######## design 1 ########
Figure 1. Floorplan with the power grid (design 1).
The bar under the picture is 20 µm long. Pins as bars on the die edge.
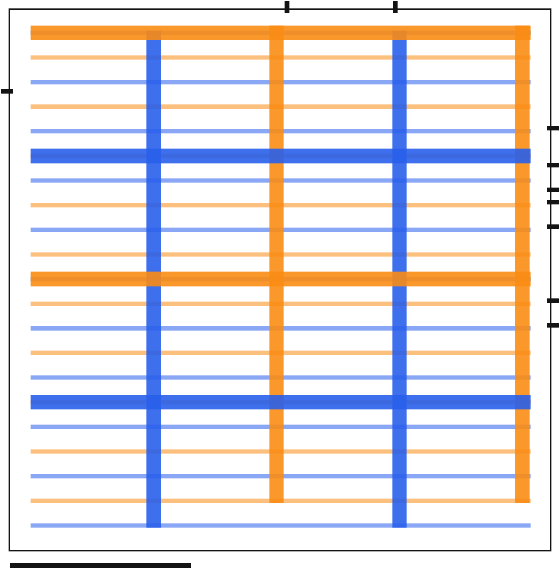
`config.mk`:
```
export PLATFORM = sky130hd
export DESIGN_NAME = input_failover_ctrl
export DESIGN_NICKNAME = d
export VERILOG_FILES = /design/src/rtl/input_failover_ctrl.sv
export SDC_FILE = /design/constraint.sdc
export NUM_CORES = 1
export LEC_CHECK = 0
export CORE_MARGIN = 2
export CORE_UTILIZATION = 50
export CTS_BUF_LIST = sky130_fd_sc_hd__clkbuf_2
export CTS_CLUSTER_DIAMETER = 50
export CTS_CLUSTER_SIZE = 16
export DETAILED_ROUTE_END_ITERATION = 12
export GPL_TIMING_DRIVEN = 0
export PLACE_DENSITY = 0.69
export SYNTH_ARGS = -nofsm -noshare
export SYNTH_HDL_FRONTEND = slang
export SYNTH_SLANG_ARGS = --single-unit
```
`constraint.sdc`:
```
create_clock -name clk -period 3.54 [get_ports clk]
set_input_delay 0.885 -clock clk [delete_from_list [all_inputs] [get_ports clk]]
set_output_delay 0.885 -clock clk [all_outputs]
set_load 0.005 [all_outputs]
```
`src/rtl/input_failover_ctrl.sv`:
```
// Primary/fallback serial input selector for the smart-LED front end: qualifies in0 by edge activity,
// fails over to in1 on in0 idle, and only switches inside a both-low guard window. Optional FAILOVER_STATS_EN.
module input_failover_ctrl #(
    parameter int EDGE_QUAL = 64,
    parameter int TIMEOUT   = 4096,
    parameter int GUARD     = 16
) (
    input  logic       clk,
    input  logic       rst_n,
    input  logic       in0,
    input  logic       in1,
    input  logic       testmode,
    output logic       out,
    output logic       sel,
    output logic [1:0] state,
    output logic       switch_pulse
`ifdef FAILOVER_STATS_EN
    ,
    output logic [7:0] switch_count,
    output logic [7:0] abort_count
`endif
);

    localparam int IW = $clog2(TIMEOUT + 1);
    localparam int EW = $clog2(EDGE_QUAL + 1);
    localparam int GW = $clog2(GUARD + 1);

    localparam logic [1:0] S_IN1   = 2'd0;
    localparam logic [1:0] S_WAIT0 = 2'd1;
    localparam logic [1:0] S_IN0   = 2'd2;
    localparam logic [1:0] S_WAIT1 = 2'd3;

    localparam logic [IW-1:0] IDLE_LAST  = IW'(TIMEOUT - 1);
    localparam logic [IW-1:0] IDLE_MAX   = IW'(TIMEOUT);
    localparam logic [EW-1:0] EDGE_LAST  = EW'(EDGE_QUAL - 1);
    localparam logic [EW-1:0] EDGE_MAX   = EW'(EDGE_QUAL);
    localparam logic [GW-1:0] GUARD_LAST = GW'(GUARD - 1);
    localparam logic [GW-1:0] GUARD_MAX  = GW'(GUARD);

    logic [1:0]    r_state;
    logic          r_last_in0;
    logic [IW-1:0] r_idle_cnt;
    logic [EW-1:0] r_edge_cnt;
    logic [GW-1:0] r_guard_cnt;
    logic          r_out;
    logic          r_sel;
    logic          r_pulse;

    logic          w_rise;
    logic          w_any;
    logic          w_idle;
    logic          w_both_low;
    logic          w_in_wait;
    logic          w_guard_ok;
    logic          w_route;
    logic [1:0]    w_state_next;
    logic [EW-1:0] w_edge_next;
    logic          w_pulse_next;
    logic          w_abort;

    assign w_rise     = ~r_last_in0 & in0;
    assign w_any      = r_last_in0 ^ in0;
    // Fires once, on the TIMEOUT-th quiet cycle; the saturated counter keeps it from re-firing.
    assign w_idle     = (r_idle_cnt == IDLE_LAST) & ~w_any;
    assign w_both_low = ~in0 & ~in1;
    assign w_in_wait  = (r_state == S_WAIT0) | (r_state == S_WAIT1);
    assign w_guard_ok = (r_guard_cnt == GUARD_LAST) & w_both_low;
    assign w_route    = ((r_state == S_IN0) | (r_state == S_WAIT1)) ^ testmode;

    always_comb begin
        w_state_next = r_state;
        w_edge_next  = r_edge_cnt;
        w_pulse_next = 1'b0;
        w_abort      = 1'b0;
        if (w_rise && ((r_state == S_IN1) || (r_state == S_WAIT0)) && (r_edge_cnt != EDGE_MAX))
            w_edge_next = r_edge_cnt + 1'b1;
        case (r_state)
            S_IN1: begin
                if (w_rise && (r_edge_cnt == EDGE_LAST))
                    w_state_next = S_WAIT0;
                else if (w_idle)
                    w_edge_next = '0;
            end
            S_WAIT0: begin
                if (w_idle) begin
                    w_state_next = S_IN1;
                    w_edge_next  = '0;
                    w_abort      = 1'b1;
                end else if (w_guard_ok) begin
                    w_state_next = S_IN0;
                    w_pulse_next = 1'b1;
                end
            end
            S_IN0: begin
                if (w_idle)
                    w_state_next = S_WAIT1;
            end
            default: begin
                if (w_rise) begin
                    w_state_next = S_IN0;
                end else if (w_guard_ok) begin
                    w_state_next = S_IN1;
                    w_pulse_next = 1'b1;
                    w_edge_next  = '0;
                end
            end
        endcase
    end

    always_ff @(posedge clk) begin
        if (!rst_n) begin
            r_state     <= S_IN1;
            r_last_in0  <= 1'b0;
            r_idle_cnt  <= '0;
            r_edge_cnt  <= '0;
            r_guard_cnt <= '0;
            r_out       <= 1'b0;
            r_sel       <= 1'b0;
            r_pulse     <= 1'b0;
        end else begin
            r_state    <= w_state_next;
            r_last_in0 <= in0;
            r_edge_cnt <= w_edge_next;
            r_pulse    <= w_pulse_next;
            r_out      <= w_route ? in0 : in1;
            r_sel      <= w_route;
            if (w_any)
                r_idle_cnt <= '0;
            else if (r_idle_cnt != IDLE_MAX)
                r_idle_cnt <= r_idle_cnt + 1'b1;
            if (!w_in_wait || !w_both_low)
                r_guard_cnt <= '0;
            else if (r_guard_cnt != GUARD_MAX)
                r_guard_cnt <= r_guard_cnt + 1'b1;
        end
    end

    assign out          = r_out;
    assign sel          = r_sel;
    assign state        = r_state;
    assign switch_pulse = r_pulse;

`ifdef FAILOVER_STATS_EN
    logic [7:0] r_switch_cnt;
    logic [7:0] r_abort_cnt;

    always_ff @(posedge clk) begin
        if (!rst_n) begin
            r_switch_cnt <= '0;
            r_abort_cnt  <= '0;
        end else begin
            if (w_pulse_next && (r_switch_cnt != 8'hFF))
                r_switch_cnt <= r_switch_cnt + 1'b1;
            if (w_abort && (r_abort_cnt != 8'hFF))
                r_abort_cnt <= r_abort_cnt + 1'b1;
        end
    end

    assign switch_count = r_switch_cnt;
    assign abort_count  = r_abort_cnt;
`endif

endmodule

```
==> results.py <==
# Auto-generated metrics
metrics = {
    "timing": {
        "clock_skew_ns": 0.0226,
        "slew_viol_final": 0,
        "worst_pin_slew_ns": 0.571,
    },
    "final_layout": {
        "largest_reg_flops": 13,
        "diodes": 0,
        "fin_util": 0.577,
        "stdcell_count": 226,
        "clk_share": 0.0368,
        "comb_area_frac": 0.500,
    },
    "pwr": {
        "leakage_nw": 0.632,
        "p_int_w": 0.000490,
        "top_power_group": "registers",
    },
    "outcome": {
        "outcome": "finished clean",
    },
    "floorplan": {
        "initCoreUtil": 0.515,
    },
    "hold_path": {
        "min_path_cells": 2,
    },
    "placed_design": {
        "place_area_um2": 1670,
    },
    "clocking": {
        "post_cts.repair.setup_buffers": 0,
    },
    "routing": {
        "vias_per_cell": 5.57,
    },
    "synth": {
        "ys.warnings.count": 0,
    },
    "worst_setup_path": {
        "rrSetupSlack_ns": 1.40,
        "startpoint": "in0",
    },
    "global_routing": {
        "grt.busiest_layer": "met2",
    },
}
Notes on Figure 1 above:
Key: VSS = blue; VDD = orange
The core has 20 rows. 4 straps on met4. 21 met1 rails follow the rows. 10 signal pins sit on the boundary. 4 straps on met5.


######## design 2 ########
$ cat config.mk
export PLATFORM = sky130hd
export DESIGN_NAME = spi_prot_trig
export DESIGN_NICKNAME = d
export VERILOG_FILES = /design/src/rtl/spi_prot_trig.sv
export SDC_FILE = /design/constraint.sdc
export NUM_CORES = 1
export LEC_CHECK = 0
export ABC_AREA = 1
export CORE_ASPECT_RATIO = 1.25
export CORE_MARGIN = 5
export CORE_UTILIZATION = 48
export DETAILED_ROUTE_END_ITERATION = 10
export PLACE_DENSITY_LB_ADDON = 0.05
export SLEW_MARGIN = 15
export SYNTH_ARGS = -nofsm -noshare
export SYNTH_HDL_FRONTEND = slang
export SYNTH_SLANG_ARGS = --single-unit
$ cat constraint.sdc
create_clock -name clk -period 3.9 [get_ports clk]
set_input_delay 0.585 -clock clk [delete_from_list [all_inputs] [get_ports clk]]
set_output_delay 0.585 -clock clk [all_outputs]
set_load 0.05 [all_outputs]
$ cat src/rtl/spi_prot_trig.sv
// Passive SPI frame monitor: synchronizes SS_n/SCLK/MOSI, captures a frame
// and pulses SPItrig when it equals the masked match value.
module spi_prot_trig #(
    parameter int MAX_BITS = 16
) (
    input  logic                clk,
    input  logic                rst,
    input  logic                SS_n,
    input  logic                SCLK,
    input  logic                MOSI,
    input  logic                edg,
    input  logic                len8,
    input  logic [MAX_BITS-1:0] match,
    input  logic [MAX_BITS-1:0] mask,
    output logic                SPItrig,
    output logic [MAX_BITS-1:0] rx_data,
    output logic                frm_err
);

    typedef enum logic [1:0] {IDLE, ARMED, RX, CHECK} state_t;

    localparam logic [4:0] CNT_FULL = 5'(MAX_BITS);
    localparam logic [4:0] CNT_SAT  = 5'(MAX_BITS + 1);

    state_t              state;
    state_t              state_nxt;
    logic [2:0]          ss_ff;
    logic [2:0]          sclk_ff;
    logic [2:0]          mosi_ff;
    logic [1:0]          warm;
    logic                fall_hold;
    logic [MAX_BITS-1:0] shft;
    logic [4:0]          bit_cnt;

    logic ss_fall;
    logic ss_rise;
    logic sclk_edge;
    logic start;
    logic good;
    logic hit;

    assign ss_fall   = ss_ff[2] & ~ss_ff[1];
    assign ss_rise   = ~ss_ff[2] & ss_ff[1];
    assign sclk_edge = edg ? (~sclk_ff[2] & sclk_ff[1])
                           : (sclk_ff[2] & ~sclk_ff[1]);
    assign start     = ss_fall | fall_hold;

    assign good = (bit_cnt == (len8 ? 5'd8 : CNT_FULL));
    assign hit  = len8 ? &((shft[7:0] ~^ match[7:0]) | mask[7:0])
                       : &((shft ~^ match) | mask);

    // warm keeps IDLE from trusting the preset sync flops before real pin data
    always_ff @(posedge clk or posedge rst) begin
        if (rst) begin
            ss_ff     <= 3'b111;
            sclk_ff   <= 3'b111;
            mosi_ff   <= 3'b000;
            warm      <= 2'd0;
            fall_hold <= 1'b0;
        end else begin
            ss_ff     <= {ss_ff[1:0], SS_n};
            sclk_ff   <= {sclk_ff[1:0], SCLK};
            mosi_ff   <= {mosi_ff[1:0], MOSI};
            fall_hold <= ss_fall;
            if (warm != 2'd2)
                warm <= warm + 2'd1;
        end
    end

    always_ff @(posedge clk or posedge rst) begin
        if (rst)
            state <= IDLE;
        else
            state <= state_nxt;
    end

    always_comb begin
        state_nxt = state;
        unique case (state)
            IDLE:  if (warm == 2'd2 && ss_ff[1]) state_nxt = ARMED;
            ARMED: if (start) state_nxt = RX;
            RX:    if (ss_rise) state_nxt = CHECK;
            CHECK: state_nxt = ARMED;
        endcase
    end

    always_ff @(posedge clk or posedge rst) begin
        if (rst) begin
            shft    <= '0;
            bit_cnt <= 5'd0;
            rx_data <= '0;
            SPItrig <= 1'b0;
            frm_err <= 1'b0;
        end else begin
            SPItrig <= 1'b0;
            frm_err <= 1'b0;
            unique case (state)
                IDLE: bit_cnt <= 5'd0;
                ARMED: begin
                    if (start) begin
                        shft    <= '0;
                        bit_cnt <= 5'd0;
                    end
                end
                RX: begin
                    if (sclk_edge && !ss_rise) begin
                        shft <= {shft[MAX_BITS-2:0], mosi_ff[2]};
                        if (bit_cnt != CNT_SAT)
                            bit_cnt <= bit_cnt + 5'd1;
                    end
                end
                CHECK: begin
                    SPItrig <= good & hit;
                    frm_err <= ~good;
                    if (good)
                        rx_data <= len8 ? {{(MAX_BITS-8){1'b0}}, shft[7:0]}
                                        : shft;
                end
            endcase
        end
    end

endmodule

Figure 2. Floorplan with the power grid (design 2).
The bar under the picture is 20 µm long. Pins as bars on the die edge.
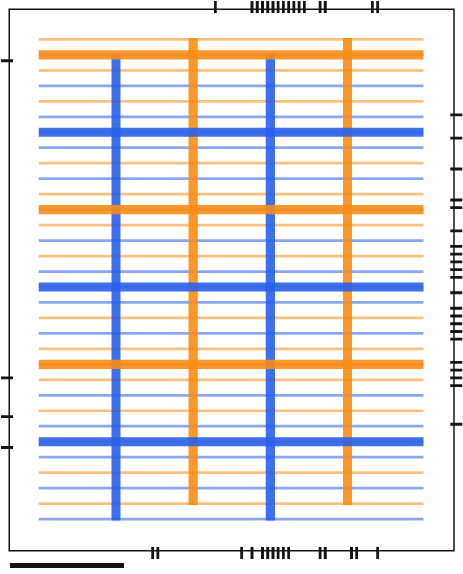
Key: VDD = orange; VSS = blue
4 straps on met4. 32 met1 rails follow the rows. The core has 31 rows. 57 signal pins sit on the boundary.
Die Wd: 77.9 µm
Core Box Area: 5700 µm²

==> results.py <==
# Auto-generated metrics
metrics = {
    "pwr": {
        "top_power_group": "registers",
        "powerComb_w": 0.000401,
        "total_power_w": 0.00135,
        "power.combinational.fraction": 0.296,
    },
    "final_layout": {
        "num-multi-input-gates": 221,
        "ff_count": 53,
        "clk_share": 0.0283,
        "fin_nets": 442,
    },
    "worst_setup_path": {
        "critPathKind": "reg -> reg",
        "rrSetupSlack_ns": 1.77,
        "r2r_end": "shft[8]",
        "slowest_stage": "nand2_1",
    },
    "clocking": {
        "cts.clk_slew.worst_paths_ns": 0.10,
    },
    "run": {
        "tool_warnings": 31,
    },
    "global_routing": {
        "grt_pass1_wl_mm": 10.3,
        "grt_util_all_layers": 0.169,
        "grt_max_degree": 34,
    },
    "routing": {
        "wl_met1_mm": 2.53,
        "route.met3.wl_um": 295,
    },
    "timing": {
        "fmax_mhz": 470,
    },
    "floorplan": {
        "taps": 66,
        "initCoreUtil": 0.486,
    },
    "outcome": {
        "outcome": "finished clean",
    },
    "synth": {
        "synth_flops": 53,
        "async_flop_share": 1.00,
    },
}

######## design 3 ########
Figure 3. Floorplan with the power grid (design 3).
The bar under the picture is 20 µm long. Pins as bars on the die edge.
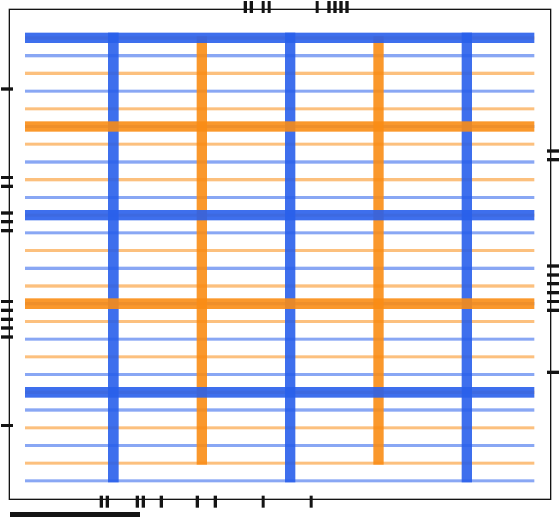
**src/rtl/fifo_pkg.sv**
```systemverilog
// Shared defaults for the arbitrated FIFO controller and its storage.
package fifo_pkg;

    localparam int unsigned DATA_W_DEF       = 8;
    localparam int unsigned DEPTH_DEF        = 8;
    localparam int unsigned AFULL_THRESH_DEF = 6;
    localparam int unsigned PTR_W_DEF        = $clog2(DEPTH_DEF);

endpackage

```
**src/rtl/fifo_mem.sv**
```systemverilog
// DEPTH x DATA_W storage: synchronous write, asynchronous read, no reset.
module fifo_mem #(
    parameter int unsigned DATA_W = fifo_pkg::DATA_W_DEF,
    parameter int unsigned DEPTH  = fifo_pkg::DEPTH_DEF,
    parameter int unsigned PTR_W  = $clog2(DEPTH)
) (
    input  logic              clk_i,
    input  logic              we_i,
    input  logic [PTR_W-1:0]  waddr_i,
    input  logic [DATA_W-1:0] wdata_i,
    input  logic [PTR_W-1:0]  raddr_i,
    output logic [DATA_W-1:0] rdata_o
);

    logic [DATA_W-1:0] mem_q [DEPTH];

    always_ff @(posedge clk_i) begin
        if (we_i) begin
            mem_q[waddr_i] <= wdata_i;
        end
    end

    assign rdata_o = mem_q[raddr_i];

endmodule

```
**src/rtl/fifo_arb_ctrl.sv**
```systemverilog
// Two-requester round-robin write arbiter in front of a fall-through FIFO.
module fifo_arb_ctrl
    import fifo_pkg::*;
#(
    parameter int unsigned DATA_W       = DATA_W_DEF,
    parameter int unsigned DEPTH        = DEPTH_DEF,
    parameter int unsigned AFULL_THRESH = AFULL_THRESH_DEF,
    parameter int unsigned PTR_W        = $clog2(DEPTH)
) (
    input  logic              clk,
    input  logic              rst,
    input  logic              wr0_valid,
    input  logic [DATA_W-1:0] wr0_data,
    output logic              wr0_ready,
    input  logic              wr1_valid,
    input  logic [DATA_W-1:0] wr1_data,
    output logic              wr1_ready,
    output logic              rd_valid,
    output logic [DATA_W-1:0] rd_data,
    input  logic              rd_ready,
    output logic [PTR_W:0]    count,
    output logic              full,
    output logic              empty,
    output logic              almost_full
);

    logic [PTR_W-1:0]  wr_ptr_q, wr_ptr_d;
    logic [PTR_W-1:0]  rd_ptr_q, rd_ptr_d;
    logic [PTR_W:0]    count_q, count_d;
    logic              rr_q, rr_d;
    logic              wr_en, rd_en;
    logic [DATA_W-1:0] wr_data;
    logic [DATA_W-1:0] mem_rdata;

    assign full        = (count_q == (PTR_W+1)'(DEPTH));
    assign empty       = (count_q == '0);
    assign almost_full = (count_q >= (PTR_W+1)'(AFULL_THRESH));
    assign count       = count_q;
    assign rd_valid    = !empty;
    assign rd_data     = empty ? '0 : mem_rdata;

    // rr_q=0 favours requester 0 when both are valid; full blocks both even if a read is pending.
    always_comb begin
        wr0_ready = !full && wr0_valid && (!wr1_valid || !rr_q);
        wr1_ready = !full && wr1_valid && (!wr0_valid ||  rr_q);
        wr_en     = (wr0_valid && wr0_ready) || (wr1_valid && wr1_ready);
        wr_data   = wr1_ready ? wr1_data : wr0_data;
        rd_en     = rd_valid && rd_ready;
    end

    always_comb begin
        wr_ptr_d = wr_en ? wr_ptr_q + PTR_W'(1) : wr_ptr_q;
        rd_ptr_d = rd_en ? rd_ptr_q + PTR_W'(1) : rd_ptr_q;
        rr_d     = wr_en ? !rr_q : rr_q;
        count_d  = count_q;
        unique case ({wr_en, rd_en})
            2'b10:   count_d = count_q + (PTR_W+1)'(1);
            2'b01:   count_d = count_q - (PTR_W+1)'(1);
            default: count_d = count_q;
        endcase
    end

    always_ff @(posedge clk) begin
        if (rst) begin
            wr_ptr_q <= '0;
            rd_ptr_q <= '0;
            count_q  <= '0;
            rr_q     <= 1'b0;
        end else begin
            wr_ptr_q <= wr_ptr_d;
            rd_ptr_q <= rd_ptr_d;
            count_q  <= count_d;
            rr_q     <= rr_d;
        end
    end

    fifo_mem #(
        .DATA_W (DATA_W),
        .DEPTH  (DEPTH),
        .PTR_W  (PTR_W)
    ) u_mem (
        .clk_i   (clk),
        .we_i    (wr_en),
        .waddr_i (wr_ptr_q),
        .wdata_i (wr_data),
        .raddr_i (rd_ptr_q),
        .rdata_o (mem_rdata)
    );

endmodule
```
**config.mk**
```make
export PLATFORM = sky130hd
export DESIGN_NAME = fifo_arb_ctrl
export DESIGN_NICKNAME = d
export VERILOG_FILES = /design/src/rtl/fifo_pkg.sv /design/src/rtl/fifo_mem.sv /design/src/rtl/fifo_arb_ctrl.sv
export SDC_FILE = /design/constraint.sdc
export NUM_CORES = 1
export LEC_CHECK = 0
export CAP_MARGIN = 20
export CORE_ASPECT_RATIO = 0.9
export CORE_MARGIN = 2
export CORE_UTILIZATION = 59
export DETAILED_ROUTE_END_ITERATION = 10
export GPL_ROUTABILITY_DRIVEN = 1
export PLACE_DENSITY = 0.84
export SYNTH_ARGS = -nofsm -noshare
export SYNTH_HDL_FRONTEND = slang
export SYNTH_SLANG_ARGS = --single-unit
```
**constraint.sdc**
```tcl
create_clock -name clk -period 3.9 [get_ports clk]
set_input_delay 1.17 -clock clk [delete_from_list [all_inputs] [get_ports clk]]
set_output_delay 1.17 -clock clk [all_outputs]
set_load 0.005 [all_outputs]
```
==> results.py <==
# Auto-generated metrics
metrics = {
    "outcome": {
        "outcome": "finished clean",
    },
    "final_layout": {
        "lay_top_cells": "edfxtp_1 (64), clkdlybuf4s50_1 (38), nor2_1 (22)",
        "num-nonclk-inverters": 4,
        "seqCellArea_um2": 2200,
        "finalInstanceArea_um2": 3970,
    },
    "routing": {
        "wl_met1_mm": 2.56,
        "wl_mm": 6.08,
        "dr.max_layer_used": "met4",
        "wl_per_cell_um": 19.1,
    },
    "placed_design": {
        "place_area_um2": 3800,
    },
    "worst_setup_path": {
        "cp_num_cells": 5,
    },
    "clocking": {
        "clkLatencyLatePin_ns": 0.33,
        "cts_buffers": 9,
    },
    "synth": {
        "area_leaders": "edfxtp_1 (58%), mux4_2 (11%), dfxtp_1 (8.5%)",
    },
    "pwr": {
        "p_clk_w": 0.000506,
        "swShare": 0.280,
    },
    "run": {
        "tool_warnings": 27,
    },
    "global_routing": {
        "gr-total-overflow": 0,
    },
    "floorplan": {
        "taps": 67,
    },
}
## Picture notes: Figure 3
Key: VSS = blue; VDD = orange
26 met1 rails follow the rows. 5 straps on met5. The core has 25 rows. 39 signal pins sit on the boundary.
Die Wd: 82.9 µm
Die Y: 75.0 µm
worst vdd ir: 0.468 mV


######## design 4 ########
Figure 4. Floorplan with the power grid (design 4).
The bar under the picture is 20 µm long. Pins as bars on the die edge.
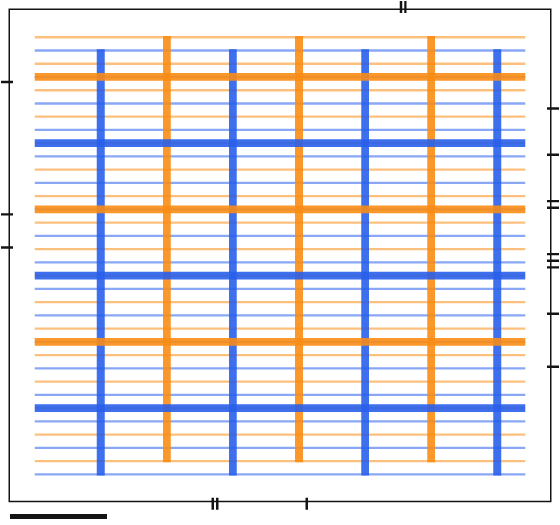
Figure 5. Cell classes on the final placement (design 4).
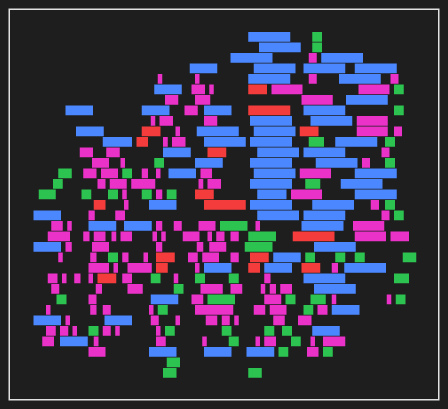
### config.mk
export PLATFORM = sky130hd
export DESIGN_NAME = serdes_deframer
export DESIGN_NICKNAME = d
export VERILOG_FILES = /design/src/rtl/serdes_deframer.sv
export SDC_FILE = /design/constraint.sdc
export NUM_CORES = 1
export LEC_CHECK = 0
export CAP_MARGIN = 20
export CELL_PAD_IN_SITES_DETAIL_PLACEMENT = 1
export CELL_PAD_IN_SITES_GLOBAL_PLACEMENT = 2
export CORE_ASPECT_RATIO = 0.9
export CORE_MARGIN = 5
export CORE_UTILIZATION = 30
export DETAILED_ROUTE_END_ITERATION = 16
export PLACE_DENSITY = 0.67
export SYNTH_ARGS = -nofsm -noshare
export SYNTH_HDL_FRONTEND = slang
export SYNTH_SLANG_ARGS = --single-unit
### constraint.sdc
create_clock -name ref_clk -period 1.8 [get_ports ref_clk]
set_input_delay 0.27 -clock ref_clk [delete_from_list [all_inputs] [get_ports ref_clk]]
set_output_delay 0.27 -clock ref_clk [all_outputs]
set_load 0.03 [all_outputs]
### src/rtl/serdes_deframer.sv
// Serial-to-byte deframer: hunts for a sync byte in an LSB-first bit stream,
// assembles fixed-length frames and emits them on an AXI-Stream master via a FIFO.
module serdes_deframer #(
  parameter logic [7:0] SyncWord  = 8'hD5,
  parameter int         FrameLen  = 4,
  parameter int         FifoDepth = 4
) (
  input  logic       ref_clk,
  input  logic       rst_n,
  input  logic       data_in,
  input  logic       bit_en,
  output logic [7:0] m_axis_tdata,
  output logic       m_axis_tvalid,
  input  logic       m_axis_tready,
  output logic       m_axis_tlast,
  output logic       locked,
  output logic       overflow
);

  localparam int AW = $clog2(FifoDepth);

  typedef enum logic {HUNT, LOCKED} state_t;

  state_t     state_q, state_d;
  logic [7:0] sr_q;
  logic [2:0] bit_cnt_q, bit_cnt_d;
  logic [7:0] byte_cnt_q, byte_cnt_d;
  logic [7:0] window;
  logic       push, push_last;

  // The byte completing on this edge, including the bit currently on the wire.
  assign window = {data_in, sr_q[7:1]};

  always_comb begin
    state_d    = state_q;
    bit_cnt_d  = bit_cnt_q;
    byte_cnt_d = byte_cnt_q;
    push       = 1'b0;
    push_last  = 1'b0;
    if (bit_en) begin
      unique case (state_q)
        HUNT: begin
          if (window == SyncWord) begin
            state_d    = LOCKED;
            bit_cnt_d  = 3'd0;
            byte_cnt_d = 8'd0;
          end
        end
        LOCKED: begin
          if (bit_cnt_q == 3'd7) begin
            push      = 1'b1;
            push_last = (byte_cnt_q == 8'(FrameLen - 1));
            bit_cnt_d = 3'd0;
            if (push_last) begin
              state_d    = HUNT;
              byte_cnt_d = 8'd0;
            end else begin
              byte_cnt_d = byte_cnt_q + 8'd1;
            end
          end else begin
            bit_cnt_d = bit_cnt_q + 3'd1;
          end
        end
        default: state_d = HUNT;
      endcase
    end
  end

  // NOTE: reset is synchronous, so it lives inside the clocked branch and the
  // sensitivity list carries only the clock.
  always_ff @(posedge ref_clk) begin
    if (!rst_n) begin
      state_q    <= HUNT;
      sr_q       <= 8'd0;
      bit_cnt_q  <= 3'd0;
      byte_cnt_q <= 8'd0;
    end else begin
      state_q    <= state_d;
      bit_cnt_q  <= bit_cnt_d;
      byte_cnt_q <= byte_cnt_d;
      if (bit_en) sr_q <= window;
    end
  end

  // Output FIFO: pointers carry one extra wrap bit to tell full from empty.
  logic [8:0]  mem [FifoDepth];
  logic [AW:0] wr_ptr_q, rd_ptr_q;
  logic        empty, full, pop, accept, overflow_q;

  assign empty  = (wr_ptr_q == rd_ptr_q);
  assign full   = (wr_ptr_q[AW] != rd_ptr_q[AW]) &&
                  (wr_ptr_q[AW-1:0] == rd_ptr_q[AW-1:0]);
  assign pop    = !empty && m_axis_tready;
  assign accept = push && (!full || pop);

  // NOTE: storage is deliberately not reset; the pointers alone define which
  // entries are valid, and the output mux hides stale contents.
  always_ff @(posedge ref_clk) begin
    if (accept) mem[wr_ptr_q[AW-1:0]] <= {push_last, window};
  end

  always_ff @(posedge ref_clk) begin
    if (!rst_n) begin
      wr_ptr_q   <= '0;
      rd_ptr_q   <= '0;
      overflow_q <= 1'b0;
    end else begin
      if (accept) wr_ptr_q <= wr_ptr_q + 1'b1;
      if (pop)    rd_ptr_q <= rd_ptr_q + 1'b1;
      if (push && full && !pop) overflow_q <= 1'b1;
    end
  end

  assign m_axis_tvalid = !empty;
  assign {m_axis_tlast, m_axis_tdata} = empty ? 9'd0 : mem[rd_ptr_q[AW-1:0]];
  assign locked   = (state_q == LOCKED);
  assign overflow = overflow_q;

endmodule

==> results.py <==
# Auto-generated metrics
metrics = {
    "routing": {
        "dr.max_layer_used": "met4",
        "ant_nets": 0,
        "via_count": 1821,
        "route.met3.wl_um": 214,
    },
    "pwr": {
        "p_clk_w": 0.00154,
        "p_int_w": 0.00249,
        "powerDensity_nw_per_um2": 859,
        "power_frac_seq": 0.492,
    },
    "worst_setup_path": {
        "cp_num_buf_inv": 2,
        "critical_path.cell_chain": "buf_6, mux4_2, nor2b_1, buf_4",
        "critPathKind": "reg -> out",
        "slowest_stage": "mux4_2",
        "r2r_end": "byte_cnt_q[3]",
    },
    "clocking": {
        "cts_hold_buf": 0,
        "cts_buffers": 9,
    },
    "outcome": {
        "violations": "setup timing",
        "outcome": "finished with violations",
    },
    "global_routing": {
        "grt_pass1_wl_mm": 10.2,
    },
    "run": {
        "max_cap_viol_count": 0,
        "tool_warnings": 31,
    },
    "final_layout": {
        "num-nonclk-inverters": 7,
        "lay_top_cells": "buf_4 (37), edfxtp_1 (36), dfxtp_1 (26)",
        "bufAreaShareNonClock": 0.128,
        "largest_reg_flops": 36,
    },
    "timing": {
        "setup_ws_ns": -0.0862,
        "layout_min_cycle_time_ns": 1.89,
        "setup_viol": 9,
    },
    "floorplan": {
        "fp.dieW_um": 111,
    },
    "placed_design": {
        "post-place-ws_ns": -0.213,
    },
    "synth": {
        "synthesis.area_um2": 2750,
    },
}
Notes on Figure 4 above:
Key: VDD = orange; VSS = blue
6 straps on met5. 34 met1 rails follow the rows. The core has 33 rows. 7 straps on met4. 17 signal pins sit on the boundary.

Notes on Figure 5 above:
Key: clock drivers and dummy loads = red [cells 16, share of their area 7.1%]; flip-flops = blue [cells 64, share of their area 47%]; other buffers and delay cells = green [cells 51, share of their area 13%]; all other logic = magenta [cells 136, share of their area 32%]
Core Box Area: 9040 µm²
row cnt: 33
final core occ: 0.403


######## design 5 ########
<file path="config.mk">
export PLATFORM = sky130hd
export DESIGN_NAME = commit_unit
export DESIGN_NICKNAME = d
export VERILOG_FILES = /design/src/rtl/tartaruga_pkg.sv /design/src/rtl/store_buffer.sv /design/src/rtl/commit_unit.sv
export SDC_FILE = /design/constraint.sdc
export NUM_CORES = 1
export LEC_CHECK = 0
export CORE_MARGIN = 2
export CORE_UTILIZATION = 53
export DETAILED_ROUTE_END_ITERATION = 16
export PLACE_DENSITY_LB_ADDON = 0.25
export SLEW_MARGIN = 25
export SYNTH_ARGS = -nofsm -noshare
export SYNTH_HDL_FRONTEND = slang
export SYNTH_SLANG_ARGS = --single-unit
</file>
<file path="constraint.sdc">
create_clock -name clk_i -period 4.5 [get_ports clk_i]
set_input_delay 0.9 -clock clk_i [delete_from_list [all_inputs] [get_ports clk_i]]
set_output_delay 0.9 -clock clk_i [all_outputs]
set_load 0.005 [all_outputs]
</file>
<file path="src/rtl/tartaruga_pkg.sv">
// Shared types and constants for the commit path and its post-commit store buffer.
package tartaruga_pkg;

  parameter int SB_DEPTH_DEFAULT = 4;

  typedef logic [31:0] instruction_t;
  typedef logic [4:0]  reg_addr_t;
  typedef logic [$clog2(SB_DEPTH_DEFAULT)-1:0] sb_idx_t;

  // One buffered store: word-aligned address, lane-aligned data, byte enables.
  typedef struct packed {
    logic [31:0] addr;
    logic [31:0] data;
    logic [3:0]  be;
  } sb_entry_t;

  typedef enum logic [0:0] {
    IDLE = 1'b0,
    REQ  = 1'b1
  } commit_drain_state_t;

  localparam logic [2:0] FUNCT3_SB = 3'b000;
  localparam logic [2:0] FUNCT3_SH = 3'b001;
  localparam logic [2:0] FUNCT3_SW = 3'b010;

endpackage

</file>
<file path="src/rtl/store_buffer.sv">
// Post-commit store FIFO with a req/gnt drain engine.
// With TARTARUGA_SB_FWD_EN defined, a newest-first load forwarding lookup is built.
module store_buffer
  import tartaruga_pkg::*;
#(
  parameter int SB_DEPTH = SB_DEPTH_DEFAULT
) (
  input  logic        clk_i,
  input  logic        rstn_i,
  input  logic        enq_valid,
  input  sb_entry_t   enq_entry,
  output logic        dmem_req,
  output logic [31:0] dmem_addr,
  output logic [31:0] dmem_wdata,
  output logic [3:0]  dmem_be,
  input  logic        dmem_gnt,
  output logic        full,
  output logic        empty,
  output logic        overflow
`ifdef TARTARUGA_SB_FWD_EN
  ,
  input  logic [31:0] ld_addr,
  output logic        fwd_hit,
  output logic [31:0] fwd_data,
  output logic [3:0]  fwd_be
`endif
);

  localparam int IW = $clog2(SB_DEPTH);
  localparam logic [IW:0] DEPTH_C = (IW+1)'(SB_DEPTH);

  sb_entry_t           mem [SB_DEPTH];
  logic [IW-1:0]       wr_ptr, rd_ptr;
  logic [IW:0]         count, count_nxt;
  commit_drain_state_t state, state_nxt;
  logic                pop, push;

  assign full  = (count == DEPTH_C);
  assign empty = (count == '0);

  // A pop frees a slot in the same cycle, so a store arriving while full is still accepted.
  assign pop  = (state == REQ) & dmem_gnt;
  assign push = enq_valid & (~full | pop);

  assign count_nxt = count + (IW+1)'(push) - (IW+1)'(pop);

  // Drain FSM: look at the post-update occupancy so a request shows up one cycle after enqueue.
  always_comb begin
    state_nxt = state;
    case (state)
      IDLE:    if (count_nxt != '0) state_nxt = REQ;
      REQ:     if (pop && count_nxt == '0) state_nxt = IDLE;
      default: state_nxt = IDLE;
    endcase
  end

  // Pointers, occupancy, FSM and the sticky overflow flag.
  always_ff @(posedge clk_i or negedge rstn_i) begin
    if (!rstn_i) begin
      wr_ptr   <= '0;
      rd_ptr   <= '0;
      count    <= '0;
      state    <= IDLE;
      overflow <= 1'b0;
    end else begin
      if (push) wr_ptr <= wr_ptr + 1'b1;
      if (pop)  rd_ptr <= rd_ptr + 1'b1;
      count <= count_nxt;
      state <= state_nxt;
      if (enq_valid && full && !pop) overflow <= 1'b1;
    end
  end

  // Entry storage; a dropped store leaves the array untouched.
  always_ff @(posedge clk_i or negedge rstn_i) begin
    if (!rstn_i) begin
      for (int i = 0; i < SB_DEPTH; i++) mem[i] <= '0;
    end else if (push) begin
      mem[wr_ptr] <= enq_entry;
    end
  end

  // Head entry is presented only while requesting so the bus idles at zero.
  assign dmem_req   = (state == REQ);
  assign dmem_addr  = dmem_req ? mem[rd_ptr].addr : '0;
  assign dmem_wdata = dmem_req ? mem[rd_ptr].data : '0;
  assign dmem_be    = dmem_req ? mem[rd_ptr].be   : '0;

`ifdef TARTARUGA_SB_FWD_EN
  logic [SB_DEPTH-1:0] vld;

  // Per-entry valid bits, needed only to qualify forwarding matches.
  always_ff @(posedge clk_i or negedge rstn_i) begin
    if (!rstn_i) begin
      vld <= '0;
    end else begin
      if (pop)  vld[rd_ptr] <= 1'b0;
      if (push) vld[wr_ptr] <= 1'b1;
    end
  end

  // Walk oldest to newest so the last match (the newest store) wins; no byte merging.
  always_comb begin
    logic [IW-1:0] k;
    k        = '0;
    fwd_hit  = 1'b0;
    fwd_data = '0;
    fwd_be   = '0;
    for (int i = SB_DEPTH; i >= 1; i--) begin
      k = wr_ptr - IW'(i);
      if (vld[k] && mem[k].addr[31:2] == ld_addr[31:2]) begin
        fwd_hit  = 1'b1;
        fwd_data = mem[k].data;
        fwd_be   = mem[k].be;
      end
    end
  end
`endif

endmodule

</file>
<file path="src/rtl/commit_unit.sv">
// ROB commit consumer: register-file write, taken-branch redirect, retired counter,
// and store lane formation feeding the post-commit store buffer.
// Optional load forwarding from the store buffer: define TARTARUGA_SB_FWD_EN.
module commit_unit
  import tartaruga_pkg::*;
#(
  parameter int SB_DEPTH  = SB_DEPTH_DEFAULT,
  parameter int INSTRET_W = 64
) (
  input  logic                 clk_i,
  input  logic                 rstn_i,
  input  logic                 commit_valid_i,
  input  logic [31:0]          commit_pc_i,
  input  instruction_t         commit_instr_i,
  input  reg_addr_t            commit_rd_addr_i,
  input  logic [31:0]          commit_result_i,
  input  logic                 commit_write_enable_i,
  input  logic                 commit_store_to_mem_i,
  input  logic [31:0]          commit_new_pc_i,
  input  logic                 commit_branch_taken_i,
  output logic                 rf_we_o,
  output logic [4:0]           rf_waddr_o,
  output logic [31:0]          rf_wdata_o,
  output logic                 redirect_valid_o,
  output logic [31:0]          redirect_pc_o,
  output logic                 dmem_req_o,
  output logic [31:0]          dmem_addr_o,
  output logic [31:0]          dmem_wdata_o,
  output logic [3:0]           dmem_be_o,
  input  logic                 dmem_gnt_i,
  output logic                 sb_full_o,
  output logic                 sb_empty_o,
  output logic                 sb_overflow_o,
  output logic [INSTRET_W-1:0] instret_o
`ifdef TARTARUGA_SB_FWD_EN
  ,
  input  logic [31:0]          ld_addr_i,
  output logic                 fwd_hit_o,
  output logic [31:0]          fwd_data_o,
  output logic [3:0]           fwd_be_o
`endif
);

  sb_entry_t  enq_entry;
  logic [2:0] funct3;
  logic [1:0] off;

  // The commit PC and non-funct3 instruction bits carry no work here.
  logic unused_bits;
  assign unused_bits = ^{commit_pc_i, commit_instr_i[31:15], commit_instr_i[11:0]};

  // Register-file write happens in the commit cycle; x0 writes are suppressed.
  assign rf_we_o    = commit_valid_i & commit_write_enable_i & (commit_rd_addr_i != '0);
  assign rf_waddr_o = rf_we_o ? commit_rd_addr_i : '0;
  assign rf_wdata_o = rf_we_o ? commit_result_i  : '0;

  // One-cycle redirect pulse; the target register keeps the last taken target.
  always_ff @(posedge clk_i or negedge rstn_i) begin
    if (!rstn_i) begin
      redirect_valid_o <= 1'b0;
      redirect_pc_o    <= '0;
    end else begin
      redirect_valid_o <= commit_valid_i & commit_branch_taken_i;
      if (commit_valid_i && commit_branch_taken_i) redirect_pc_o <= commit_new_pc_i;
    end
  end

  // Retired-instruction counter, wraps naturally.
  always_ff @(posedge clk_i or negedge rstn_i) begin
    if (!rstn_i) instret_o <= '0;
    else if (commit_valid_i) instret_o <= instret_o + INSTRET_W'(1);
  end

  assign funct3 = commit_instr_i[14:12];
  assign off    = commit_result_i[1:0];

  // Lane formation: shift byte/half into its lane; lanes past byte 3 fall off the top.
  always_comb begin
    enq_entry      = '0;
    enq_entry.addr = {commit_result_i[31:2], 2'b00};
    case (funct3)
      FUNCT3_SB: begin
        enq_entry.be   = 4'b0001 << off;
        enq_entry.data = {24'b0, commit_new_pc_i[7:0]} << {off, 3'b000};
      end
      FUNCT3_SH: begin
        enq_entry.be   = 4'b0011 << off;
        enq_entry.data = {16'b0, commit_new_pc_i[15:0]} << {off, 3'b000};
      end
      default: begin
        enq_entry.be   = 4'b1111;
        enq_entry.data = commit_new_pc_i;
      end
    endcase
  end

  store_buffer #(.SB_DEPTH(SB_DEPTH)) u_sb (
    .clk_i      (clk_i),
    .rstn_i     (rstn_i),
    .enq_valid  (commit_valid_i & commit_store_to_mem_i),
    .enq_entry  (enq_entry),
    .dmem_req   (dmem_req_o),
    .dmem_addr  (dmem_addr_o),
    .dmem_wdata (dmem_wdata_o),
    .dmem_be    (dmem_be_o),
    .dmem_gnt   (dmem_gnt_i),
    .full       (sb_full_o),
    .empty      (sb_empty_o),
    .overflow   (sb_overflow_o)
`ifdef TARTARUGA_SB_FWD_EN
    ,
    .ld_addr    (ld_addr_i),
    .fwd_hit    (fwd_hit_o),
    .fwd_data   (fwd_data_o),
    .fwd_be     (fwd_be_o)
`endif
  );

endmodule
</file>
Figure 6. Floorplan with the power grid (design 5).
The bar under the picture is 50 µm long. Pins as bars on the die edge.
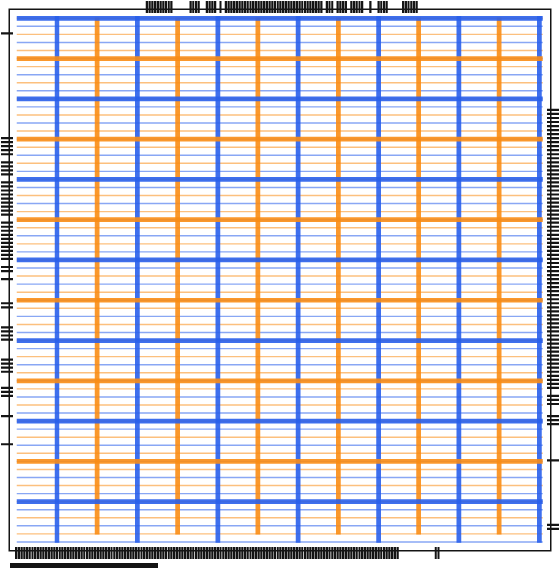
Key: VSS = blue; VDD = orange
13 straps on met4. 66 met1 rails follow the rows. 13 straps on met5.
worst vdd ir: 0.364 mV
Die Y: 182 µm

Figure 7. Cell classes on the final placement (design 5).
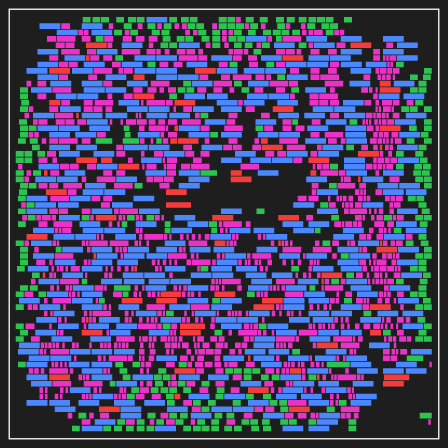
Key: other buffers and delay cells = green [cells 305, share of their area 15%]; all other logic = magenta [cells 939, share of their area 35%]; clock drivers and dummy loads = red [cells 71, share of their area 6.3%]; flip-flops = blue [cells 370, share of their area 44%]

==> results.py <==
# Auto-generated metrics
metrics = {
    "outcome": {
        "outcome": "finished clean",
    },
    "final_layout": {
        "diodes": 0,
        "clk_share": 0.0615,
        "reg_top3": "u_sb.mem x264, instret_o x64, redirect_pc_o x32",
        "seq_share": 0.432,
        "lay_top_cells": "dfrtp_1 (367), clkdlybuf4s50_1 (282), nand2_1 (191)",
    },
    "synth": {
        "synthesis.area_um2": 16900,
        "synth_cells": 1393,
        "syn_area_per_cell_um2": 12.1,
    },
    "floorplan": {
        "chip_area_um2": 33200,
    },
    "timing": {
        "worst_hold_slack_ns": 0.275,
        "clock_skew_ns": 0.0245,
        "worst_pin_slew_ns": 1.02,
    },
    "clocking": {
        "cts_hold_buf": 0,
    },
    "pwr": {
        "top_power_group": "registers",
        "power_frac_seq": 0.390,
    },
    "routing": {
        "wl_met1_mm": 17.7,
        "wl_per_cell_um": 19.7,
        "drcViolationCount": 0,
        "route.met3.wl_mm": 2.04,
        "vias_per_cell": 5.68,
    },
    "placed_design": {
        "place_area_um2": 20100,
        "post-place-ws_ns": 0.556,
    },
}
Figure 8. Routed clock nets over the placement (design 5).
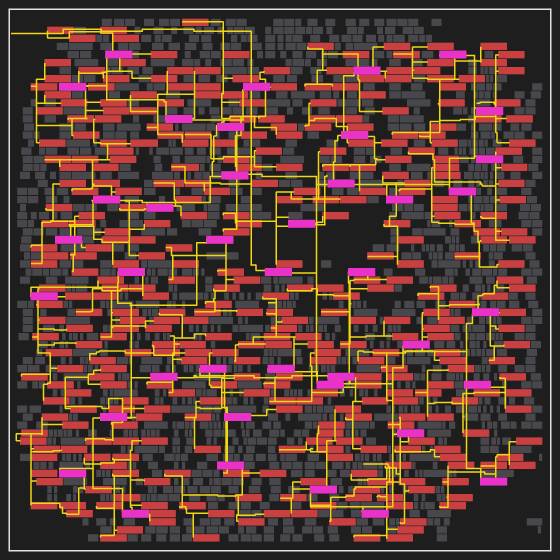
Key: cells driving clock nets = magenta [count 40]; flip-flops = red [count 370]; clock wires = yellow [length 4480 µm]
Position of the flops: widely spread.


######## design 6 ########
Figure 9. Floorplan with the power grid (design 6).
The bar under the picture is 20 µm long. Pins as bars on the die edge.
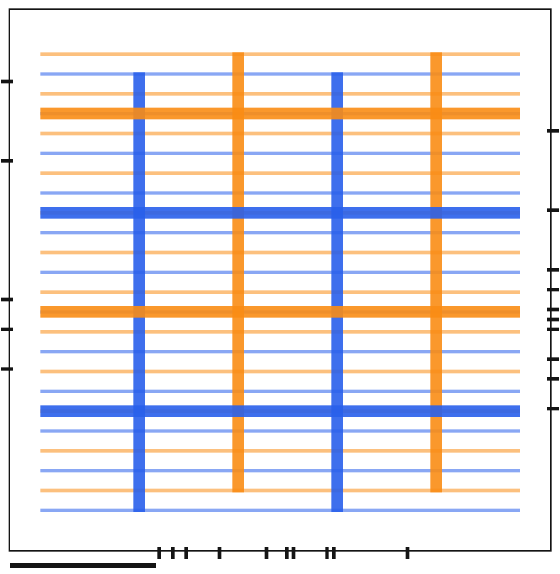
Figure 10. Cell classes on the final placement (design 6).
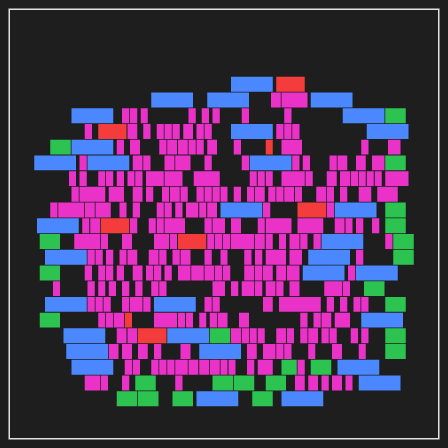
### config.mk
export PLATFORM = sky130hd
export DESIGN_NAME = clk_div_sched
export DESIGN_NICKNAME = d
export VERILOG_FILES = /design/src/rtl/clk_div_sched.sv
export SDC_FILE = /design/constraint.sdc
export NUM_CORES = 1
export LEC_CHECK = 0
export ABC_AREA = 1
export CAP_MARGIN = 5
export CORE_MARGIN = 4
export CORE_UTILIZATION = 45
export DETAILED_ROUTE_END_ITERATION = 8
export HOLD_SLACK_MARGIN = 0.03
export PLACE_DENSITY = 0.79
export SLEW_MARGIN = 25
export SYNTH_ARGS = -nofsm -noshare
export SYNTH_HDL_FRONTEND = slang
export SYNTH_SLANG_ARGS = --single-unit
### constraint.sdc
create_clock -name clk_in -period 5.1 [get_ports clk_in]
set_clock_uncertainty 0.05 [all_clocks]
set_input_delay 1.53 -clock clk_in [delete_from_list [all_inputs] [get_ports clk_in]]
set_output_delay 1.53 -clock clk_in [all_outputs]
set_load 0.02 [all_outputs]
### src/rtl/clk_div_sched.sv
// clk_div_sched: run/stop and ratio-change sequencer for an integer
// clock divider; changes land only on period boundaries.
//
// Ports:
//   clk_in      sole clock (posedge)
//   rst         synchronous active-high reset
//   run         level: 1 = run, 0 = stop at end of current period
//   cfg_req     level ratio-change request, held until cfg_ack
//   cfg_div     requested ratio, stable while cfg_req
//   cfg_ack     one-cycle pulse: request applied or rejected
//   cfg_err     with cfg_ack: 1 = rejected (ratio < 2)
//   clk_out     registered divided clock
//   tick        one-cycle pulse in the last cycle of each period
//   busy        1 when not IDLE
//   div_cur     ratio currently in effect
//   period_cnt  (CLK_DIV_SCHED_PERIOD_CNT_EN only) 16-bit tick counter
//
// Optional macro: CLK_DIV_SCHED_PERIOD_CNT_EN
module clk_div_sched #(
    parameter int DIV_W   = 8,
    parameter int DEF_DIV = 2
) (
    input  logic             clk_in,
    input  logic             rst,
    input  logic             run,
    input  logic             cfg_req,
    input  logic [DIV_W-1:0] cfg_div,
    output logic             cfg_ack,
    output logic             cfg_err,
    output logic             clk_out,
    output logic             tick,
    output logic             busy,
`ifdef CLK_DIV_SCHED_PERIOD_CNT_EN
    output logic [15:0]      period_cnt,
`endif
    output logic [DIV_W-1:0] div_cur
);

    typedef enum logic [1:0] {
        IDLE = 2'd0,
        RUN  = 2'd1,
        STOP = 2'd2
    } state_t;

    localparam logic [DIV_W-1:0] DEF = DIV_W'(DEF_DIV);
    localparam logic [DIV_W-1:0] ONE = DIV_W'(1);
    localparam logic [DIV_W-1:0] TWO = DIV_W'(2);

    state_t           state;
    state_t           nxt_state;
    logic [DIV_W-1:0] cnt;
    logic [DIV_W-1:0] nxt_cnt;
    logic [DIV_W-1:0] div_pend;
    logic [DIV_W-1:0] nxt_div;
    logic             pend;
    logic             nxt_pend;
    logic             acc;
    logic             bad;
    logic             nxt_ack;
    logic             nxt_err;

    // The registered tick marks the boundary cycle, so it doubles as
    // the "period ends now" condition for all sequencing below.
    always_comb begin
        acc       = cfg_req && !pend && !cfg_ack;
        bad       = cfg_div < TWO;
        nxt_state = state;
        nxt_div   = div_cur;
        nxt_pend  = pend;
        nxt_ack   = 1'b0;
        nxt_err   = 1'b0;

        unique case (state)
            IDLE: if (run) nxt_state = RUN;
            RUN:  if (!run) nxt_state = STOP;
            STOP: begin
                if (run)       nxt_state = RUN;
                else if (tick) nxt_state = IDLE;
            end
            default: nxt_state = IDLE;
        endcase

        if (nxt_state == IDLE || state == IDLE || tick)
            nxt_cnt = '0;
        else
            nxt_cnt = cnt + ONE;

        if (tick && pend) begin
            nxt_div  = div_pend;
            nxt_pend = 1'b0;
            nxt_ack  = 1'b1;
        end

        // acc implies !pend, so this never collides with the apply above.
        if (acc) begin
            nxt_ack = 1'b1;
            if (bad) begin
                nxt_err = 1'b1;
            end else if (state == IDLE || tick) begin
                nxt_div = cfg_div;
            end else begin
                nxt_ack  = 1'b0;
                nxt_pend = 1'b1;
            end
        end
    end

    always_ff @(posedge clk_in) begin
        if (rst) begin
            state    <= IDLE;
            cnt      <= '0;
            pend     <= 1'b0;
            div_pend <= DEF;
            div_cur  <= DEF;
            clk_out  <= 1'b0;
            tick     <= 1'b0;
            cfg_ack  <= 1'b0;
            cfg_err  <= 1'b0;
            busy     <= 1'b0;
        end else begin
            state   <= nxt_state;
            cnt     <= nxt_cnt;
            pend    <= nxt_pend;
            div_cur <= nxt_div;
            cfg_ack <= nxt_ack;
            cfg_err <= nxt_err;
            busy    <= nxt_state != IDLE;
            if (acc && !bad)
                div_pend <= cfg_div;
            // Outputs track the cnt/ratio being loaded this edge.
            clk_out <= (nxt_state != IDLE) &&
                       (nxt_cnt < (nxt_div >> 1));
            tick    <= (nxt_state != IDLE) &&
                       (nxt_cnt == nxt_div - ONE);
        end
    end

`ifdef CLK_DIV_SCHED_PERIOD_CNT_EN
    always_ff @(posedge clk_in) begin
        if (rst)
            period_cnt <= '0;
        else if (state == IDLE && nxt_state == RUN)
            period_cnt <= '0;
        else if (tick)
            period_cnt <= period_cnt + 16'd1;
    end
`endif

endmodule

==> results.py <==
# Auto-generated metrics
metrics = {
    "outcome": {
        "outcome": "finished clean",
    },
    "clocking": {
        "cts_sinks": 32,
    },
    "final_layout": {
        "num-nonclk-inverters": 54,
        "lay_top_cells": "nand2_1 (82), inv_1 (48), nor2_1 (34)",
        "biggestCellCategory": "logic gates",
        "layout_top_cell_excl_fill_tap": "nand2_1",
        "fin_util": 0.566,
    },
    "timing": {
        "fin_crit_sh": 0.742,
        "setup_viol": 0,
        "fmax_mhz": 264,
    },
    "global_routing": {
        "grt.busiest_layer": "met2",
        "grt_util_met3": 0.0514,
        "gr-total-overflow": 0,
    },
    "routing": {
        "dr.pass1.iters": 4,
    },
    "pwr": {
        "clockPowerShare": 0.315,
        "swShare": 0.309,
        "powerDensity_nw_per_um2": 271,
    },
    "floorplan": {
        "taps": 50,
        "core_area_um2": 4120,
    },
    "hold_path": {
        "min_path_cells": 2,
    },
    "worst_setup_path": {
        "slowest_stage": "clkdlybuf4s50_1",
    },
    "placed_design": {
        "place_area_um2": 2240,
    },
}
Notes on Figure 9 above:
Key: VSS = blue; VDD = orange
The core has 23 rows. 4 straps on met5. 24 met1 rails follow the rows. 25 signal pins sit on the boundary. 4 straps on met4.

Notes on Figure 10 above:
Key: flip-flops = blue [cells 32, share of their area 28%]; other buffers and delay cells = green [cells 25, share of their area 11%]; clock drivers and dummy loads = red [cells 8, share of their area 4.0%]; all other logic = magenta [cells 268, share of their area 57%]


######## design 7 ########
Figure 11. Floorplan with the power grid (design 7).
The bar under the picture is 20 µm long. Pins as bars on the die edge.
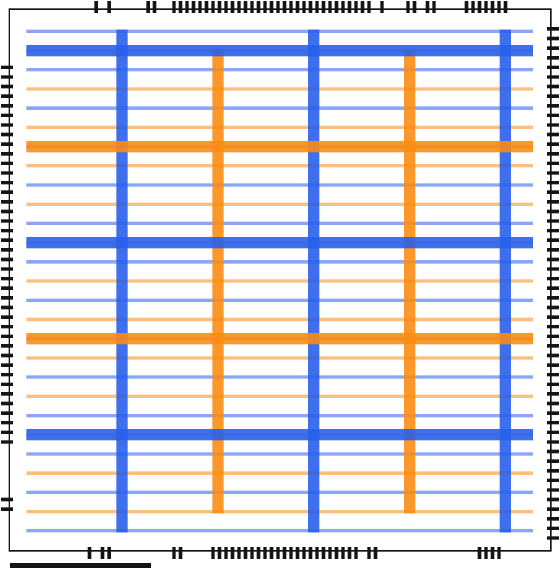
## src/rtl/pipeline_sched_if.sv

```systemverilog
`default_nettype none
// ============================================================================
// Module      : pipeline_sched_if
// Description : Bundles the requester handshakes, the pipeline drive/return
//               signals and the tagged response path of pipeline_sched.
//               Ports (by group):
//                 requesters : req0/req1 valid, data, ready
//                 control    : flush_req, out_ready
//                 pipeline   : pipe_inputs, pipe_in_valid, pipe_flush,
//                              pipe_stall, pipe_outputs, pipe_out_valid
//                 response   : resp_data, resp_valid, resp_id, inflight
//                 monitor    : err (sticky protocol-error flag)
//               Modport slave is the scheduler; master is its environment.
// Revision    : 1.0 - initial release
// ============================================================================
interface pipeline_sched_if #(
  parameter int DATA_W = 32
);
  logic              req0_valid;
  logic [DATA_W-1:0] req0_data;
  logic              req0_ready;
  logic              req1_valid;
  logic [DATA_W-1:0] req1_data;
  logic              req1_ready;
  logic              flush_req;
  logic              out_ready;
  logic [DATA_W-1:0] pipe_inputs;
  logic              pipe_in_valid;
  logic              pipe_flush;
  logic              pipe_stall;
  logic [DATA_W-1:0] pipe_outputs;
  logic              pipe_out_valid;
  logic [DATA_W-1:0] resp_data;
  logic              resp_valid;
  logic              resp_id;
  logic [1:0]        inflight;
  logic              err;

  modport slave (
    input  req0_valid, req0_data, req1_valid, req1_data,
    input  flush_req, out_ready, pipe_outputs, pipe_out_valid,
    output req0_ready, req1_ready,
    output pipe_inputs, pipe_in_valid, pipe_flush, pipe_stall,
    output resp_data, resp_valid, resp_id, inflight, err
  );

  modport master (
    output req0_valid, req0_data, req1_valid, req1_data,
    output flush_req, out_ready, pipe_outputs, pipe_out_valid,
    input  req0_ready, req1_ready,
    input  pipe_inputs, pipe_in_valid, pipe_flush, pipe_stall,
    input  resp_data, resp_valid, resp_id, inflight, err
  );
endinterface
`default_nettype wire

```

## src/rtl/pipeline_sched.sv

```systemverilog
`default_nettype none
// ============================================================================
// Module      : pipeline_sched
// Description : Issue scheduler for an external 3-stage pipeline. Two
//               requesters are arbitrated round-robin, the granted word is
//               driven into the pipeline, and a 3-entry tag shift register
//               follows each word so the stage-3 result can be returned
//               tagged with its requester id. A flush kills all tags and
//               holds off issue for DRAIN_CYC cycles.
//               Ports:
//                 clk     : clock, rising-edge active
//                 reset_n : asynchronous active-low reset
//                 bus     : pipeline_sched_if.slave (all handshake/data)
// Revision    : 1.0 - initial release
// ============================================================================
module pipeline_sched #(
  parameter int DATA_W    = 32,
  parameter int DRAIN_CYC = 3
) (
  input  logic                  clk,
  input  logic                  reset_n,
  pipeline_sched_if.slave       bus
);

  // Counter only ever holds DRAIN_CYC-1 down to 0.
  localparam int c_CNT_W = (DRAIN_CYC > 1) ? $clog2(DRAIN_CYC) : 1;
  localparam logic [c_CNT_W-1:0] c_DRAIN_LOAD = c_CNT_W'(DRAIN_CYC - 1);

  localparam logic [0:0] c_ST_RUN   = 1'b0;
  localparam logic [0:0] c_ST_DRAIN = 1'b1;

  // --------------------------------------------------------------------------
  // State
  // --------------------------------------------------------------------------
  logic [0:0]         r_state;
  logic               r_rr;          // round-robin priority pointer
  logic [2:0]         r_tag_vld;     // bit 0 = stage 1 ... bit 2 = stage 3
  logic [2:0]         r_tag_id;
  logic [c_CNT_W-1:0] r_cnt;
  logic               r_err;

  // --------------------------------------------------------------------------
  // Combinational control
  // --------------------------------------------------------------------------
  logic              w_run;
  logic              w_stall;
  logic              w_issue_ok;
  logic              w_grant_vld;
  logic              w_grant_id;
  logic [DATA_W-1:0] w_issue_data;

  assign w_run   = (r_state == c_ST_RUN);
  assign w_stall = ~bus.out_ready;

  // reset_n gates the combinational outputs so they sit at their reset
  // values for the whole reset period, not just after the next edge.
  assign w_issue_ok = reset_n & w_run & ~w_stall & ~bus.flush_req;

  assign w_grant_vld = w_issue_ok & (bus.req0_valid | bus.req1_valid);
  // Both valid: pointer decides. One valid: req1_valid alone picks id 1,
  // otherwise it must be req0.
  assign w_grant_id  = (bus.req0_valid & bus.req1_valid) ? r_rr : bus.req1_valid;

  always_comb begin
    w_issue_data = '0;
    if (w_grant_vld) begin
      w_issue_data = w_grant_id ? bus.req1_data : bus.req0_data;
    end
  end

  assign bus.req0_ready    = w_grant_vld & ~w_grant_id;
  assign bus.req1_ready    = w_grant_vld &  w_grant_id;
  assign bus.pipe_inputs   = w_issue_data;
  assign bus.pipe_in_valid = w_grant_vld;
  assign bus.pipe_flush    = reset_n & bus.flush_req;
  assign bus.pipe_stall    = w_stall;

  // Responses are suppressed while draining: anything still leaving the
  // pipeline then belongs to a flushed issue.
  assign bus.resp_data  = bus.pipe_outputs;
  assign bus.resp_valid = bus.pipe_out_valid & r_tag_vld[2] & w_run;
  assign bus.resp_id    = r_tag_id[2];

  assign bus.inflight = {1'b0, r_tag_vld[0]} + {1'b0, r_tag_vld[1]}
                      + {1'b0, r_tag_vld[2]};
  assign bus.err      = r_err;

  // --------------------------------------------------------------------------
  // Arbitration pointer
  // --------------------------------------------------------------------------
  always_ff @(posedge clk or negedge reset_n) begin
    if (!reset_n) begin
      r_rr <= 1'b0;
    end else if (w_grant_vld) begin
      r_rr <= ~w_grant_id;
    end
  end

  // --------------------------------------------------------------------------
  // Tag shift register: mirrors the pipeline, freezing with it on stall.
  // A flush empties it regardless of stall.
  // --------------------------------------------------------------------------
  always_ff @(posedge clk or negedge reset_n) begin
    if (!reset_n) begin
      r_tag_vld <= '0;
      r_tag_id  <= '0;
    end else if (bus.flush_req) begin
      r_tag_vld <= '0;
      r_tag_id  <= '0;
    end else if (!w_stall) begin
      r_tag_vld <= {r_tag_vld[1:0], w_grant_vld};
      r_tag_id  <= {r_tag_id[1:0], w_grant_vld & w_grant_id};
    end
  end

  // --------------------------------------------------------------------------
  // Sticky protocol-error flag: pipeline produced a word nobody issued.
  // --------------------------------------------------------------------------
  always_ff @(posedge clk or negedge reset_n) begin
    if (!reset_n) begin
      r_err <= 1'b0;
    end else if (bus.pipe_out_valid && !r_tag_vld[2]) begin
      r_err <= 1'b1;
    end
  end

  // --------------------------------------------------------------------------
  // RUN / DRAIN state machine. The drain counter ignores stall so the
  // hold-off is a fixed number of cycles after the last flush.
  // --------------------------------------------------------------------------
  always_ff @(posedge clk or negedge reset_n) begin
    if (!reset_n) begin
      r_state <= c_ST_RUN;
      r_cnt   <= '0;
    end else begin
      case (r_state)
        c_ST_RUN: begin
          if (bus.flush_req) begin
            r_state <= c_ST_DRAIN;
            r_cnt   <= c_DRAIN_LOAD;
          end
        end
        c_ST_DRAIN: begin
          if (bus.flush_req) begin
            r_cnt <= c_DRAIN_LOAD;
          end else if (r_cnt == '0) begin
            r_state <= c_ST_RUN;
          end else begin
            r_cnt <= r_cnt - 1'b1;
          end
        end
        default: begin
          r_state <= c_ST_RUN;
          r_cnt   <= '0;
        end
      endcase
    end
  end

endmodule
`default_nettype wire
```

## src/flat_wrapper.sv

```systemverilog
// flat-port wrapper written by rule: the top's interface ports become plain ports
module pipeline_sched_flat 
#(
  parameter int DATA_W    = 32,
  parameter int DRAIN_CYC = 3
)
  (clk, reset_n, bus_req0_valid, bus_req0_data, bus_req1_valid, bus_req1_data, bus_flush_req, bus_out_ready, bus_pipe_outputs, bus_pipe_out_valid, bus_req0_ready, bus_req1_ready, bus_pipe_inputs, bus_pipe_in_valid, bus_pipe_flush, bus_pipe_stall, bus_resp_data, bus_resp_valid, bus_resp_id, bus_inflight, bus_err);
  pipeline_sched_if #(.DATA_W(DATA_W)) bus_i ();
  input  logic clk;
  input  logic reset_n;
  input wire logic [$bits(bus_i.req0_valid)-1:0] bus_req0_valid;
  input wire logic [$bits(bus_i.req0_data)-1:0] bus_req0_data;
  input wire logic [$bits(bus_i.req1_valid)-1:0] bus_req1_valid;
  input wire logic [$bits(bus_i.req1_data)-1:0] bus_req1_data;
  input wire logic [$bits(bus_i.flush_req)-1:0] bus_flush_req;
  input wire logic [$bits(bus_i.out_ready)-1:0] bus_out_ready;
  input wire logic [$bits(bus_i.pipe_outputs)-1:0] bus_pipe_outputs;
  input wire logic [$bits(bus_i.pipe_out_valid)-1:0] bus_pipe_out_valid;
  output wire logic [$bits(bus_i.req0_ready)-1:0] bus_req0_ready;
  output wire logic [$bits(bus_i.req1_ready)-1:0] bus_req1_ready;
  output wire logic [$bits(bus_i.pipe_inputs)-1:0] bus_pipe_inputs;
  output wire logic [$bits(bus_i.pipe_in_valid)-1:0] bus_pipe_in_valid;
  output wire logic [$bits(bus_i.pipe_flush)-1:0] bus_pipe_flush;
  output wire logic [$bits(bus_i.pipe_stall)-1:0] bus_pipe_stall;
  output wire logic [$bits(bus_i.resp_data)-1:0] bus_resp_data;
  output wire logic [$bits(bus_i.resp_valid)-1:0] bus_resp_valid;
  output wire logic [$bits(bus_i.resp_id)-1:0] bus_resp_id;
  output wire logic [$bits(bus_i.inflight)-1:0] bus_inflight;
  output wire logic [$bits(bus_i.err)-1:0] bus_err;
  assign bus_i.req0_valid = bus_req0_valid;
  assign bus_i.req0_data = bus_req0_data;
  assign bus_i.req1_valid = bus_req1_valid;
  assign bus_i.req1_data = bus_req1_data;
  assign bus_i.flush_req = bus_flush_req;
  assign bus_i.out_ready = bus_out_ready;
  assign bus_i.pipe_outputs = bus_pipe_outputs;
  assign bus_i.pipe_out_valid = bus_pipe_out_valid;
  assign bus_req0_ready = bus_i.req0_ready;
  assign bus_req1_ready = bus_i.req1_ready;
  assign bus_pipe_inputs = bus_i.pipe_inputs;
  assign bus_pipe_in_valid = bus_i.pipe_in_valid;
  assign bus_pipe_flush = bus_i.pipe_flush;
  assign bus_pipe_stall = bus_i.pipe_stall;
  assign bus_resp_data = bus_i.resp_data;
  assign bus_resp_valid = bus_i.resp_valid;
  assign bus_resp_id = bus_i.resp_id;
  assign bus_inflight = bus_i.inflight;
  assign bus_err = bus_i.err;
  pipeline_sched #(.DATA_W(DATA_W), .DRAIN_CYC(DRAIN_CYC)) u_core (.clk(clk), .reset_n(reset_n), .bus(bus_i));
endmodule
```

## config.mk

```make
export PLATFORM = sky130hd
export DESIGN_NAME = pipeline_sched_flat
export DESIGN_NICKNAME = d
export VERILOG_FILES = /design/src/rtl/pipeline_sched_if.sv /design/src/rtl/pipeline_sched.sv /design/src/flat_wrapper.sv
export SDC_FILE = /design/constraint.sdc
export NUM_CORES = 1
export LEC_CHECK = 0
export CORE_MARGIN = 2
export CORE_UTILIZATION = 30
export DETAILED_ROUTE_END_ITERATION = 10
export PLACE_DENSITY = 0.87
export SLEW_MARGIN = 20
export SYNTH_ARGS = -nofsm -noshare
export SYNTH_HDL_FRONTEND = slang
export SYNTH_SLANG_ARGS = --single-unit
```

## constraint.sdc

```tcl
create_clock -name clk -period 1.65 [get_ports clk]
set_input_delay 0.165 -clock clk [delete_from_list [all_inputs] [get_ports clk]]
set_output_delay 0.165 -clock clk [all_outputs]
set_load 0.01 [all_outputs]
```

==> results.py <==
# Auto-generated metrics
metrics = {
    "synth": {
        "synthTopLogicFamily": "AND-OR/OR-AND gates",
        "syn_area_per_cell_um2": 8.00,
        "async_flop_share": 1.00,
        "ys_sh_xor": 0.00556,
        "yosys-top-cells-count": "buf_4 (33), nand3b_1 (32), a21oi_2 (27), o21ai_0 (27), dfrtp_1 (11)",
        "synthesis.area_um2": 1580,
    },
    "placed_design": {
        "dp.cells": 344,
        "post-place-ws_ns": -0.418,
        "place.gp.congestion": 0.742,
    },
    "worst_setup_path": {
        "crit_arrival_ns": 1.50,
        "cp-start-kind": "register",
        "slowest_stage": "dfrtp_1",
        "critical_path.cell_chain": "nor2b_4, buf_12, buf_8, o21ai_1, a21oi_2, buf_2",
    },
    "clocking": {
        "root_buffer": "clkbuf_8",
        "h-tree-depth": 1,
        "cts_buffers": 3,
    },
    "timing": {
        "tns_ns": -0.0385,
        "setup_viol": 3,
        "setup_ws_ns": -0.0188,
    },
    "routing": {
        "dr.pass1.iters": 4,
        "wl_met1_mm": 2.24,
    },
    "outcome": {
        "outcome": "finished with violations",
        "violations": "setup timing",
    },
    "run": {
        "tool_warnings": 28,
    },
    "pwr": {
        "leakage_nw": 1.17,
        "power_frac_seq": 0.199,
        "powerComb_w": 0.00112,
    },
    "floorplan": {
        "chip_area_um2": 5850,
    },
    "final_layout": {
        "fin_util": 0.559,
    },
    "global_routing": {
        "grt.busiest_layer": "met2",
    },
}
## Picture notes: Figure 11
Key: VDD = orange; VSS = blue
5 straps on met5. The core has 26 rows.
Die Wd: 76.5 µm
Die Y: 76.5 µm
worst vdd ir: 0.807 mV
Core Box Area: 5070 µm²


######## design 8 ########
### src/rtl/uart_frame_tx_pkg.sv
// Shared UART types and helpers for the transmit and receive framers.
package uart_frame_tx_pkg;

   typedef enum logic [2:0] {
      IDLE,
      START,
      DATA,
      PARITY,
      STOP
   } tx_state_e;

   // Clocks per serial bit; integer divide, truncating any remainder.
   function automatic int unsigned calc_clks_per_bit(input int unsigned freq,
                                                     input int unsigned baud);
      return freq / baud;
   endfunction

endpackage

### src/rtl/uart_frame_tx_if.sv
// TX FIFO read port (first-word-fall-through) between fifo_tx and the framer.
interface uart_frame_tx_if #(
   parameter int unsigned DataLength = 8
);
   logic [DataLength-1:0] tx_fifo_data;
   logic                  tx_fifo_empty;
   logic                  tx_fifo_read_en;

   modport master (
      output tx_fifo_data,
      output tx_fifo_empty,
      input  tx_fifo_read_en
   );

   modport slave (
      input  tx_fifo_data,
      input  tx_fifo_empty,
      output tx_fifo_read_en
   );
endinterface

### src/rtl/uart_frame_tx_baud_tick.sv
// Bit-period timer: restarts on start, flags the last clock of every bit period.
module uart_frame_tx_baud_tick #(
   parameter int unsigned ClksPerBit = 10
) (
   input  logic i_clk,
   input  logic i_rst_n,
   input  logic start,
   output logic bit_end_c
);
   localparam int unsigned CntW = (ClksPerBit > 1) ? $clog2(ClksPerBit) : 1;
   localparam logic [CntW-1:0] CntMax = CntW'(ClksPerBit - 1);

   logic [CntW-1:0] cnt;

   // Wrapping counter, re-aligned to the frame on each start pulse.
   always_ff @(posedge i_clk or negedge i_rst_n) begin
      if (!i_rst_n) begin
         cnt <= '0;
      end else if (start || (cnt == CntMax)) begin
         cnt <= '0;
      end else begin
         cnt <= cnt + CntW'(1);
      end
   end

   assign bit_end_c = (cnt == CntMax);
endmodule

### src/rtl/uart_frame_tx.sv
// Transmit-side UART framer: pops bytes from the TX FIFO and serialises them
// as start / data (LSB first) / optional parity / stop bits on o_tx.
module uart_frame_tx
   import uart_frame_tx_pkg::*;
#(
   parameter int unsigned DataLength      = 8,
   parameter int unsigned BaudRate        = 115200,
   parameter int unsigned SystemClockFreq = 50_000_000,
   parameter bit          Parity          = 1'b0,
   parameter bit          ParityEven      = 1'b0,
   parameter int unsigned StopBits        = 1,
   parameter bit          FlowControl     = 1'b0
) (
   input  logic           i_clk,
   input  logic           i_rst_n,
   uart_frame_tx_if.slave fifo_if,
   input  logic           i_cts,
   output logic           o_tx,
   output logic           o_busy
);
   localparam int unsigned ClksPerBit = calc_clks_per_bit(SystemClockFreq, BaudRate);
   localparam int unsigned IdxW       = $clog2(DataLength);

   if (ClksPerBit < 2) begin : g_bad_clks
      $error("uart_frame_tx: ClksPerBit must be at least 2");
   end
   if ((DataLength < 5) || (DataLength > 9)) begin : g_bad_len
      $error("uart_frame_tx: DataLength must be 5..9");
   end
   if ((StopBits < 1) || (StopBits > 2)) begin : g_bad_stop
      $error("uart_frame_tx: StopBits must be 1 or 2");
   end

   tx_state_e             state;
   logic [DataLength-1:0] shift_q;
   logic                  par_q;
   logic [IdxW-1:0]       bit_idx;
   logic                  stop_idx;
   logic [1:0]            cts_sync_q;
   logic                  cts_s;
   logic                  pop_c;
   logic                  bit_end_c;

   // Two-flop synchroniser for the asynchronous CTS input.
   always_ff @(posedge i_clk or negedge i_rst_n) begin
      if (!i_rst_n) begin
         cts_sync_q <= 2'b11;
      end else begin
         cts_sync_q <= {cts_sync_q[0], i_cts};
      end
   end

   assign cts_s = FlowControl ? cts_sync_q[1] : 1'b1;
   assign pop_c = (state == IDLE) && !fifo_if.tx_fifo_empty && cts_s;

   uart_frame_tx_baud_tick #(
      .ClksPerBit (ClksPerBit)
   ) u_baud_tick (
      .i_clk     (i_clk),
      .i_rst_n   (i_rst_n),
      .start     (pop_c),
      .bit_end_c (bit_end_c)
   );

   // Frame FSM; o_tx is registered from the current state, so the line trails
   // the state by one clock and the start bit begins the edge after the pop.
   always_ff @(posedge i_clk or negedge i_rst_n) begin
      if (!i_rst_n) begin
         state                   <= IDLE;
         shift_q                 <= '0;
         par_q                   <= 1'b0;
         bit_idx                 <= '0;
         stop_idx                <= 1'b0;
         o_tx                    <= 1'b1;
         o_busy                  <= 1'b0;
         fifo_if.tx_fifo_read_en <= 1'b0;
      end else begin
         fifo_if.tx_fifo_read_en <= 1'b0;
         o_busy                  <= (state != IDLE) || pop_c;
         unique case (state)
            IDLE: begin
               o_tx <= 1'b1;
               if (pop_c) begin
                  fifo_if.tx_fifo_read_en <= 1'b1;
                  shift_q  <= fifo_if.tx_fifo_data;
                  par_q    <= ParityEven ? (^fifo_if.tx_fifo_data) : (~^fifo_if.tx_fifo_data);
                  bit_idx  <= '0;
                  stop_idx <= 1'b0;
                  state    <= START;
               end
            end
            START: begin
               o_tx <= 1'b0;
               if (bit_end_c) begin
                  state <= DATA;
               end
            end
            DATA: begin
               o_tx <= shift_q[0];
               if (bit_end_c) begin
                  shift_q <= shift_q >> 1;
                  bit_idx <= bit_idx + IdxW'(1);
                  if (bit_idx == IdxW'(DataLength - 1)) begin
                     state <= Parity ? PARITY : STOP;
                  end
               end
            end
            PARITY: begin
               o_tx <= par_q;
               if (bit_end_c) begin
                  state <= STOP;
               end
            end
            STOP: begin
               o_tx <= 1'b1;
               if (bit_end_c) begin
                  if (stop_idx == 1'(StopBits - 1)) begin
                     state <= IDLE;
                  end else begin
                     stop_idx <= stop_idx + 1'b1;
                  end
               end
            end
            default: begin
               o_tx  <= 1'b1;
               state <= IDLE;
            end
         endcase
      end
   end
endmodule

### src/flat_wrapper.sv
// flat-port wrapper written by rule: the top's interface ports become plain ports
module uart_frame_tx_flat import uart_frame_tx_pkg::*;
#(
   parameter int unsigned DataLength      = 8,
   parameter int unsigned BaudRate        = 115200,
   parameter int unsigned SystemClockFreq = 50_000_000,
   parameter bit          Parity          = 1'b0,
   parameter bit          ParityEven      = 1'b0,
   parameter int unsigned StopBits        = 1,
   parameter bit          FlowControl     = 1'b0
)
  (i_clk, i_rst_n, i_cts, o_tx, o_busy, fifo_if_tx_fifo_data, fifo_if_tx_fifo_empty, fifo_if_tx_fifo_read_en);
  uart_frame_tx_if #(.DataLength(DataLength)) fifo_if_i ();
  input  logic i_clk;
  input  logic i_rst_n;
  input  logic i_cts;
  output logic o_tx;
  output logic o_busy;
  input wire logic [$bits(fifo_if_i.tx_fifo_data)-1:0] fifo_if_tx_fifo_data;
  input wire logic [$bits(fifo_if_i.tx_fifo_empty)-1:0] fifo_if_tx_fifo_empty;
  output wire logic [$bits(fifo_if_i.tx_fifo_read_en)-1:0] fifo_if_tx_fifo_read_en;
  assign fifo_if_i.tx_fifo_data = fifo_if_tx_fifo_data;
  assign fifo_if_i.tx_fifo_empty = fifo_if_tx_fifo_empty;
  assign fifo_if_tx_fifo_read_en = fifo_if_i.tx_fifo_read_en;
  uart_frame_tx #(.DataLength(DataLength), .BaudRate(BaudRate), .SystemClockFreq(SystemClockFreq), .Parity(Parity), .ParityEven(ParityEven), .StopBits(StopBits), .FlowControl(FlowControl)) u_core (.i_clk(i_clk), .i_rst_n(i_rst_n), .fifo_if(fifo_if_i), .i_cts(i_cts), .o_tx(o_tx), .o_busy(o_busy));
endmodule
### config.mk
export PLATFORM = sky130hd
export DESIGN_NAME = uart_frame_tx_flat
export DESIGN_NICKNAME = d
export VERILOG_FILES = /design/src/rtl/uart_frame_tx_pkg.sv /design/src/rtl/uart_frame_tx_if.sv /design/src/rtl/uart_frame_tx_baud_tick.sv /design/src/rtl/uart_frame_tx.sv /design/src/flat_wrapper.sv
export SDC_FILE = /design/constraint.sdc
export NUM_CORES = 1
export LEC_CHECK = 0
export ABC_AREA = 1
export CORE_MARGIN = 5
export CORE_UTILIZATION = 56
export DETAILED_ROUTE_END_ITERATION = 8
export MAX_ROUTING_LAYER = met4
export PLACE_DENSITY = 0.78
export SLEW_MARGIN = 25
export SYNTH_ARGS = -nofsm -noshare
export SYNTH_HDL_FRONTEND = slang
export SYNTH_SLANG_ARGS = --single-unit
### constraint.sdc
create_clock -name i_clk -period 1.5 [get_ports i_clk]
set_input_delay 0.15 -clock i_clk [delete_from_list [all_inputs] [get_ports i_clk]]
set_output_delay 0.15 -clock i_clk [all_outputs]
set_load 0.05 [all_outputs]
Figure 12. Floorplan with the power grid (design 8).
The bar under the picture is 20 µm long. Pins as bars on the die edge.
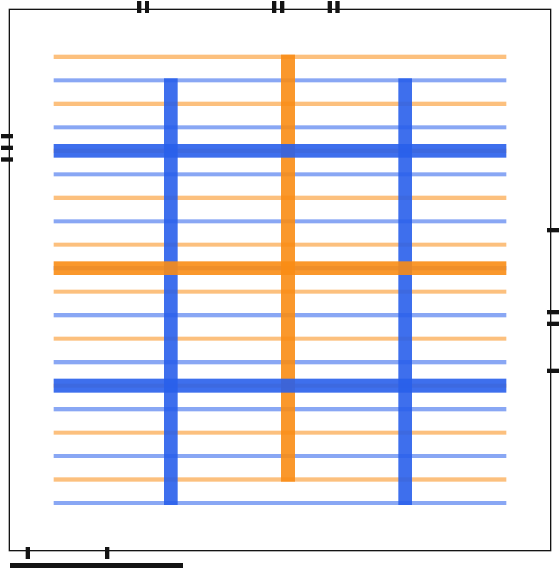
Key: VSS = blue; VDD = orange
20 met1 rails follow the rows. 15 signal pins sit on the boundary. The core has 19 rows. 3 straps on met5. 3 straps on met4.
Die Wd: 62.6 µm
Die Y: 62.6 µm
Core Box Area: 2710 µm²
worst vdd ir: 1.02 mV

==> results.py <==
# Auto-generated metrics
metrics = {
    "clocking": {
        "root_buffer": "clkbuf_4",
        "cts_tree": "yes",
    },
    "synth": {
        "edf_count": 0,
        "synth_flops": 27,
        "ys.warnings.count": 0,
    },
    "worst_setup_path": {
        "cp-start-kind": "register",
        "crit_fanout": 5,
        "cp.required_ns": 1.74,
    },
    "outcome": {
        "outcome": "finished clean",
    },
    "final_layout": {
        "layout_top_cell_excl_fill_tap": "nand2_1",
        "comb_area_frac": 0.420,
        "reg_top3": "u_core.u_baud_tick.cnt x9, u_core.shift_q x8",
    },
    "routing": {
        "vias_per_cell": 4.91,
        "dr.pass1.iters": 4,
    },
    "pwr": {
        "clockPowerShare": 0.105,
    },
}

######## design 9 ########
Figure 13. Floorplan with the power grid (design 9).
The bar under the picture is 20 µm long. Pins as bars on the die edge.
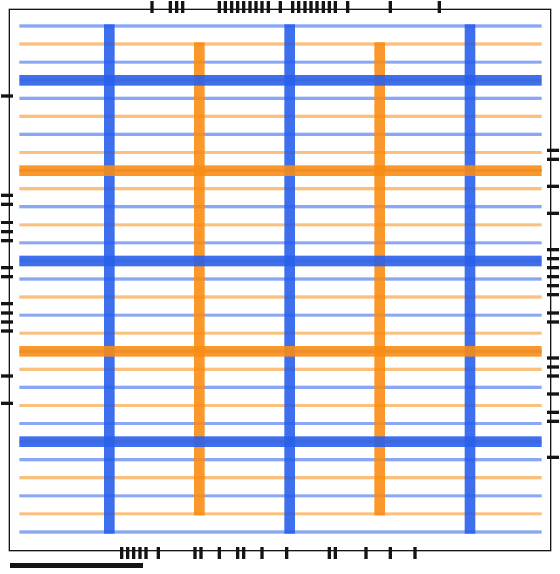
## src/rtl/operand_fetch.sv

```systemverilog
// rtl/operand_fetch.sv - register file read front end with busy scoreboard and writeback forwarding
// One-deep operand output stage; stalls issue on RAW/WAW against writes still in flight.
module operand_fetch #(
  parameter int DATA_W = 8,
  parameter int ADDR_W = 2,
  parameter int NREGS  = 4,
  parameter int OP_W   = 4
) (
  input  logic              clk,
  input  logic              rst,
  input  logic              in_valid,
  output logic              in_ready,
  input  logic [ADDR_W-1:0] in_ra,
  input  logic [ADDR_W-1:0] in_rb,
  input  logic [ADDR_W-1:0] in_wb,
  input  logic              in_we,
  input  logic [OP_W-1:0]   in_op,
  output logic [ADDR_W-1:0] rf_ra,
  output logic [ADDR_W-1:0] rf_rb,
  input  logic [DATA_W-1:0] rf_data1,
  input  logic [DATA_W-1:0] rf_data2,
  input  logic              wb_valid,
  input  logic [ADDR_W-1:0] wb_addr,
  input  logic [DATA_W-1:0] wb_data,
  output logic              out_valid,
  input  logic              out_ready,
  output logic [DATA_W-1:0] out_a,
  output logic [DATA_W-1:0] out_b,
  output logic [ADDR_W-1:0] out_wb,
  output logic              out_we,
  output logic [OP_W-1:0]   out_op,
  output logic [NREGS-1:0]  busy,
  output logic              sb_err
);

  logic [NREGS-1:0]  busy_q, busy_d;
  logic [NREGS-1:0]  clr_vec, set_vec;
  logic              sb_err_q, sb_err_d;
  logic              out_valid_q, out_valid_d;
  logic [DATA_W-1:0] out_a_q, out_a_d, out_b_q, out_b_d;
  logic [ADDR_W-1:0] out_wb_q, out_wb_d;
  logic              out_we_q, out_we_d;
  logic [OP_W-1:0]   out_op_q, out_op_d;
  logic              haz, accept;

  assign rf_ra = in_ra;
  assign rf_rb = in_rb;

  always_comb begin
    clr_vec = '0;
    if (wb_valid) clr_vec[wb_addr] = 1'b1;
  end

  // A writeback landing this cycle resolves the hazard because its data is forwarded.
  assign haz = (busy_q[in_ra] && !clr_vec[in_ra]) ||
               (busy_q[in_rb] && !clr_vec[in_rb]) ||
               (in_we && busy_q[in_wb] && !clr_vec[in_wb]);

  assign in_ready = !haz && (!out_valid_q || out_ready);
  assign accept   = in_valid && in_ready;

  always_comb begin
    set_vec = '0;
    if (accept && in_we) set_vec[in_wb] = 1'b1;
  end

  // Set overrides clear so the newer producer keeps the register reserved.
  assign busy_d   = set_vec | (busy_q & ~clr_vec);
  assign sb_err_d = sb_err_q | (wb_valid && !busy_q[wb_addr]);

  always_comb begin
    out_valid_d = out_valid_q;
    out_a_d     = out_a_q;
    out_b_d     = out_b_q;
    out_wb_d    = out_wb_q;
    out_we_d    = out_we_q;
    out_op_d    = out_op_q;
    if (accept) begin
      out_valid_d = 1'b1;
      out_a_d     = clr_vec[in_ra] ? wb_data : rf_data1;
      out_b_d     = clr_vec[in_rb] ? wb_data : rf_data2;
      out_wb_d    = in_wb;
      out_we_d    = in_we;
      out_op_d    = in_op;
    end else if (out_ready) begin
      out_valid_d = 1'b0;
    end
  end

  always_ff @(posedge clk or negedge rst) begin
    if (!rst) begin
      busy_q      <= '0;
      sb_err_q    <= 1'b0;
      out_valid_q <= 1'b0;
      out_a_q     <= '0;
      out_b_q     <= '0;
      out_wb_q    <= '0;
      out_we_q    <= 1'b0;
      out_op_q    <= '0;
    end else begin
      busy_q      <= busy_d;
      sb_err_q    <= sb_err_d;
      out_valid_q <= out_valid_d;
      out_a_q     <= out_a_d;
      out_b_q     <= out_b_d;
      out_wb_q    <= out_wb_d;
      out_we_q    <= out_we_d;
      out_op_q    <= out_op_d;
    end
  end

  assign out_valid = out_valid_q;
  assign out_a     = out_a_q;
  assign out_b     = out_b_q;
  assign out_wb    = out_wb_q;
  assign out_we    = out_we_q;
  assign out_op    = out_op_q;
  assign busy      = busy_q;
  assign sb_err    = sb_err_q;

endmodule

```

## config.mk

```make
export PLATFORM = sky130hd
export DESIGN_NAME = operand_fetch
export DESIGN_NICKNAME = d
export VERILOG_FILES = /design/src/rtl/operand_fetch.sv
export SDC_FILE = /design/constraint.sdc
export NUM_CORES = 1
export LEC_CHECK = 0
export ABC_AREA = 1
export CAP_MARGIN = 20
export CORE_UTILIZATION = 28
export DETAILED_ROUTE_END_ITERATION = 10
export PLACE_DENSITY = 0.59
export SLEW_MARGIN = 20
export SYNTH_ARGS = -nofsm -noshare
export SYNTH_HDL_FRONTEND = slang
export SYNTH_SLANG_ARGS = --single-unit
```

## constraint.sdc

```tcl
create_clock -name clk -period 1.86 [get_ports clk]
set_input_delay 0.465 -clock clk [delete_from_list [all_inputs] [get_ports clk]]
set_output_delay 0.465 -clock clk [all_outputs]
set_load 0.01 [all_outputs]
```

==> results.py <==
# Auto-generated metrics
metrics = {
    "floorplan": {
        "num_io_pins": 76,
    },
    "worst_setup_path": {
        "critPathKind": "reg -> out",
        "cp_num_buf_inv": 2,
        "crit_arrival_ns": 1.43,
    },
    "run": {
        "max_cap_viol_count": 0,
    },
    "pwr": {
        "total_power_w": 0.00276,
    },
    "timing": {
        "setup_ws_ns": -0.0303,
        "finalHoldViolations": 0,
        "setup_viol": 1,
    },
    "outcome": {
        "violations": "setup timing",
        "outcome": "finished with violations",
    },
    "synth": {
        "synthMostInstantiatedCell": "nand2_1",
        "synthesis.area_um2": 1760,
    },
    "hold_path": {
        "min_path_cells": 2,
    },
    "clocking": {
        "cts_sinks": 29,
    },
}
## Picture notes: Figure 13
Key: VSS = blue; VDD = orange
5 straps on met5. The core has 28 rows.
worst vdd ir: 0.424 mV
Core Box Area: 5990 µm²
Die Wd: 81.3 µm
Die Y: 81.3 µm


######## design 10 ########
Figure 14. Floorplan with the power grid (design 10).
The bar under the picture is 20 µm long. Pins as bars on the die edge.
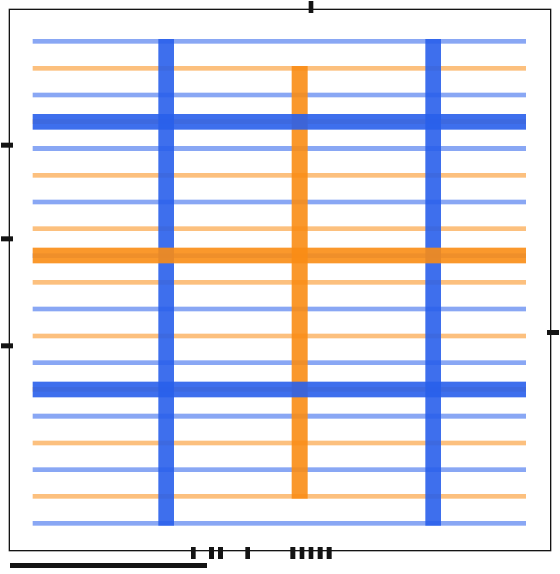
Figure 15. Cell classes on the final placement (design 10).
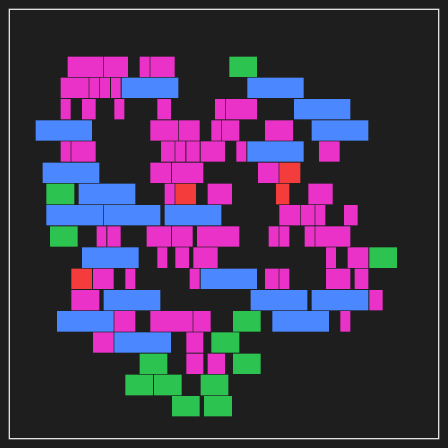
## config.mk

```make
export PLATFORM = sky130hd
export DESIGN_NAME = clk_rst_ctrl
export DESIGN_NICKNAME = d
export VERILOG_FILES = /design/src/rtl/clk_rst_ctrl_pkg.sv /design/src/rtl/clk_phase_ring.sv /design/src/rtl/clk_rst_ctrl.sv
export SDC_FILE = /design/constraint.sdc
export NUM_CORES = 1
export LEC_CHECK = 0
export CAP_MARGIN = 20
export CORE_MARGIN = 2
export CORE_UTILIZATION = 32
export CTS_CLUSTER_DIAMETER = 100
export DETAILED_ROUTE_END_ITERATION = 7
export PLACE_DENSITY = 0.59
export SYNTH_ARGS = -nofsm -noshare
export SYNTH_HDL_FRONTEND = slang
export SYNTH_HIERARCHICAL = 1
export SYNTH_SLANG_ARGS = --single-unit
```

## constraint.sdc

```tcl
create_clock -name CLK -period 3.49 [get_ports CLK]
set_input_delay 0.698 -clock CLK [delete_from_list [all_inputs] [get_ports CLK]]
set_output_delay 0.698 -clock CLK [all_outputs]
set_load 0.02 [all_outputs]
```

## src/rtl/clk_rst_ctrl_pkg.sv

```systemverilog
// ============================================================================
// Module   : clk_rst_ctrl_pkg
// Brief    : Shared state encoding and phase constants for the clock/reset
//            controller.
// Revision : 1.0  initial release
// ============================================================================
`default_nettype none

package clk_rst_ctrl_pkg;

   typedef enum logic [1:0] {
      ST_OFF    = 2'd0,
      ST_WARMUP = 2'd1,
      ST_RUN    = 2'd2
   } state_t;

   localparam logic [3:0] PH_IDLE = 4'b0000;
   localparam logic [3:0] PH_0    = 4'b0001;
   localparam logic [3:0] PH_LAST = 4'b1000;

endpackage

`default_nettype wire

```

## src/rtl/clk_phase_ring.sv

```systemverilog
// ============================================================================
// Module   : clk_phase_ring
// Brief    : 4-bit one-hot machine-cycle phase rotator with clear, load and
//            end-of-cycle boundary flag.
// Revision : 1.0  initial release
// ============================================================================
`default_nettype none

module clk_phase_ring
   import clk_rst_ctrl_pkg::*;
(
   input  logic       clk,
   input  logic       clear,
   input  logic       load,
   output logic [3:0] ph,
   output logic       boundary
);

   // An idle ring stays idle; only a load starts it rotating.
   always_ff @(posedge clk) begin
      if (clear) begin
         ph <= PH_IDLE;
      end else if (load) begin
         ph <= PH_0;
      end else if (ph != PH_IDLE) begin
         ph <= {ph[2:0], ph[3]};
      end
   end

   assign boundary = (ph == PH_LAST);

endmodule

`default_nettype wire

```

## src/rtl/clk_rst_ctrl.sv

```systemverilog
// ============================================================================
// Module   : clk_rst_ctrl
// Brief    : Oscillator warm-up / STOP / HALT controller producing OSC_STABLE,
//            SYNC_RESET and one-hot phase enables from a single fast clock.
// Revision : 1.0  initial release
// ============================================================================
`default_nettype none

module clk_rst_ctrl
   import clk_rst_ctrl_pkg::*;
#(
   parameter int STABLE_CYCLES = 16,
   parameter int RESET_STRETCH = 8
) (
   input  logic       CLK,
   input  logic       RESET,
   input  logic       OSC_ENA,
   input  logic       CLK_ENA,
   output logic       OSC_STABLE,
   output logic       SYNC_RESET,
   output logic [3:0] PH_OSC,
   output logic [3:0] PH_CPU
);

   localparam int WCW = $clog2(STABLE_CYCLES + 1);
   localparam int SCW = $clog2(RESET_STRETCH + 1);
   localparam logic [WCW-1:0] WARM_LAST    = WCW'(STABLE_CYCLES - 1);
   localparam logic [SCW-1:0] STRETCH_LAST = SCW'(RESET_STRETCH - 1);

   state_t           state;
   logic [WCW-1:0]   warm_cnt;
   logic [SCW-1:0]   stretch_cnt;
   logic             from_reset;
   logic             osc_stable;
   logic             sync_reset;
   logic             cpu_run;
   logic [3:0]       ph_osc;
   logic             boundary;

   logic             warm_abort;
   logic             warm_done;
   logic             stop_now;
   logic             stretch_end;
   logic             sync_reset_next;
   logic             cycle_start;

   always_comb begin
      warm_abort      = (state == ST_WARMUP) && !OSC_ENA && !from_reset;
      warm_done       = (state == ST_WARMUP) && !warm_abort && (warm_cnt == WARM_LAST);
      stop_now        = (state == ST_RUN) && !sync_reset && boundary && !OSC_ENA;
      stretch_end     = (state == ST_RUN) && sync_reset && (stretch_cnt == STRETCH_LAST);
      sync_reset_next = sync_reset && !stretch_end;
      // Edges whose result is PH_OSC=0001: the only points where HALT may change.
      cycle_start     = warm_done || ((state == ST_RUN) && boundary && !stop_now);
   end

   clk_phase_ring u_ring (
      .clk      (CLK),
      .clear    (RESET || stop_now),
      .load     (!RESET && warm_done),
      .ph       (ph_osc),
      .boundary (boundary)
   );

   always_ff @(posedge CLK) begin
      if (RESET) begin
         state       <= ST_WARMUP;
         warm_cnt    <= '0;
         stretch_cnt <= '0;
         from_reset  <= 1'b1;
         osc_stable  <= 1'b0;
         sync_reset  <= 1'b1;
         cpu_run     <= 1'b0;
      end else begin
         sync_reset <= sync_reset_next;
         if (cycle_start) begin
            cpu_run <= sync_reset_next || CLK_ENA;
         end
         case (state)
            ST_OFF: begin
               if (OSC_ENA) begin
                  state    <= ST_WARMUP;
                  warm_cnt <= '0;
               end
            end
            ST_WARMUP: begin
               if (warm_abort) begin
                  state    <= ST_OFF;
                  warm_cnt <= '0;
               end else if (warm_done) begin
                  state      <= ST_RUN;
                  osc_stable <= 1'b1;
                  warm_cnt   <= '0;
               end else begin
                  warm_cnt <= warm_cnt + 1'b1;
               end
            end
            ST_RUN: begin
               if (stretch_end) begin
                  from_reset  <= 1'b0;
                  stretch_cnt <= '0;
               end else if (sync_reset) begin
                  stretch_cnt <= stretch_cnt + 1'b1;
               end
               if (stop_now) begin
                  state      <= ST_OFF;
                  osc_stable <= 1'b0;
               end
            end
            default: begin
               state <= ST_OFF;
            end
         endcase
      end
   end

   assign OSC_STABLE = osc_stable;
   assign SYNC_RESET = sync_reset;
   assign PH_OSC     = ph_osc;
   assign PH_CPU     = cpu_run ? ph_osc : PH_IDLE;

endmodule

`default_nettype wire

```

==> results.py <==
# Auto-generated metrics
metrics = {
    "timing": {
        "layout_min_cycle_time_ns": 2.13,
        "finalHoldViolations": 0,
        "clock_skew_ns": 0.00392,
        "tns_ns": 0,
    },
    "worst_setup_path": {
        "slowest_stage": "clkdlybuf4s50_1",
        "startpoint": "u_ring/ph[2]",
    },
    "global_routing": {
        "grt_pass1_wl_mm": 2.75,
        "gr-total-overflow": 0,
        "grt_util_all_layers": 0.131,
        "grt_max_degree": 14,
    },
    "run": {
        "max_cap_viol_count": 0,
    },
    "routing": {
        "vias_per_cell": 4.91,
        "ant_nets": 0,
        "route.met3.wl_um": 60,
    },
    "clocking": {
        "post_cts.repair.setup_buffers": 0,
        "cts_tree": "yes",
        "cts_sinks": 19,
    },
    "pwr": {
        "leakage_nw": 0.371,
        "top_power_group": "registers",
    },
    "placed_design": {
        "place_area_um2": 992,
    },
    "final_layout": {
        "max_flop_register": "warm_cnt",
        "lay_top_cells": "dfxtp_1 (19), nor2_1 (13), clkdlybuf4s50_1 (13)",
        "fillCellCount": 258,
        "reg_top3": "warm_cnt x5, stretch_cnt x4, u_ring/ph x4",
    },
    "synth": {
        "synthMostInstantiatedCell": "dfxtp_1",
        "synthesis.area_um2": 828,
        "syn_area_per_cell_um2": 9.41,
    },
    "outcome": {
        "outcome": "finished clean",
    },
}
Notes on Figure 14 above:
Key: VDD = orange; VSS = blue
3 straps on met4. The core has 18 rows. 14 signal pins sit on the boundary. 19 met1 rails follow the rows. 3 straps on met5.

Notes on Figure 15 above:
Key: all other logic = magenta [cells 68, share of their area 45%]; clock drivers and dummy loads = red [cells 4, share of their area 2.8%]; flip-flops = blue [cells 19, share of their area 39%]; other buffers and delay cells = green [cells 13, share of their area 13%]
row cnt: 18
post-route cell area: 1020 µm²
final core occ: 0.415
Core Box Area: 2450 µm²
fraction of area in registers: 0.373


######## design 11 ########
Figure 16. Floorplan with the power grid (design 11).
The bar under the picture is 20 µm long. Pins as bars on the die edge.
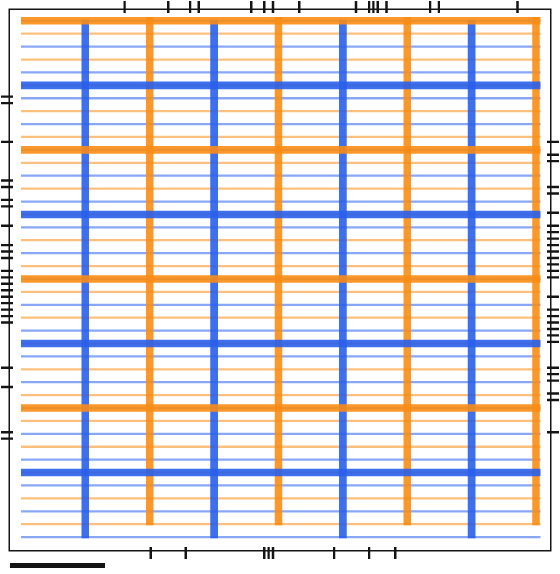
<file path="config.mk">
export PLATFORM = sky130hd
export DESIGN_NAME = mipi_pair_scheduler
export DESIGN_NICKNAME = d
export VERILOG_FILES = /design/src/rtl/mipi_pkg.sv /design/src/rtl/mipi_lane_fifo.sv /design/src/rtl/mipi_pair_scheduler.sv
export SDC_FILE = /design/constraint.sdc
export NUM_CORES = 1
export LEC_CHECK = 0
export ABC_AREA = 1
export CAP_MARGIN = 40
export CORE_MARGIN = 2
export CORE_UTILIZATION = 50
export CTS_CLUSTER_DIAMETER = 50
export CTS_CLUSTER_SIZE = 10
export DETAILED_ROUTE_END_ITERATION = 6
export PLACE_DENSITY = 0.76
export RECOVER_POWER = 25
export SYNTH_ARGS = -nofsm -noshare
export SYNTH_HDL_FRONTEND = slang
export SYNTH_SLANG_ARGS = --single-unit
</file>
<file path="constraint.sdc">
create_clock -name clk -period 2.6 [get_ports clk]
set_input_delay 0.52 -clock clk [delete_from_list [all_inputs] [get_ports clk]]
set_output_delay 0.52 -clock clk [all_outputs]
set_load 0.02 [all_outputs]
</file>
<file path="src/rtl/mipi_pkg.sv">
// Shared definitions for the MIPI pair scheduler: scheduler states,
// lane/pair widths and the word-packing helper.
package mipi_pkg;

  localparam int LANE_W = 8;
  localparam int PAIR_W = 16;

  typedef enum logic [1:0] {
    IDLE  = 2'd0,
    RUN   = 2'd1,
    DRAIN = 2'd2,
    FLUSH = 2'd3
  } state_t;

  // Lane B occupies the upper byte of the stitched word.
  function automatic logic [PAIR_W-1:0] pack_pair(input logic [LANE_W-1:0] b_byte,
                                                  input logic [LANE_W-1:0] a_byte);
    return {b_byte, a_byte};
  endfunction

endpackage

</file>
<file path="src/rtl/mipi_lane_fifo.sv">
// Per-lane byte FIFO with synchronous clear. DEPTH must be a power of two
// (>= 2) so the read/write pointers wrap naturally.
module mipi_lane_fifo
  import mipi_pkg::*;
#(
  parameter int DEPTH = 4
) (
  input  logic                     clk,
  input  logic                     rst,
  input  logic                     push,
  input  logic                     pop,
  input  logic                     clear,
  input  logic [LANE_W-1:0]        din,
  output logic [LANE_W-1:0]        head,
  output logic                     full,
  output logic                     empty,
  output logic [$clog2(DEPTH):0]   occ
);

  localparam int AW = $clog2(DEPTH);

  logic [LANE_W-1:0] mem [DEPTH];
  logic [AW-1:0]     rd_ptr;
  logic [AW-1:0]     wr_ptr;
  logic [AW:0]       count;
  logic              do_push;
  logic              do_pop;

  assign do_push = push & ~full;
  assign do_pop  = pop & ~empty;
  assign full    = (count == (AW+1)'(DEPTH));
  assign empty   = (count == {(AW+1){1'b0}});
  assign occ     = count;
  assign head    = mem[rd_ptr];

  // Storage write; contents need no reset because occupancy gates every read.
  always_ff @(posedge clk) begin
    if (do_push) begin
      mem[wr_ptr] <= din;
    end
  end

  // Pointer and occupancy bookkeeping; clear empties the FIFO in one cycle.
  always_ff @(posedge clk) begin
    if (rst || clear) begin
      rd_ptr <= {AW{1'b0}};
      wr_ptr <= {AW{1'b0}};
      count  <= {(AW+1){1'b0}};
    end else begin
      if (do_push) begin
        wr_ptr <= wr_ptr + 1'b1;
      end
      if (do_pop) begin
        rd_ptr <= rd_ptr + 1'b1;
      end
      count <= count + {{AW{1'b0}}, do_push} - {{AW{1'b0}}, do_pop};
    end
  end

endmodule

</file>
<file path="src/rtl/mipi_pair_scheduler.sv">
// Pairs lane A / lane B bytes into {B,A} words with enable/flush/drain
// sequencing and orphan-byte discard. Optional skew timeout is enabled by
// defining MIPI_PAIR_TIMEOUT_EN; without it skew_err is tied low.
module mipi_pair_scheduler
  import mipi_pkg::*;
#(
  parameter int FIFO_DEPTH     = 4,
  parameter int TIMEOUT_CYCLES = 64,
  parameter int CNT_W          = 16
) (
  input  logic              clk,
  input  logic              rst,
  input  logic              enable,
  input  logic              flush,
  input  logic [LANE_W-1:0] mipi_a,
  input  logic              mipi_a_valid,
  output logic              mipi_a_ready,
  input  logic [LANE_W-1:0] mipi_b,
  input  logic              mipi_b_valid,
  output logic              mipi_b_ready,
  output logic [PAIR_W-1:0] pair_out,
  output logic              pair_out_valid,
  input  logic              pair_out_ready,
  output logic [CNT_W-1:0]  pair_count,
  output logic [CNT_W-1:0]  drop_count,
  output logic              skew_err,
  output logic              busy
);

  localparam int OW = $clog2(FIFO_DEPTH) + 1;

  state_t            state;
  state_t            state_nxt;
  logic              a_push, b_push;
  logic              a_clear, b_clear;
  logic              a_full, b_full;
  logic              a_empty, b_empty;
  logic [OW-1:0]     a_occ, b_occ;
  logic [LANE_W-1:0] a_head, b_head;
  logic              pair_fire;
  logic              handshake;
  logic              to_fire;
  logic [CNT_W-1:0]  drop_add;

  // Saturating add through a one-bit-wider intermediate.
  function automatic logic [CNT_W-1:0] sat_add(input logic [CNT_W-1:0] base,
                                               input logic [CNT_W-1:0] inc);
    logic [CNT_W:0] sum;
    sum = {1'b0, base} + {1'b0, inc};
    if (sum[CNT_W]) begin
      return {CNT_W{1'b1}};
    end else begin
      return sum[CNT_W-1:0];
    end
  endfunction

  assign mipi_a_ready = (state == RUN) & ~a_full & ~flush;
  assign mipi_b_ready = (state == RUN) & ~b_full & ~flush;
  assign a_push       = mipi_a_valid & mipi_a_ready;
  assign b_push       = mipi_b_valid & mipi_b_ready;
  assign handshake    = pair_out_valid & pair_out_ready;
  assign busy         = (state != IDLE);

  mipi_lane_fifo #(.DEPTH(FIFO_DEPTH)) u_fifo_a (
    .clk   (clk),
    .rst   (rst),
    .push  (a_push),
    .pop   (pair_fire),
    .clear (a_clear),
    .din   (mipi_a),
    .head  (a_head),
    .full  (a_full),
    .empty (a_empty),
    .occ   (a_occ)
  );

  mipi_lane_fifo #(.DEPTH(FIFO_DEPTH)) u_fifo_b (
    .clk   (clk),
    .rst   (rst),
    .push  (b_push),
    .pop   (pair_fire),
    .clear (b_clear),
    .din   (mipi_b),
    .head  (b_head),
    .full  (b_full),
    .empty (b_empty),
    .occ   (b_occ)
  );

`ifdef MIPI_PAIR_TIMEOUT_EN
  localparam int TW = $clog2(TIMEOUT_CYCLES + 1);

  logic [TW-1:0] to_cnt;
  logic          lone;
  logic          skew_q;

  assign lone     = (state == RUN) & (a_empty ^ b_empty);
  assign to_fire  = lone & (to_cnt == TW'(TIMEOUT_CYCLES - 1));
  assign skew_err = skew_q;

  // Skew timer: counts consecutive one-sided RUN cycles, pulses on expiry.
  always_ff @(posedge clk) begin
    if (rst) begin
      to_cnt <= {TW{1'b0}};
      skew_q <= 1'b0;
    end else if (to_fire) begin
      to_cnt <= {TW{1'b0}};
      skew_q <= 1'b1;
    end else if (lone) begin
      to_cnt <= to_cnt + 1'b1;
      skew_q <= 1'b0;
    end else begin
      to_cnt <= {TW{1'b0}};
      skew_q <= 1'b0;
    end
  end
`else
  logic unused_timeout;

  assign unused_timeout = (TIMEOUT_CYCLES > 0);
  assign to_fire        = 1'b0;
  assign skew_err       = 1'b0;
`endif

  // Pairing decision plus which lanes get discarded and how many bytes.
  always_comb begin
    pair_fire = 1'b0;
    a_clear   = 1'b0;
    b_clear   = 1'b0;
    drop_add  = {CNT_W{1'b0}};
    if (((state == RUN) || (state == DRAIN)) && !a_empty && !b_empty &&
        (!pair_out_valid || pair_out_ready)) begin
      pair_fire = 1'b1;
    end else begin
      pair_fire = 1'b0;
    end
    case (state)
      FLUSH: begin
        a_clear  = 1'b1;
        b_clear  = 1'b1;
        drop_add = CNT_W'(a_occ) + CNT_W'(b_occ);
      end
      DRAIN: begin
        if (!a_empty && b_empty) begin
          a_clear  = 1'b1;
          drop_add = CNT_W'(a_occ);
        end else if (a_empty && !b_empty) begin
          b_clear  = 1'b1;
          drop_add = CNT_W'(b_occ);
        end else begin
          drop_add = {CNT_W{1'b0}};
        end
      end
      default: begin
        drop_add = {CNT_W{1'b0}};
      end
    endcase
    // A byte pushed into the orphaned lane on the expiry edge is lost too.
    if (to_fire) begin
      if (!a_empty) begin
        a_clear  = 1'b1;
        drop_add = CNT_W'(a_occ) + CNT_W'(a_push);
      end else begin
        b_clear  = 1'b1;
        drop_add = CNT_W'(b_occ) + CNT_W'(b_push);
      end
    end else begin
      drop_add = drop_add;
    end
  end

  // Next-state logic; flush outranks enable.
  always_comb begin
    state_nxt = state;
    case (state)
      IDLE: begin
        if (enable) state_nxt = RUN;
        else        state_nxt = IDLE;
      end
      RUN: begin
        if (flush)        state_nxt = FLUSH;
        else if (!enable) state_nxt = DRAIN;
        else              state_nxt = RUN;
      end
      DRAIN: begin
        if (flush)                                        state_nxt = FLUSH;
        else if (enable)                                  state_nxt = RUN;
        else if (a_empty && b_empty && !pair_out_valid)   state_nxt = IDLE;
        else                                              state_nxt = DRAIN;
      end
      FLUSH: begin
        if (enable) state_nxt = RUN;
        else        state_nxt = IDLE;
      end
      default: state_nxt = IDLE;
    endcase
  end

  // State register.
  always_ff @(posedge clk) begin
    if (rst) begin
      state <= IDLE;
    end else begin
      state <= state_nxt;
    end
  end

  // Output word register: loads on a pair, holds until its handshake.
  always_ff @(posedge clk) begin
    if (rst) begin
      pair_out       <= {PAIR_W{1'b0}};
      pair_out_valid <= 1'b0;
    end else if (pair_fire) begin
      pair_out       <= pack_pair(b_head, a_head);
      pair_out_valid <= 1'b1;
    end else if (handshake) begin
      pair_out_valid <= 1'b0;
    end
  end

  // Saturating delivered-word and dropped-byte statistics.
  always_ff @(posedge clk) begin
    if (rst) begin
      pair_count <= {CNT_W{1'b0}};
      drop_count <= {CNT_W{1'b0}};
    end else begin
      if (handshake) begin
        pair_count <= sat_add(pair_count, CNT_W'(1'b1));
      end
      drop_count <= sat_add(drop_count, drop_add);
    end
  end

endmodule

</file>
==> results.py <==
# Auto-generated metrics
metrics = {
    "outcome": {
        "outcome": "finished clean",
    },
    "timing": {
        "slew_viol_final": 0,
    },
    "global_routing": {
        "use_met1": 0.269,
        "grt_util_met3": 0.0611,
    },
    "synth": {
        "synthesis.area_um2": 6030,
        "ys_sh_xor": 0.0131,
        "flop_cell": "dfxtp_1",
        "mux_area_frac": 0.0266,
        "synthTopLogicFamily": "simple AND/OR/NAND/NOR gates",
    },
    "pwr": {
        "swShare": 0.221,
        "peakVddDrop_mv": 0.532,
    },
    "routing": {
        "drt_iter0_drc": 295,
        "wl_met2_mm": 6.54,
        "dr.pass1.iters": 4,
        "dr.max_layer_used": "met4",
        "wl_met1_mm": 5.67,
        "ant_nets": 0,
        "via_count": 4858,
    },
    "worst_setup_path": {
        "cp_num_cells": 16,
        "critical_path.cell_chain": "buf_4, inv_1, nand3_2, inv_1, nand2_2, o21ai_0, o21ai_1, ha_2, fa_2, nand3_1, nand2_2, nand4_1, buf_4, nand3_1, nand2_1, inv_1",
        "crit_arrival_ns": 2.80,
        "crit_fanout": 6,
    },
    "final_layout": {
        "diodes": 0,
        "stdcell_count": 927,
        "layout_top_cell_excl_fill_tap": "nor2_1",
    },
    "placed_design": {
        "portBuffers": 74,
    },
    "clocking": {
        "cts.clk_slew.worst_paths_ns": 0.06,
        "root_buffer": "clkbuf_16",
    },
}
About Figure 16:
Key: VSS = blue; VDD = orange
76 signal pins sit on the boundary. 41 met1 rails follow the rows. 8 straps on met4. 8 straps on met5.
Die Y: 114 µm
Die Wd: 114 µm
Core Box Area: 11900 µm²


######## design 12 ########
--- src/rtl/mac_sequencer.sv ---
// mac_sequencer: job controller for the 16-bit MAC. It streams operand pairs into an external
// multiplier/adder datapath, owns the operand and accumulator registers, and saturates the result.
`default_nettype none

module mac_sequencer #(
    parameter int W     = 16,
    parameter int ACC_W = 40,
    parameter int LEN_W = 8
) (
    input  logic             clk,
    input  logic             rst_n,
    input  logic             start_i,
    input  logic [LEN_W-1:0] len_i,
    output logic             busy_o,
    input  logic             in_valid_i,
    output logic             in_ready_o,
    input  logic [W-1:0]     in_a_i,
    input  logic [W-1:0]     in_b_i,
    output logic [W-1:0]     dp_a_o,
    output logic [W-1:0]     dp_b_o,
    output logic [ACC_W-1:0] dp_acc_o,
    input  logic [ACC_W:0]   dp_sum_i,
    output logic             out_valid_o,
    input  logic             out_ready_i,
    output logic [ACC_W-1:0] out_data_o,
    output logic             ovf_o
);

    typedef enum logic [1:0] {
        S_IDLE  = 2'd0,
        S_RUN   = 2'd1,
        S_DRAIN = 2'd2,
        S_DONE  = 2'd3
    } state_t;

    localparam logic [ACC_W-1:0] ACC_MAX = {1'b0, {(ACC_W-1){1'b1}}};
    localparam logic [ACC_W-1:0] ACC_MIN = {1'b1, {(ACC_W-1){1'b0}}};

    state_t           state_q, state_d;
    logic [LEN_W-1:0] cnt_q, cnt_d;
    logic             pend_q, pend_d;
    logic [W-1:0]     a_q, a_d, b_q, b_d;
    logic [ACC_W-1:0] acc_q, acc_d;
    logic             ovf_q, ovf_d;

    logic             hs_w;
    logic             sat_w;
    logic [ACC_W-1:0] sat_val_w;

    assign hs_w  = (state_q == S_RUN) && in_valid_i;
    assign sat_w = dp_sum_i[ACC_W] ^ dp_sum_i[ACC_W-1];

    always_comb begin
        sat_val_w = dp_sum_i[ACC_W-1:0];
        if (sat_w) begin
            sat_val_w = dp_sum_i[ACC_W] ? ACC_MIN : ACC_MAX;
        end
    end

    always_comb begin
        state_d = state_q;
        cnt_d   = cnt_q;
        pend_d  = pend_q;
        a_d     = a_q;
        b_d     = b_q;
        acc_d   = acc_q;
        ovf_d   = ovf_q;

        // The product registered on the previous edge lands now, overlapping any new handshake.
        if (pend_q) begin
            acc_d = sat_val_w;
            if (sat_w) begin
                ovf_d = 1'b1;
            end
        end

        case (state_q)
            S_IDLE: begin
                if (start_i) begin
                    acc_d = '0;
                    ovf_d = 1'b0;
                    cnt_d = len_i;
                    // An empty job passes through DRAIN so its result latency follows the N+1 rule.
                    state_d = (len_i != '0) ? S_RUN : S_DRAIN;
                end
            end
            S_RUN: begin
                pend_d = hs_w;
                if (hs_w) begin
                    a_d   = in_a_i;
                    b_d   = in_b_i;
                    cnt_d = cnt_q - LEN_W'(1);
                    if (cnt_q == LEN_W'(1)) begin
                        state_d = S_DRAIN;
                    end
                end
            end
            S_DRAIN: begin
                pend_d  = 1'b0;
                state_d = S_DONE;
            end
            S_DONE: begin
                if (out_ready_i) begin
                    state_d = S_IDLE;
                end
            end
            default: state_d = S_IDLE;
        endcase
    end

    always_ff @(posedge clk or negedge rst_n) begin
        if (!rst_n) begin
            state_q <= S_IDLE;
            cnt_q   <= '0;
            pend_q  <= 1'b0;
            a_q     <= '0;
            b_q     <= '0;
            acc_q   <= '0;
            ovf_q   <= 1'b0;
        end else begin
            state_q <= state_d;
            cnt_q   <= cnt_d;
            pend_q  <= pend_d;
            a_q     <= a_d;
            b_q     <= b_d;
            acc_q   <= acc_d;
            ovf_q   <= ovf_d;
        end
    end

    assign busy_o      = (state_q != S_IDLE);
    assign in_ready_o  = (state_q == S_RUN);
    assign out_valid_o = (state_q == S_DONE);
    assign dp_a_o      = a_q;
    assign dp_b_o      = b_q;
    assign dp_acc_o    = acc_q;
    assign out_data_o  = acc_q;
    assign ovf_o       = ovf_q;

endmodule

`default_nettype wire

--- config.mk ---
export PLATFORM = sky130hd
export DESIGN_NAME = mac_sequencer
export DESIGN_NICKNAME = d
export VERILOG_FILES = /design/src/rtl/mac_sequencer.sv
export SDC_FILE = /design/constraint.sdc
export NUM_CORES = 1
export LEC_CHECK = 0
export ABC_AREA = 1
export CAP_MARGIN = 20
export CORE_MARGIN = 1
export CORE_UTILIZATION = 38
export CTS_BUF_LIST = sky130_fd_sc_hd__clkbuf_2
export CTS_CLUSTER_SIZE = 12
export DETAILED_ROUTE_END_ITERATION = 10
export GPL_ROUTABILITY_DRIVEN = 0
export PLACE_DENSITY_LB_ADDON = 0.05
export REMOVE_ABC_BUFFERS = 1
export SLEW_MARGIN = 15
export SYNTH_ARGS = -nofsm -noshare
export SYNTH_HDL_FRONTEND = slang
export SYNTH_SLANG_ARGS = --single-unit
export TNS_END_PERCENT = 10
--- constraint.sdc ---
create_clock -name clk -period 1.3 [get_ports clk]
set_input_delay 0.26 -clock clk [delete_from_list [all_inputs] [get_ports clk]]
set_output_delay 0.26 -clock clk [all_outputs]
set_load 0.005 [all_outputs]
Figure 17. Floorplan with the power grid (design 12).
The bar under the picture is 20 µm long. Pins as bars on the die edge.
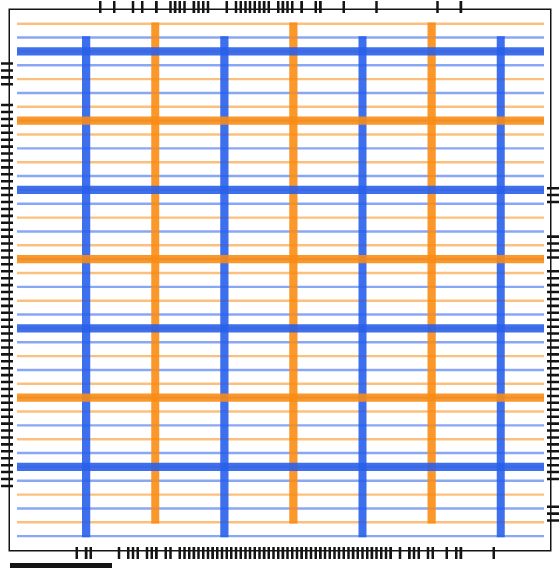
Key: VDD = orange; VSS = blue
7 straps on met5. The core has 37 rows.

Figure 18. Cell classes on the final placement (design 12).
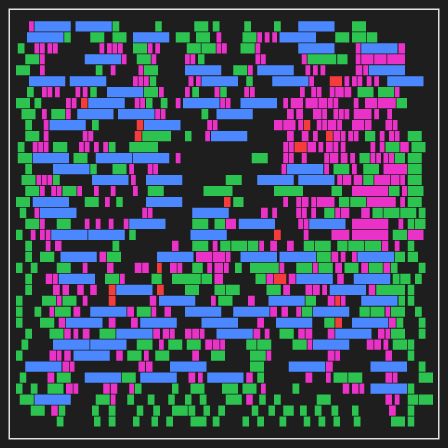
Key: clock drivers and dummy loads = red [cells 16, share of their area 1.5%]; other buffers and delay cells = green [cells 262, share of their area 35%]; all other logic = magenta [cells 347, share of their area 28%]; flip-flops = blue [cells 84, share of their area 35%]
post-route cell area: 6130 µm²
fraction of area in registers: 0.343

==> results.py <==
# Auto-generated metrics
metrics = {
    "timing": {
        "setup_ws_ns": -0.424,
        "setup_viol": 199,
        "slew_viol_final": 0,
    },
    "synth": {
        "yosys-top-cells-count": "nand2_1 (184), dfrtp_1 (84), o21ai_0 (46)",
        "flop_cell": "dfrtp_1",
        "synthMostInstantiatedCell": "nand2_1",
        "async_flop_share": 1.00,
        "synth_flops": 84,
        "synthTopLogicFamily": "simple AND/OR/NAND/NOR gates",
    },
    "outcome": {
        "outcome": "finished with violations",
        "violations": "setup timing",
    },
    "floorplan": {
        "die_y_um": 106,
        "core_area_um2": 10400,
    },
    "worst_setup_path": {
        "cp-start-kind": "register",
        "slowest_stage": "dfrtp_1",
        "crit_arrival_ns": 1.46,
    },
    "pwr": {
        "clockPowerShare": 0.088,
    },
    "routing": {
        "ant_nets": 0,
        "via_count": 3944,
    },
    "global_routing": {
        "grt_util_met3": 0.0607,
    },
    "placed_design": {
        "place_area_um2": 6170,
    },
    "final_layout": {
        "ff_count": 84,
    },
}

######## design 13 ########
### src/rtl/phase_detector.sv
// phase_detector: iterative CORDIC (vectoring) returning magnitude and phase of a Q0.7 (x, y) pair.
// Define PHASE_DETECTOR_GAIN_COMP_EN to scale magnitude_o by ~1/1.6468 (CORDIC gain compensation).
module phase_detector #(
  parameter int N_FRAC = 7,
  parameter int N_ITER = 7
) (
  input  logic                     clk_i,
  input  logic                     rst_i,
  input  logic signed [N_FRAC:0]   x_i,
  input  logic signed [N_FRAC:0]   y_i,
  input  logic                     data_in_valid_strobe_i,
  output logic signed [N_FRAC:0]   magnitude_o,
  output logic signed [N_FRAC:0]   phase_o,
  output logic                     data_out_valid_strobe_o,
  output logic                     busy_o
);
  localparam int XW = N_FRAC + 5;
  localparam int ZW = N_FRAC + 2;
  localparam int EXT = XW - N_FRAC - 1;
  localparam logic [2:0] LAST = 3'(N_ITER - 1);
  localparam logic signed [ZW-1:0] HALF_PI = ZW'(1 << (N_FRAC - 1));
  localparam logic signed [XW-1:0] MAG_MAX = XW'((1 << N_FRAC) - 1);
  typedef enum logic [1:0] {IDLE, ITER, DONE} state_t;
  state_t state, state_nx;
  logic [2:0] cnt;
  logic zero;
  logic signed [XW-1:0] x, y, xe, ye, x_ld, y_ld, xs, ys, x_nx, y_nx, xg;
  logic signed [ZW-1:0] z, z_ld, z_nx, at;
  logic signed [N_FRAC:0] mag;
  assign busy_o = state != IDLE;
  always_comb begin
    xe = {{EXT{x_i[N_FRAC]}}, x_i};
    ye = {{EXT{y_i[N_FRAC]}}, y_i};
    x_ld = !xe[XW-1] ? xe : (!ye[XW-1] ? ye : -ye);
    y_ld = !xe[XW-1] ? ye : (!ye[XW-1] ? -xe : xe);
    z_ld = !xe[XW-1] ? '0 : (!ye[XW-1] ? HALF_PI : -HALF_PI);
  end
  // round(atan(2^-i) * 128 / pi)
  always_comb begin
    at = cnt == 3'd0 ? 9'sd32 :
         cnt == 3'd1 ? 9'sd19 :
         cnt == 3'd2 ? 9'sd10 :
         cnt == 3'd3 ? 9'sd5  :
         cnt == 3'd4 ? 9'sd3  : 9'sd1;
    xs = x >>> cnt;
    ys = y >>> cnt;
    x_nx = y[XW-1] ? x - ys : x + ys;
    y_nx = y[XW-1] ? y + xs : y - xs;
    z_nx = y[XW-1] ? z - at : z + at;
  end
  always_comb begin
`ifdef PHASE_DETECTOR_GAIN_COMP_EN
    xg = (x >>> 1) + (x >>> 3) - (x >>> 6) - (x >>> 9);
`else
    xg = x;
`endif
    mag = xg[XW-1] ? '0 : (xg > MAG_MAX ? MAG_MAX[N_FRAC:0] : xg[N_FRAC:0]);
  end
  always_comb begin
    state_nx = state;
    state_nx = state == IDLE ? (data_in_valid_strobe_i ? ITER : IDLE) :
               state == ITER ? (cnt == LAST ? DONE : ITER) : IDLE;
  end
  always_ff @(posedge clk_i) begin
    if (rst_i) begin
      state <= IDLE;
      cnt <= '0;
      zero <= 1'b0;
      x <= '0;
      y <= '0;
      z <= '0;
      magnitude_o <= '0;
      phase_o <= '0;
      data_out_valid_strobe_o <= 1'b0;
    end else begin
      state <= state_nx;
      data_out_valid_strobe_o <= state == DONE;
      if (state == IDLE && data_in_valid_strobe_i) begin
        x <= x_ld;
        y <= y_ld;
        z <= z_ld;
        cnt <= '0;
        zero <= x_i == '0 && y_i == '0;
      end
      if (state == ITER) begin
        x <= x_nx;
        y <= y_nx;
        z <= z_nx;
        cnt <= cnt == LAST ? cnt : cnt + 3'd1;
      end
      if (state == DONE) begin
        magnitude_o <= zero ? '0 : mag;
        phase_o <= zero ? '0 : z[N_FRAC:0];
      end
    end
  end
endmodule
### config.mk
export PLATFORM = sky130hd
export DESIGN_NAME = phase_detector
export DESIGN_NICKNAME = d
export VERILOG_FILES = /design/src/rtl/phase_detector.sv
export SDC_FILE = /design/constraint.sdc
export NUM_CORES = 1
export LEC_CHECK = 0
export ABC_CLOCK_PERIOD_IN_PS = 5200
export CORE_UTILIZATION = 35
export CTS_CLUSTER_DIAMETER = 30
export CTS_CLUSTER_SIZE = 12
export DETAILED_ROUTE_END_ITERATION = 16
export GPL_ROUTABILITY_DRIVEN = 0
export SYNTH_ARGS = -nofsm -noshare
export SYNTH_HDL_FRONTEND = slang
export SYNTH_SLANG_ARGS = --single-unit
### constraint.sdc
create_clock -name clk_i -period 5.2 [get_ports clk_i]
set_clock_uncertainty 0.05 [all_clocks]
set_input_delay 1.04 -clock clk_i [delete_from_list [all_inputs] [get_ports clk_i]]
set_output_delay 1.04 -clock clk_i [all_outputs]
set_load 0.005 [all_outputs]
Figure 19. Floorplan with the power grid (design 13).
The bar under the picture is 50 µm long. Pins as bars on the die edge.
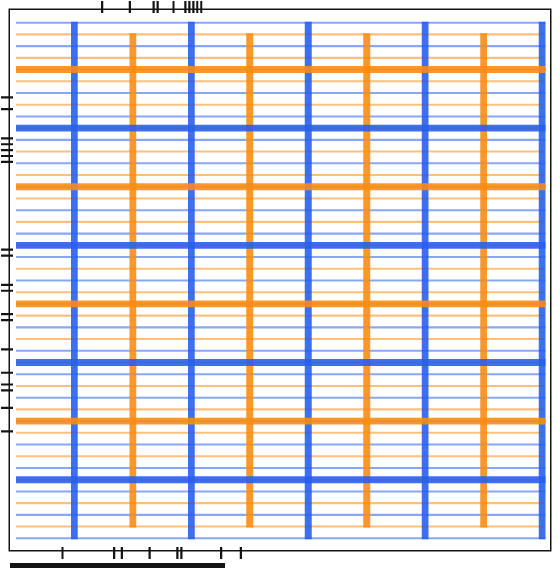
Key: VDD = orange; VSS = blue
9 straps on met4. 37 signal pins sit on the boundary. 8 straps on met5. The core has 44 rows. 45 met1 rails follow the rows.

Figure 20. Cell classes on the final placement (design 13).
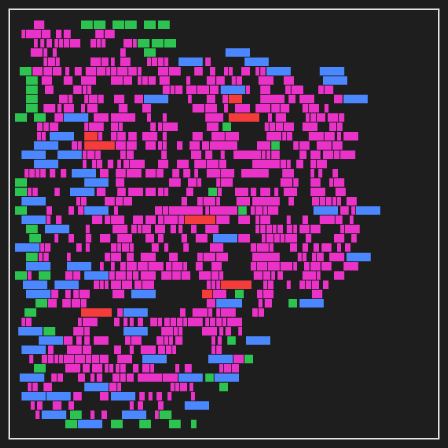
Key: flip-flops = blue [cells 55, share of their area 19%]; other buffers and delay cells = green [cells 46, share of their area 7.5%]; all other logic = magenta [cells 598, share of their area 70%]; clock drivers and dummy loads = red [cells 8, share of their area 2.7%]
post-route cell area: 5950 µm²
Core Box Area: 14700 µm²
fraction of area in registers: 0.185
row cnt: 44
final core occ: 0.405

==> results.py <==
# Auto-generated metrics
metrics = {
    "final_layout": {
        "n_all_buffers": 46,
        "bufAreaShareNonClock": 0.0723,
        "diodes": 0,
        "seqCellArea_um2": 1100,
        "num-nonclk-inverters": 27,
    },
    "worst_setup_path": {
        "rrSetupSlack_ns": 0.51,
        "worstSetupEndpointType": "register",
        "path_common_cell": "a21oi_1",
        "startpoint": "cnt[1]",
    },
    "hold_path": {
        "worstHoldStart": "magnitude_o[5]",
    },
    "global_routing": {
        "grt_pass1_wl_mm": 24.9,
        "grt_util_all_layers": 0.195,
    },
    "floorplan": {
        "taps": 184,
        "chip_area_um2": 15700,
        "num_io_pins": 37,
    },
    "timing": {
        "fmax_mhz": 213,
    },
    "placed_design": {
        "portBuffers": 36,
    },
    "synth": {
        "yosys-top-cells-count": "nor2_1 (90), a21oi_1 (82), dfxtp_1 (55)",
        "syn_area_per_cell_um2": 7.60,
        "synth_cells": 701,
        "synth_cell_types": 69,
        "synthesis.area_um2": 5330,
        "fa_ha_area_frac": 0.108,
    },
    "pwr": {
        "top_power_group": "combinational cells",
        "power_frac_seq": 0.223,
    },
    "outcome": {
        "outcome": "finished clean",
    },
    "routing": {
        "wl_met1_mm": 7.19,
    },
}


==> notes/layouts.md <==
Pictures saved along the way, in no particular order.

Routing congestion.
Plate I
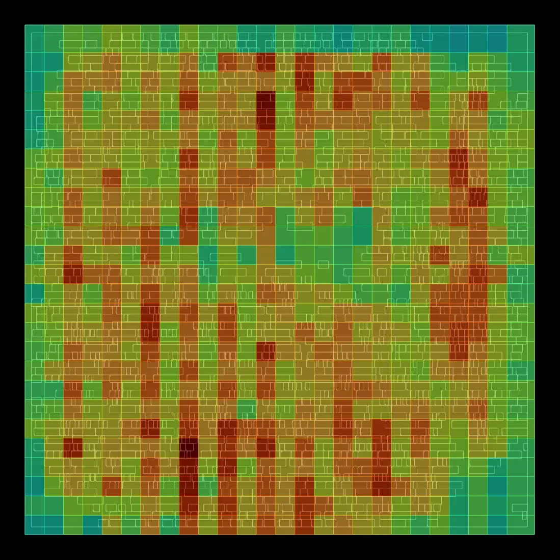
Plate II
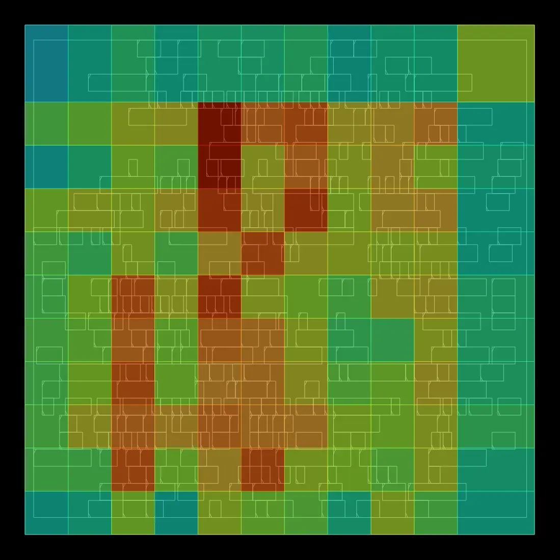
Plate III
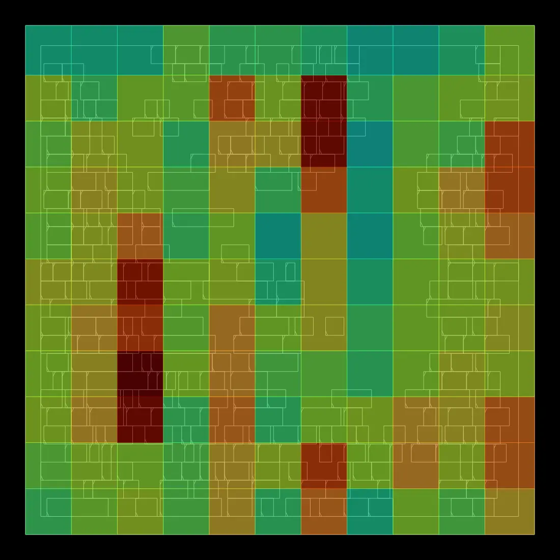
Plate IV
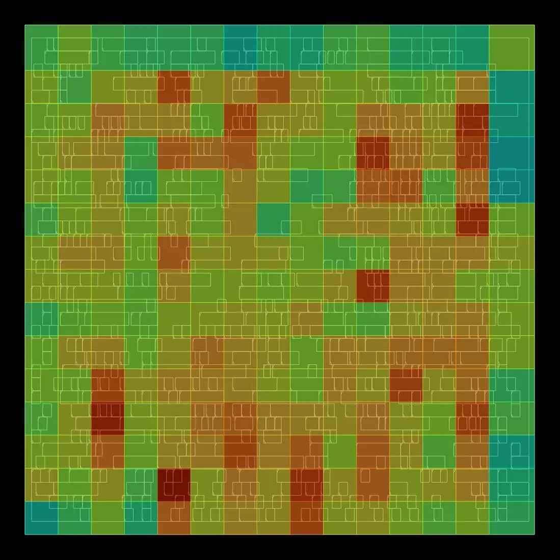
Plate V
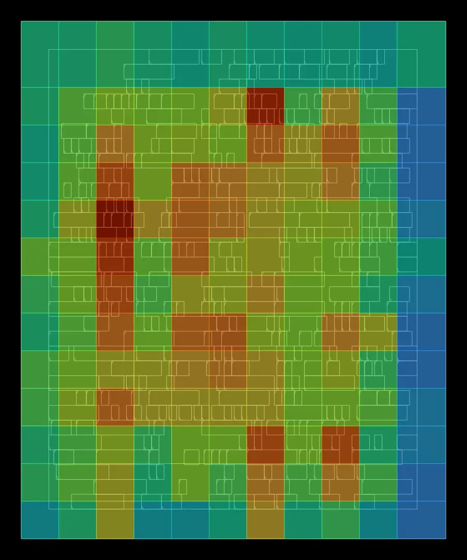
Plate VI
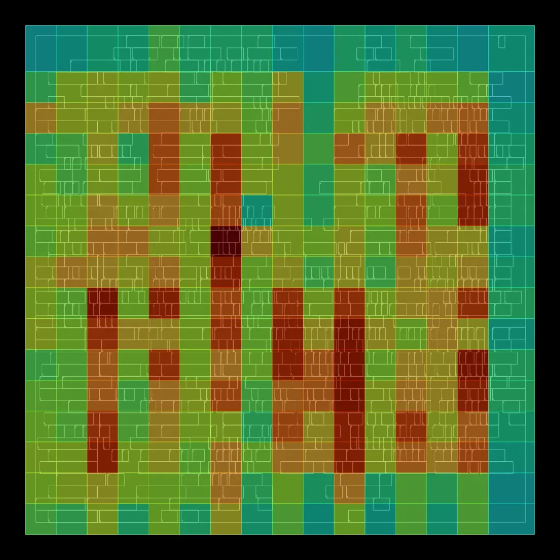
Plate I: design 5
Plate IV: design 12
Plate II: design 9
Plate V: design 2
Plate VI: design 11
Plate III: design 7


==> screenshots <==
Routing congestion.
(a)
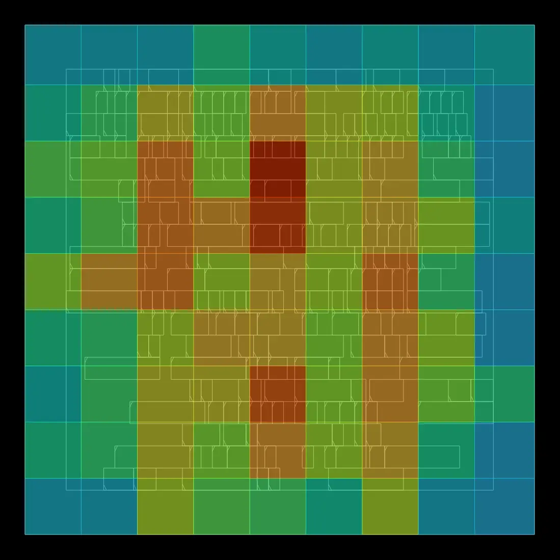
(b)
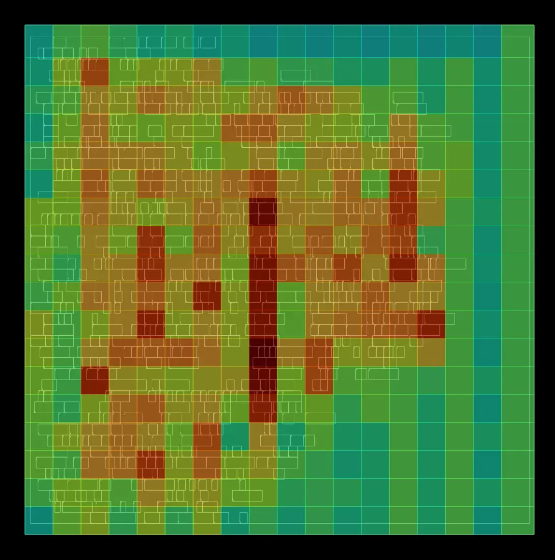
(c)
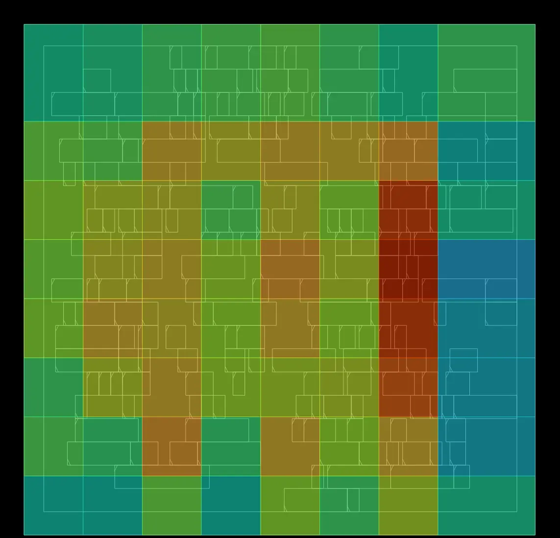
(d)
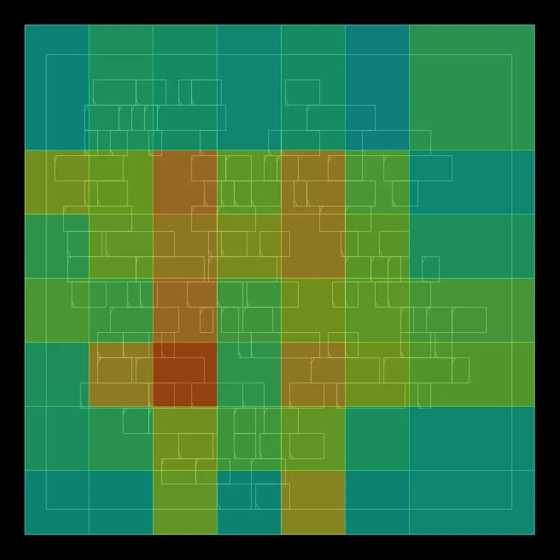
(e)
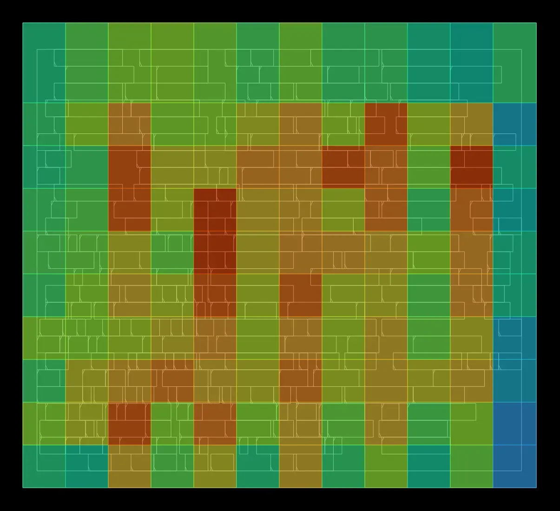
(f)
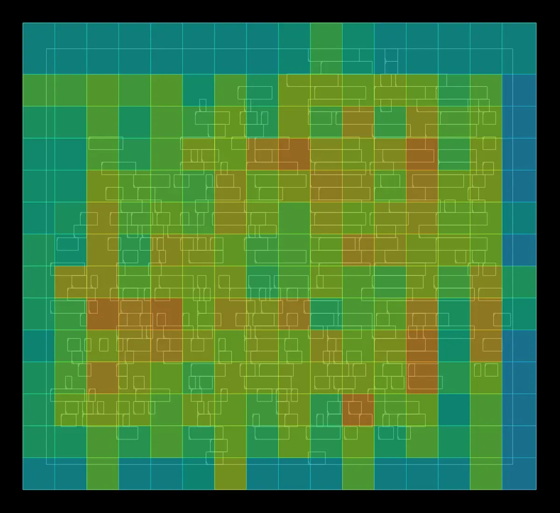
- (f) = design 4
- (c) = design 1
- (d) = design 10
- (e) = design 3
- (a) = design 8
- (b) = design 13

No activity file was given, so power comes from the tool's default toggle rates.
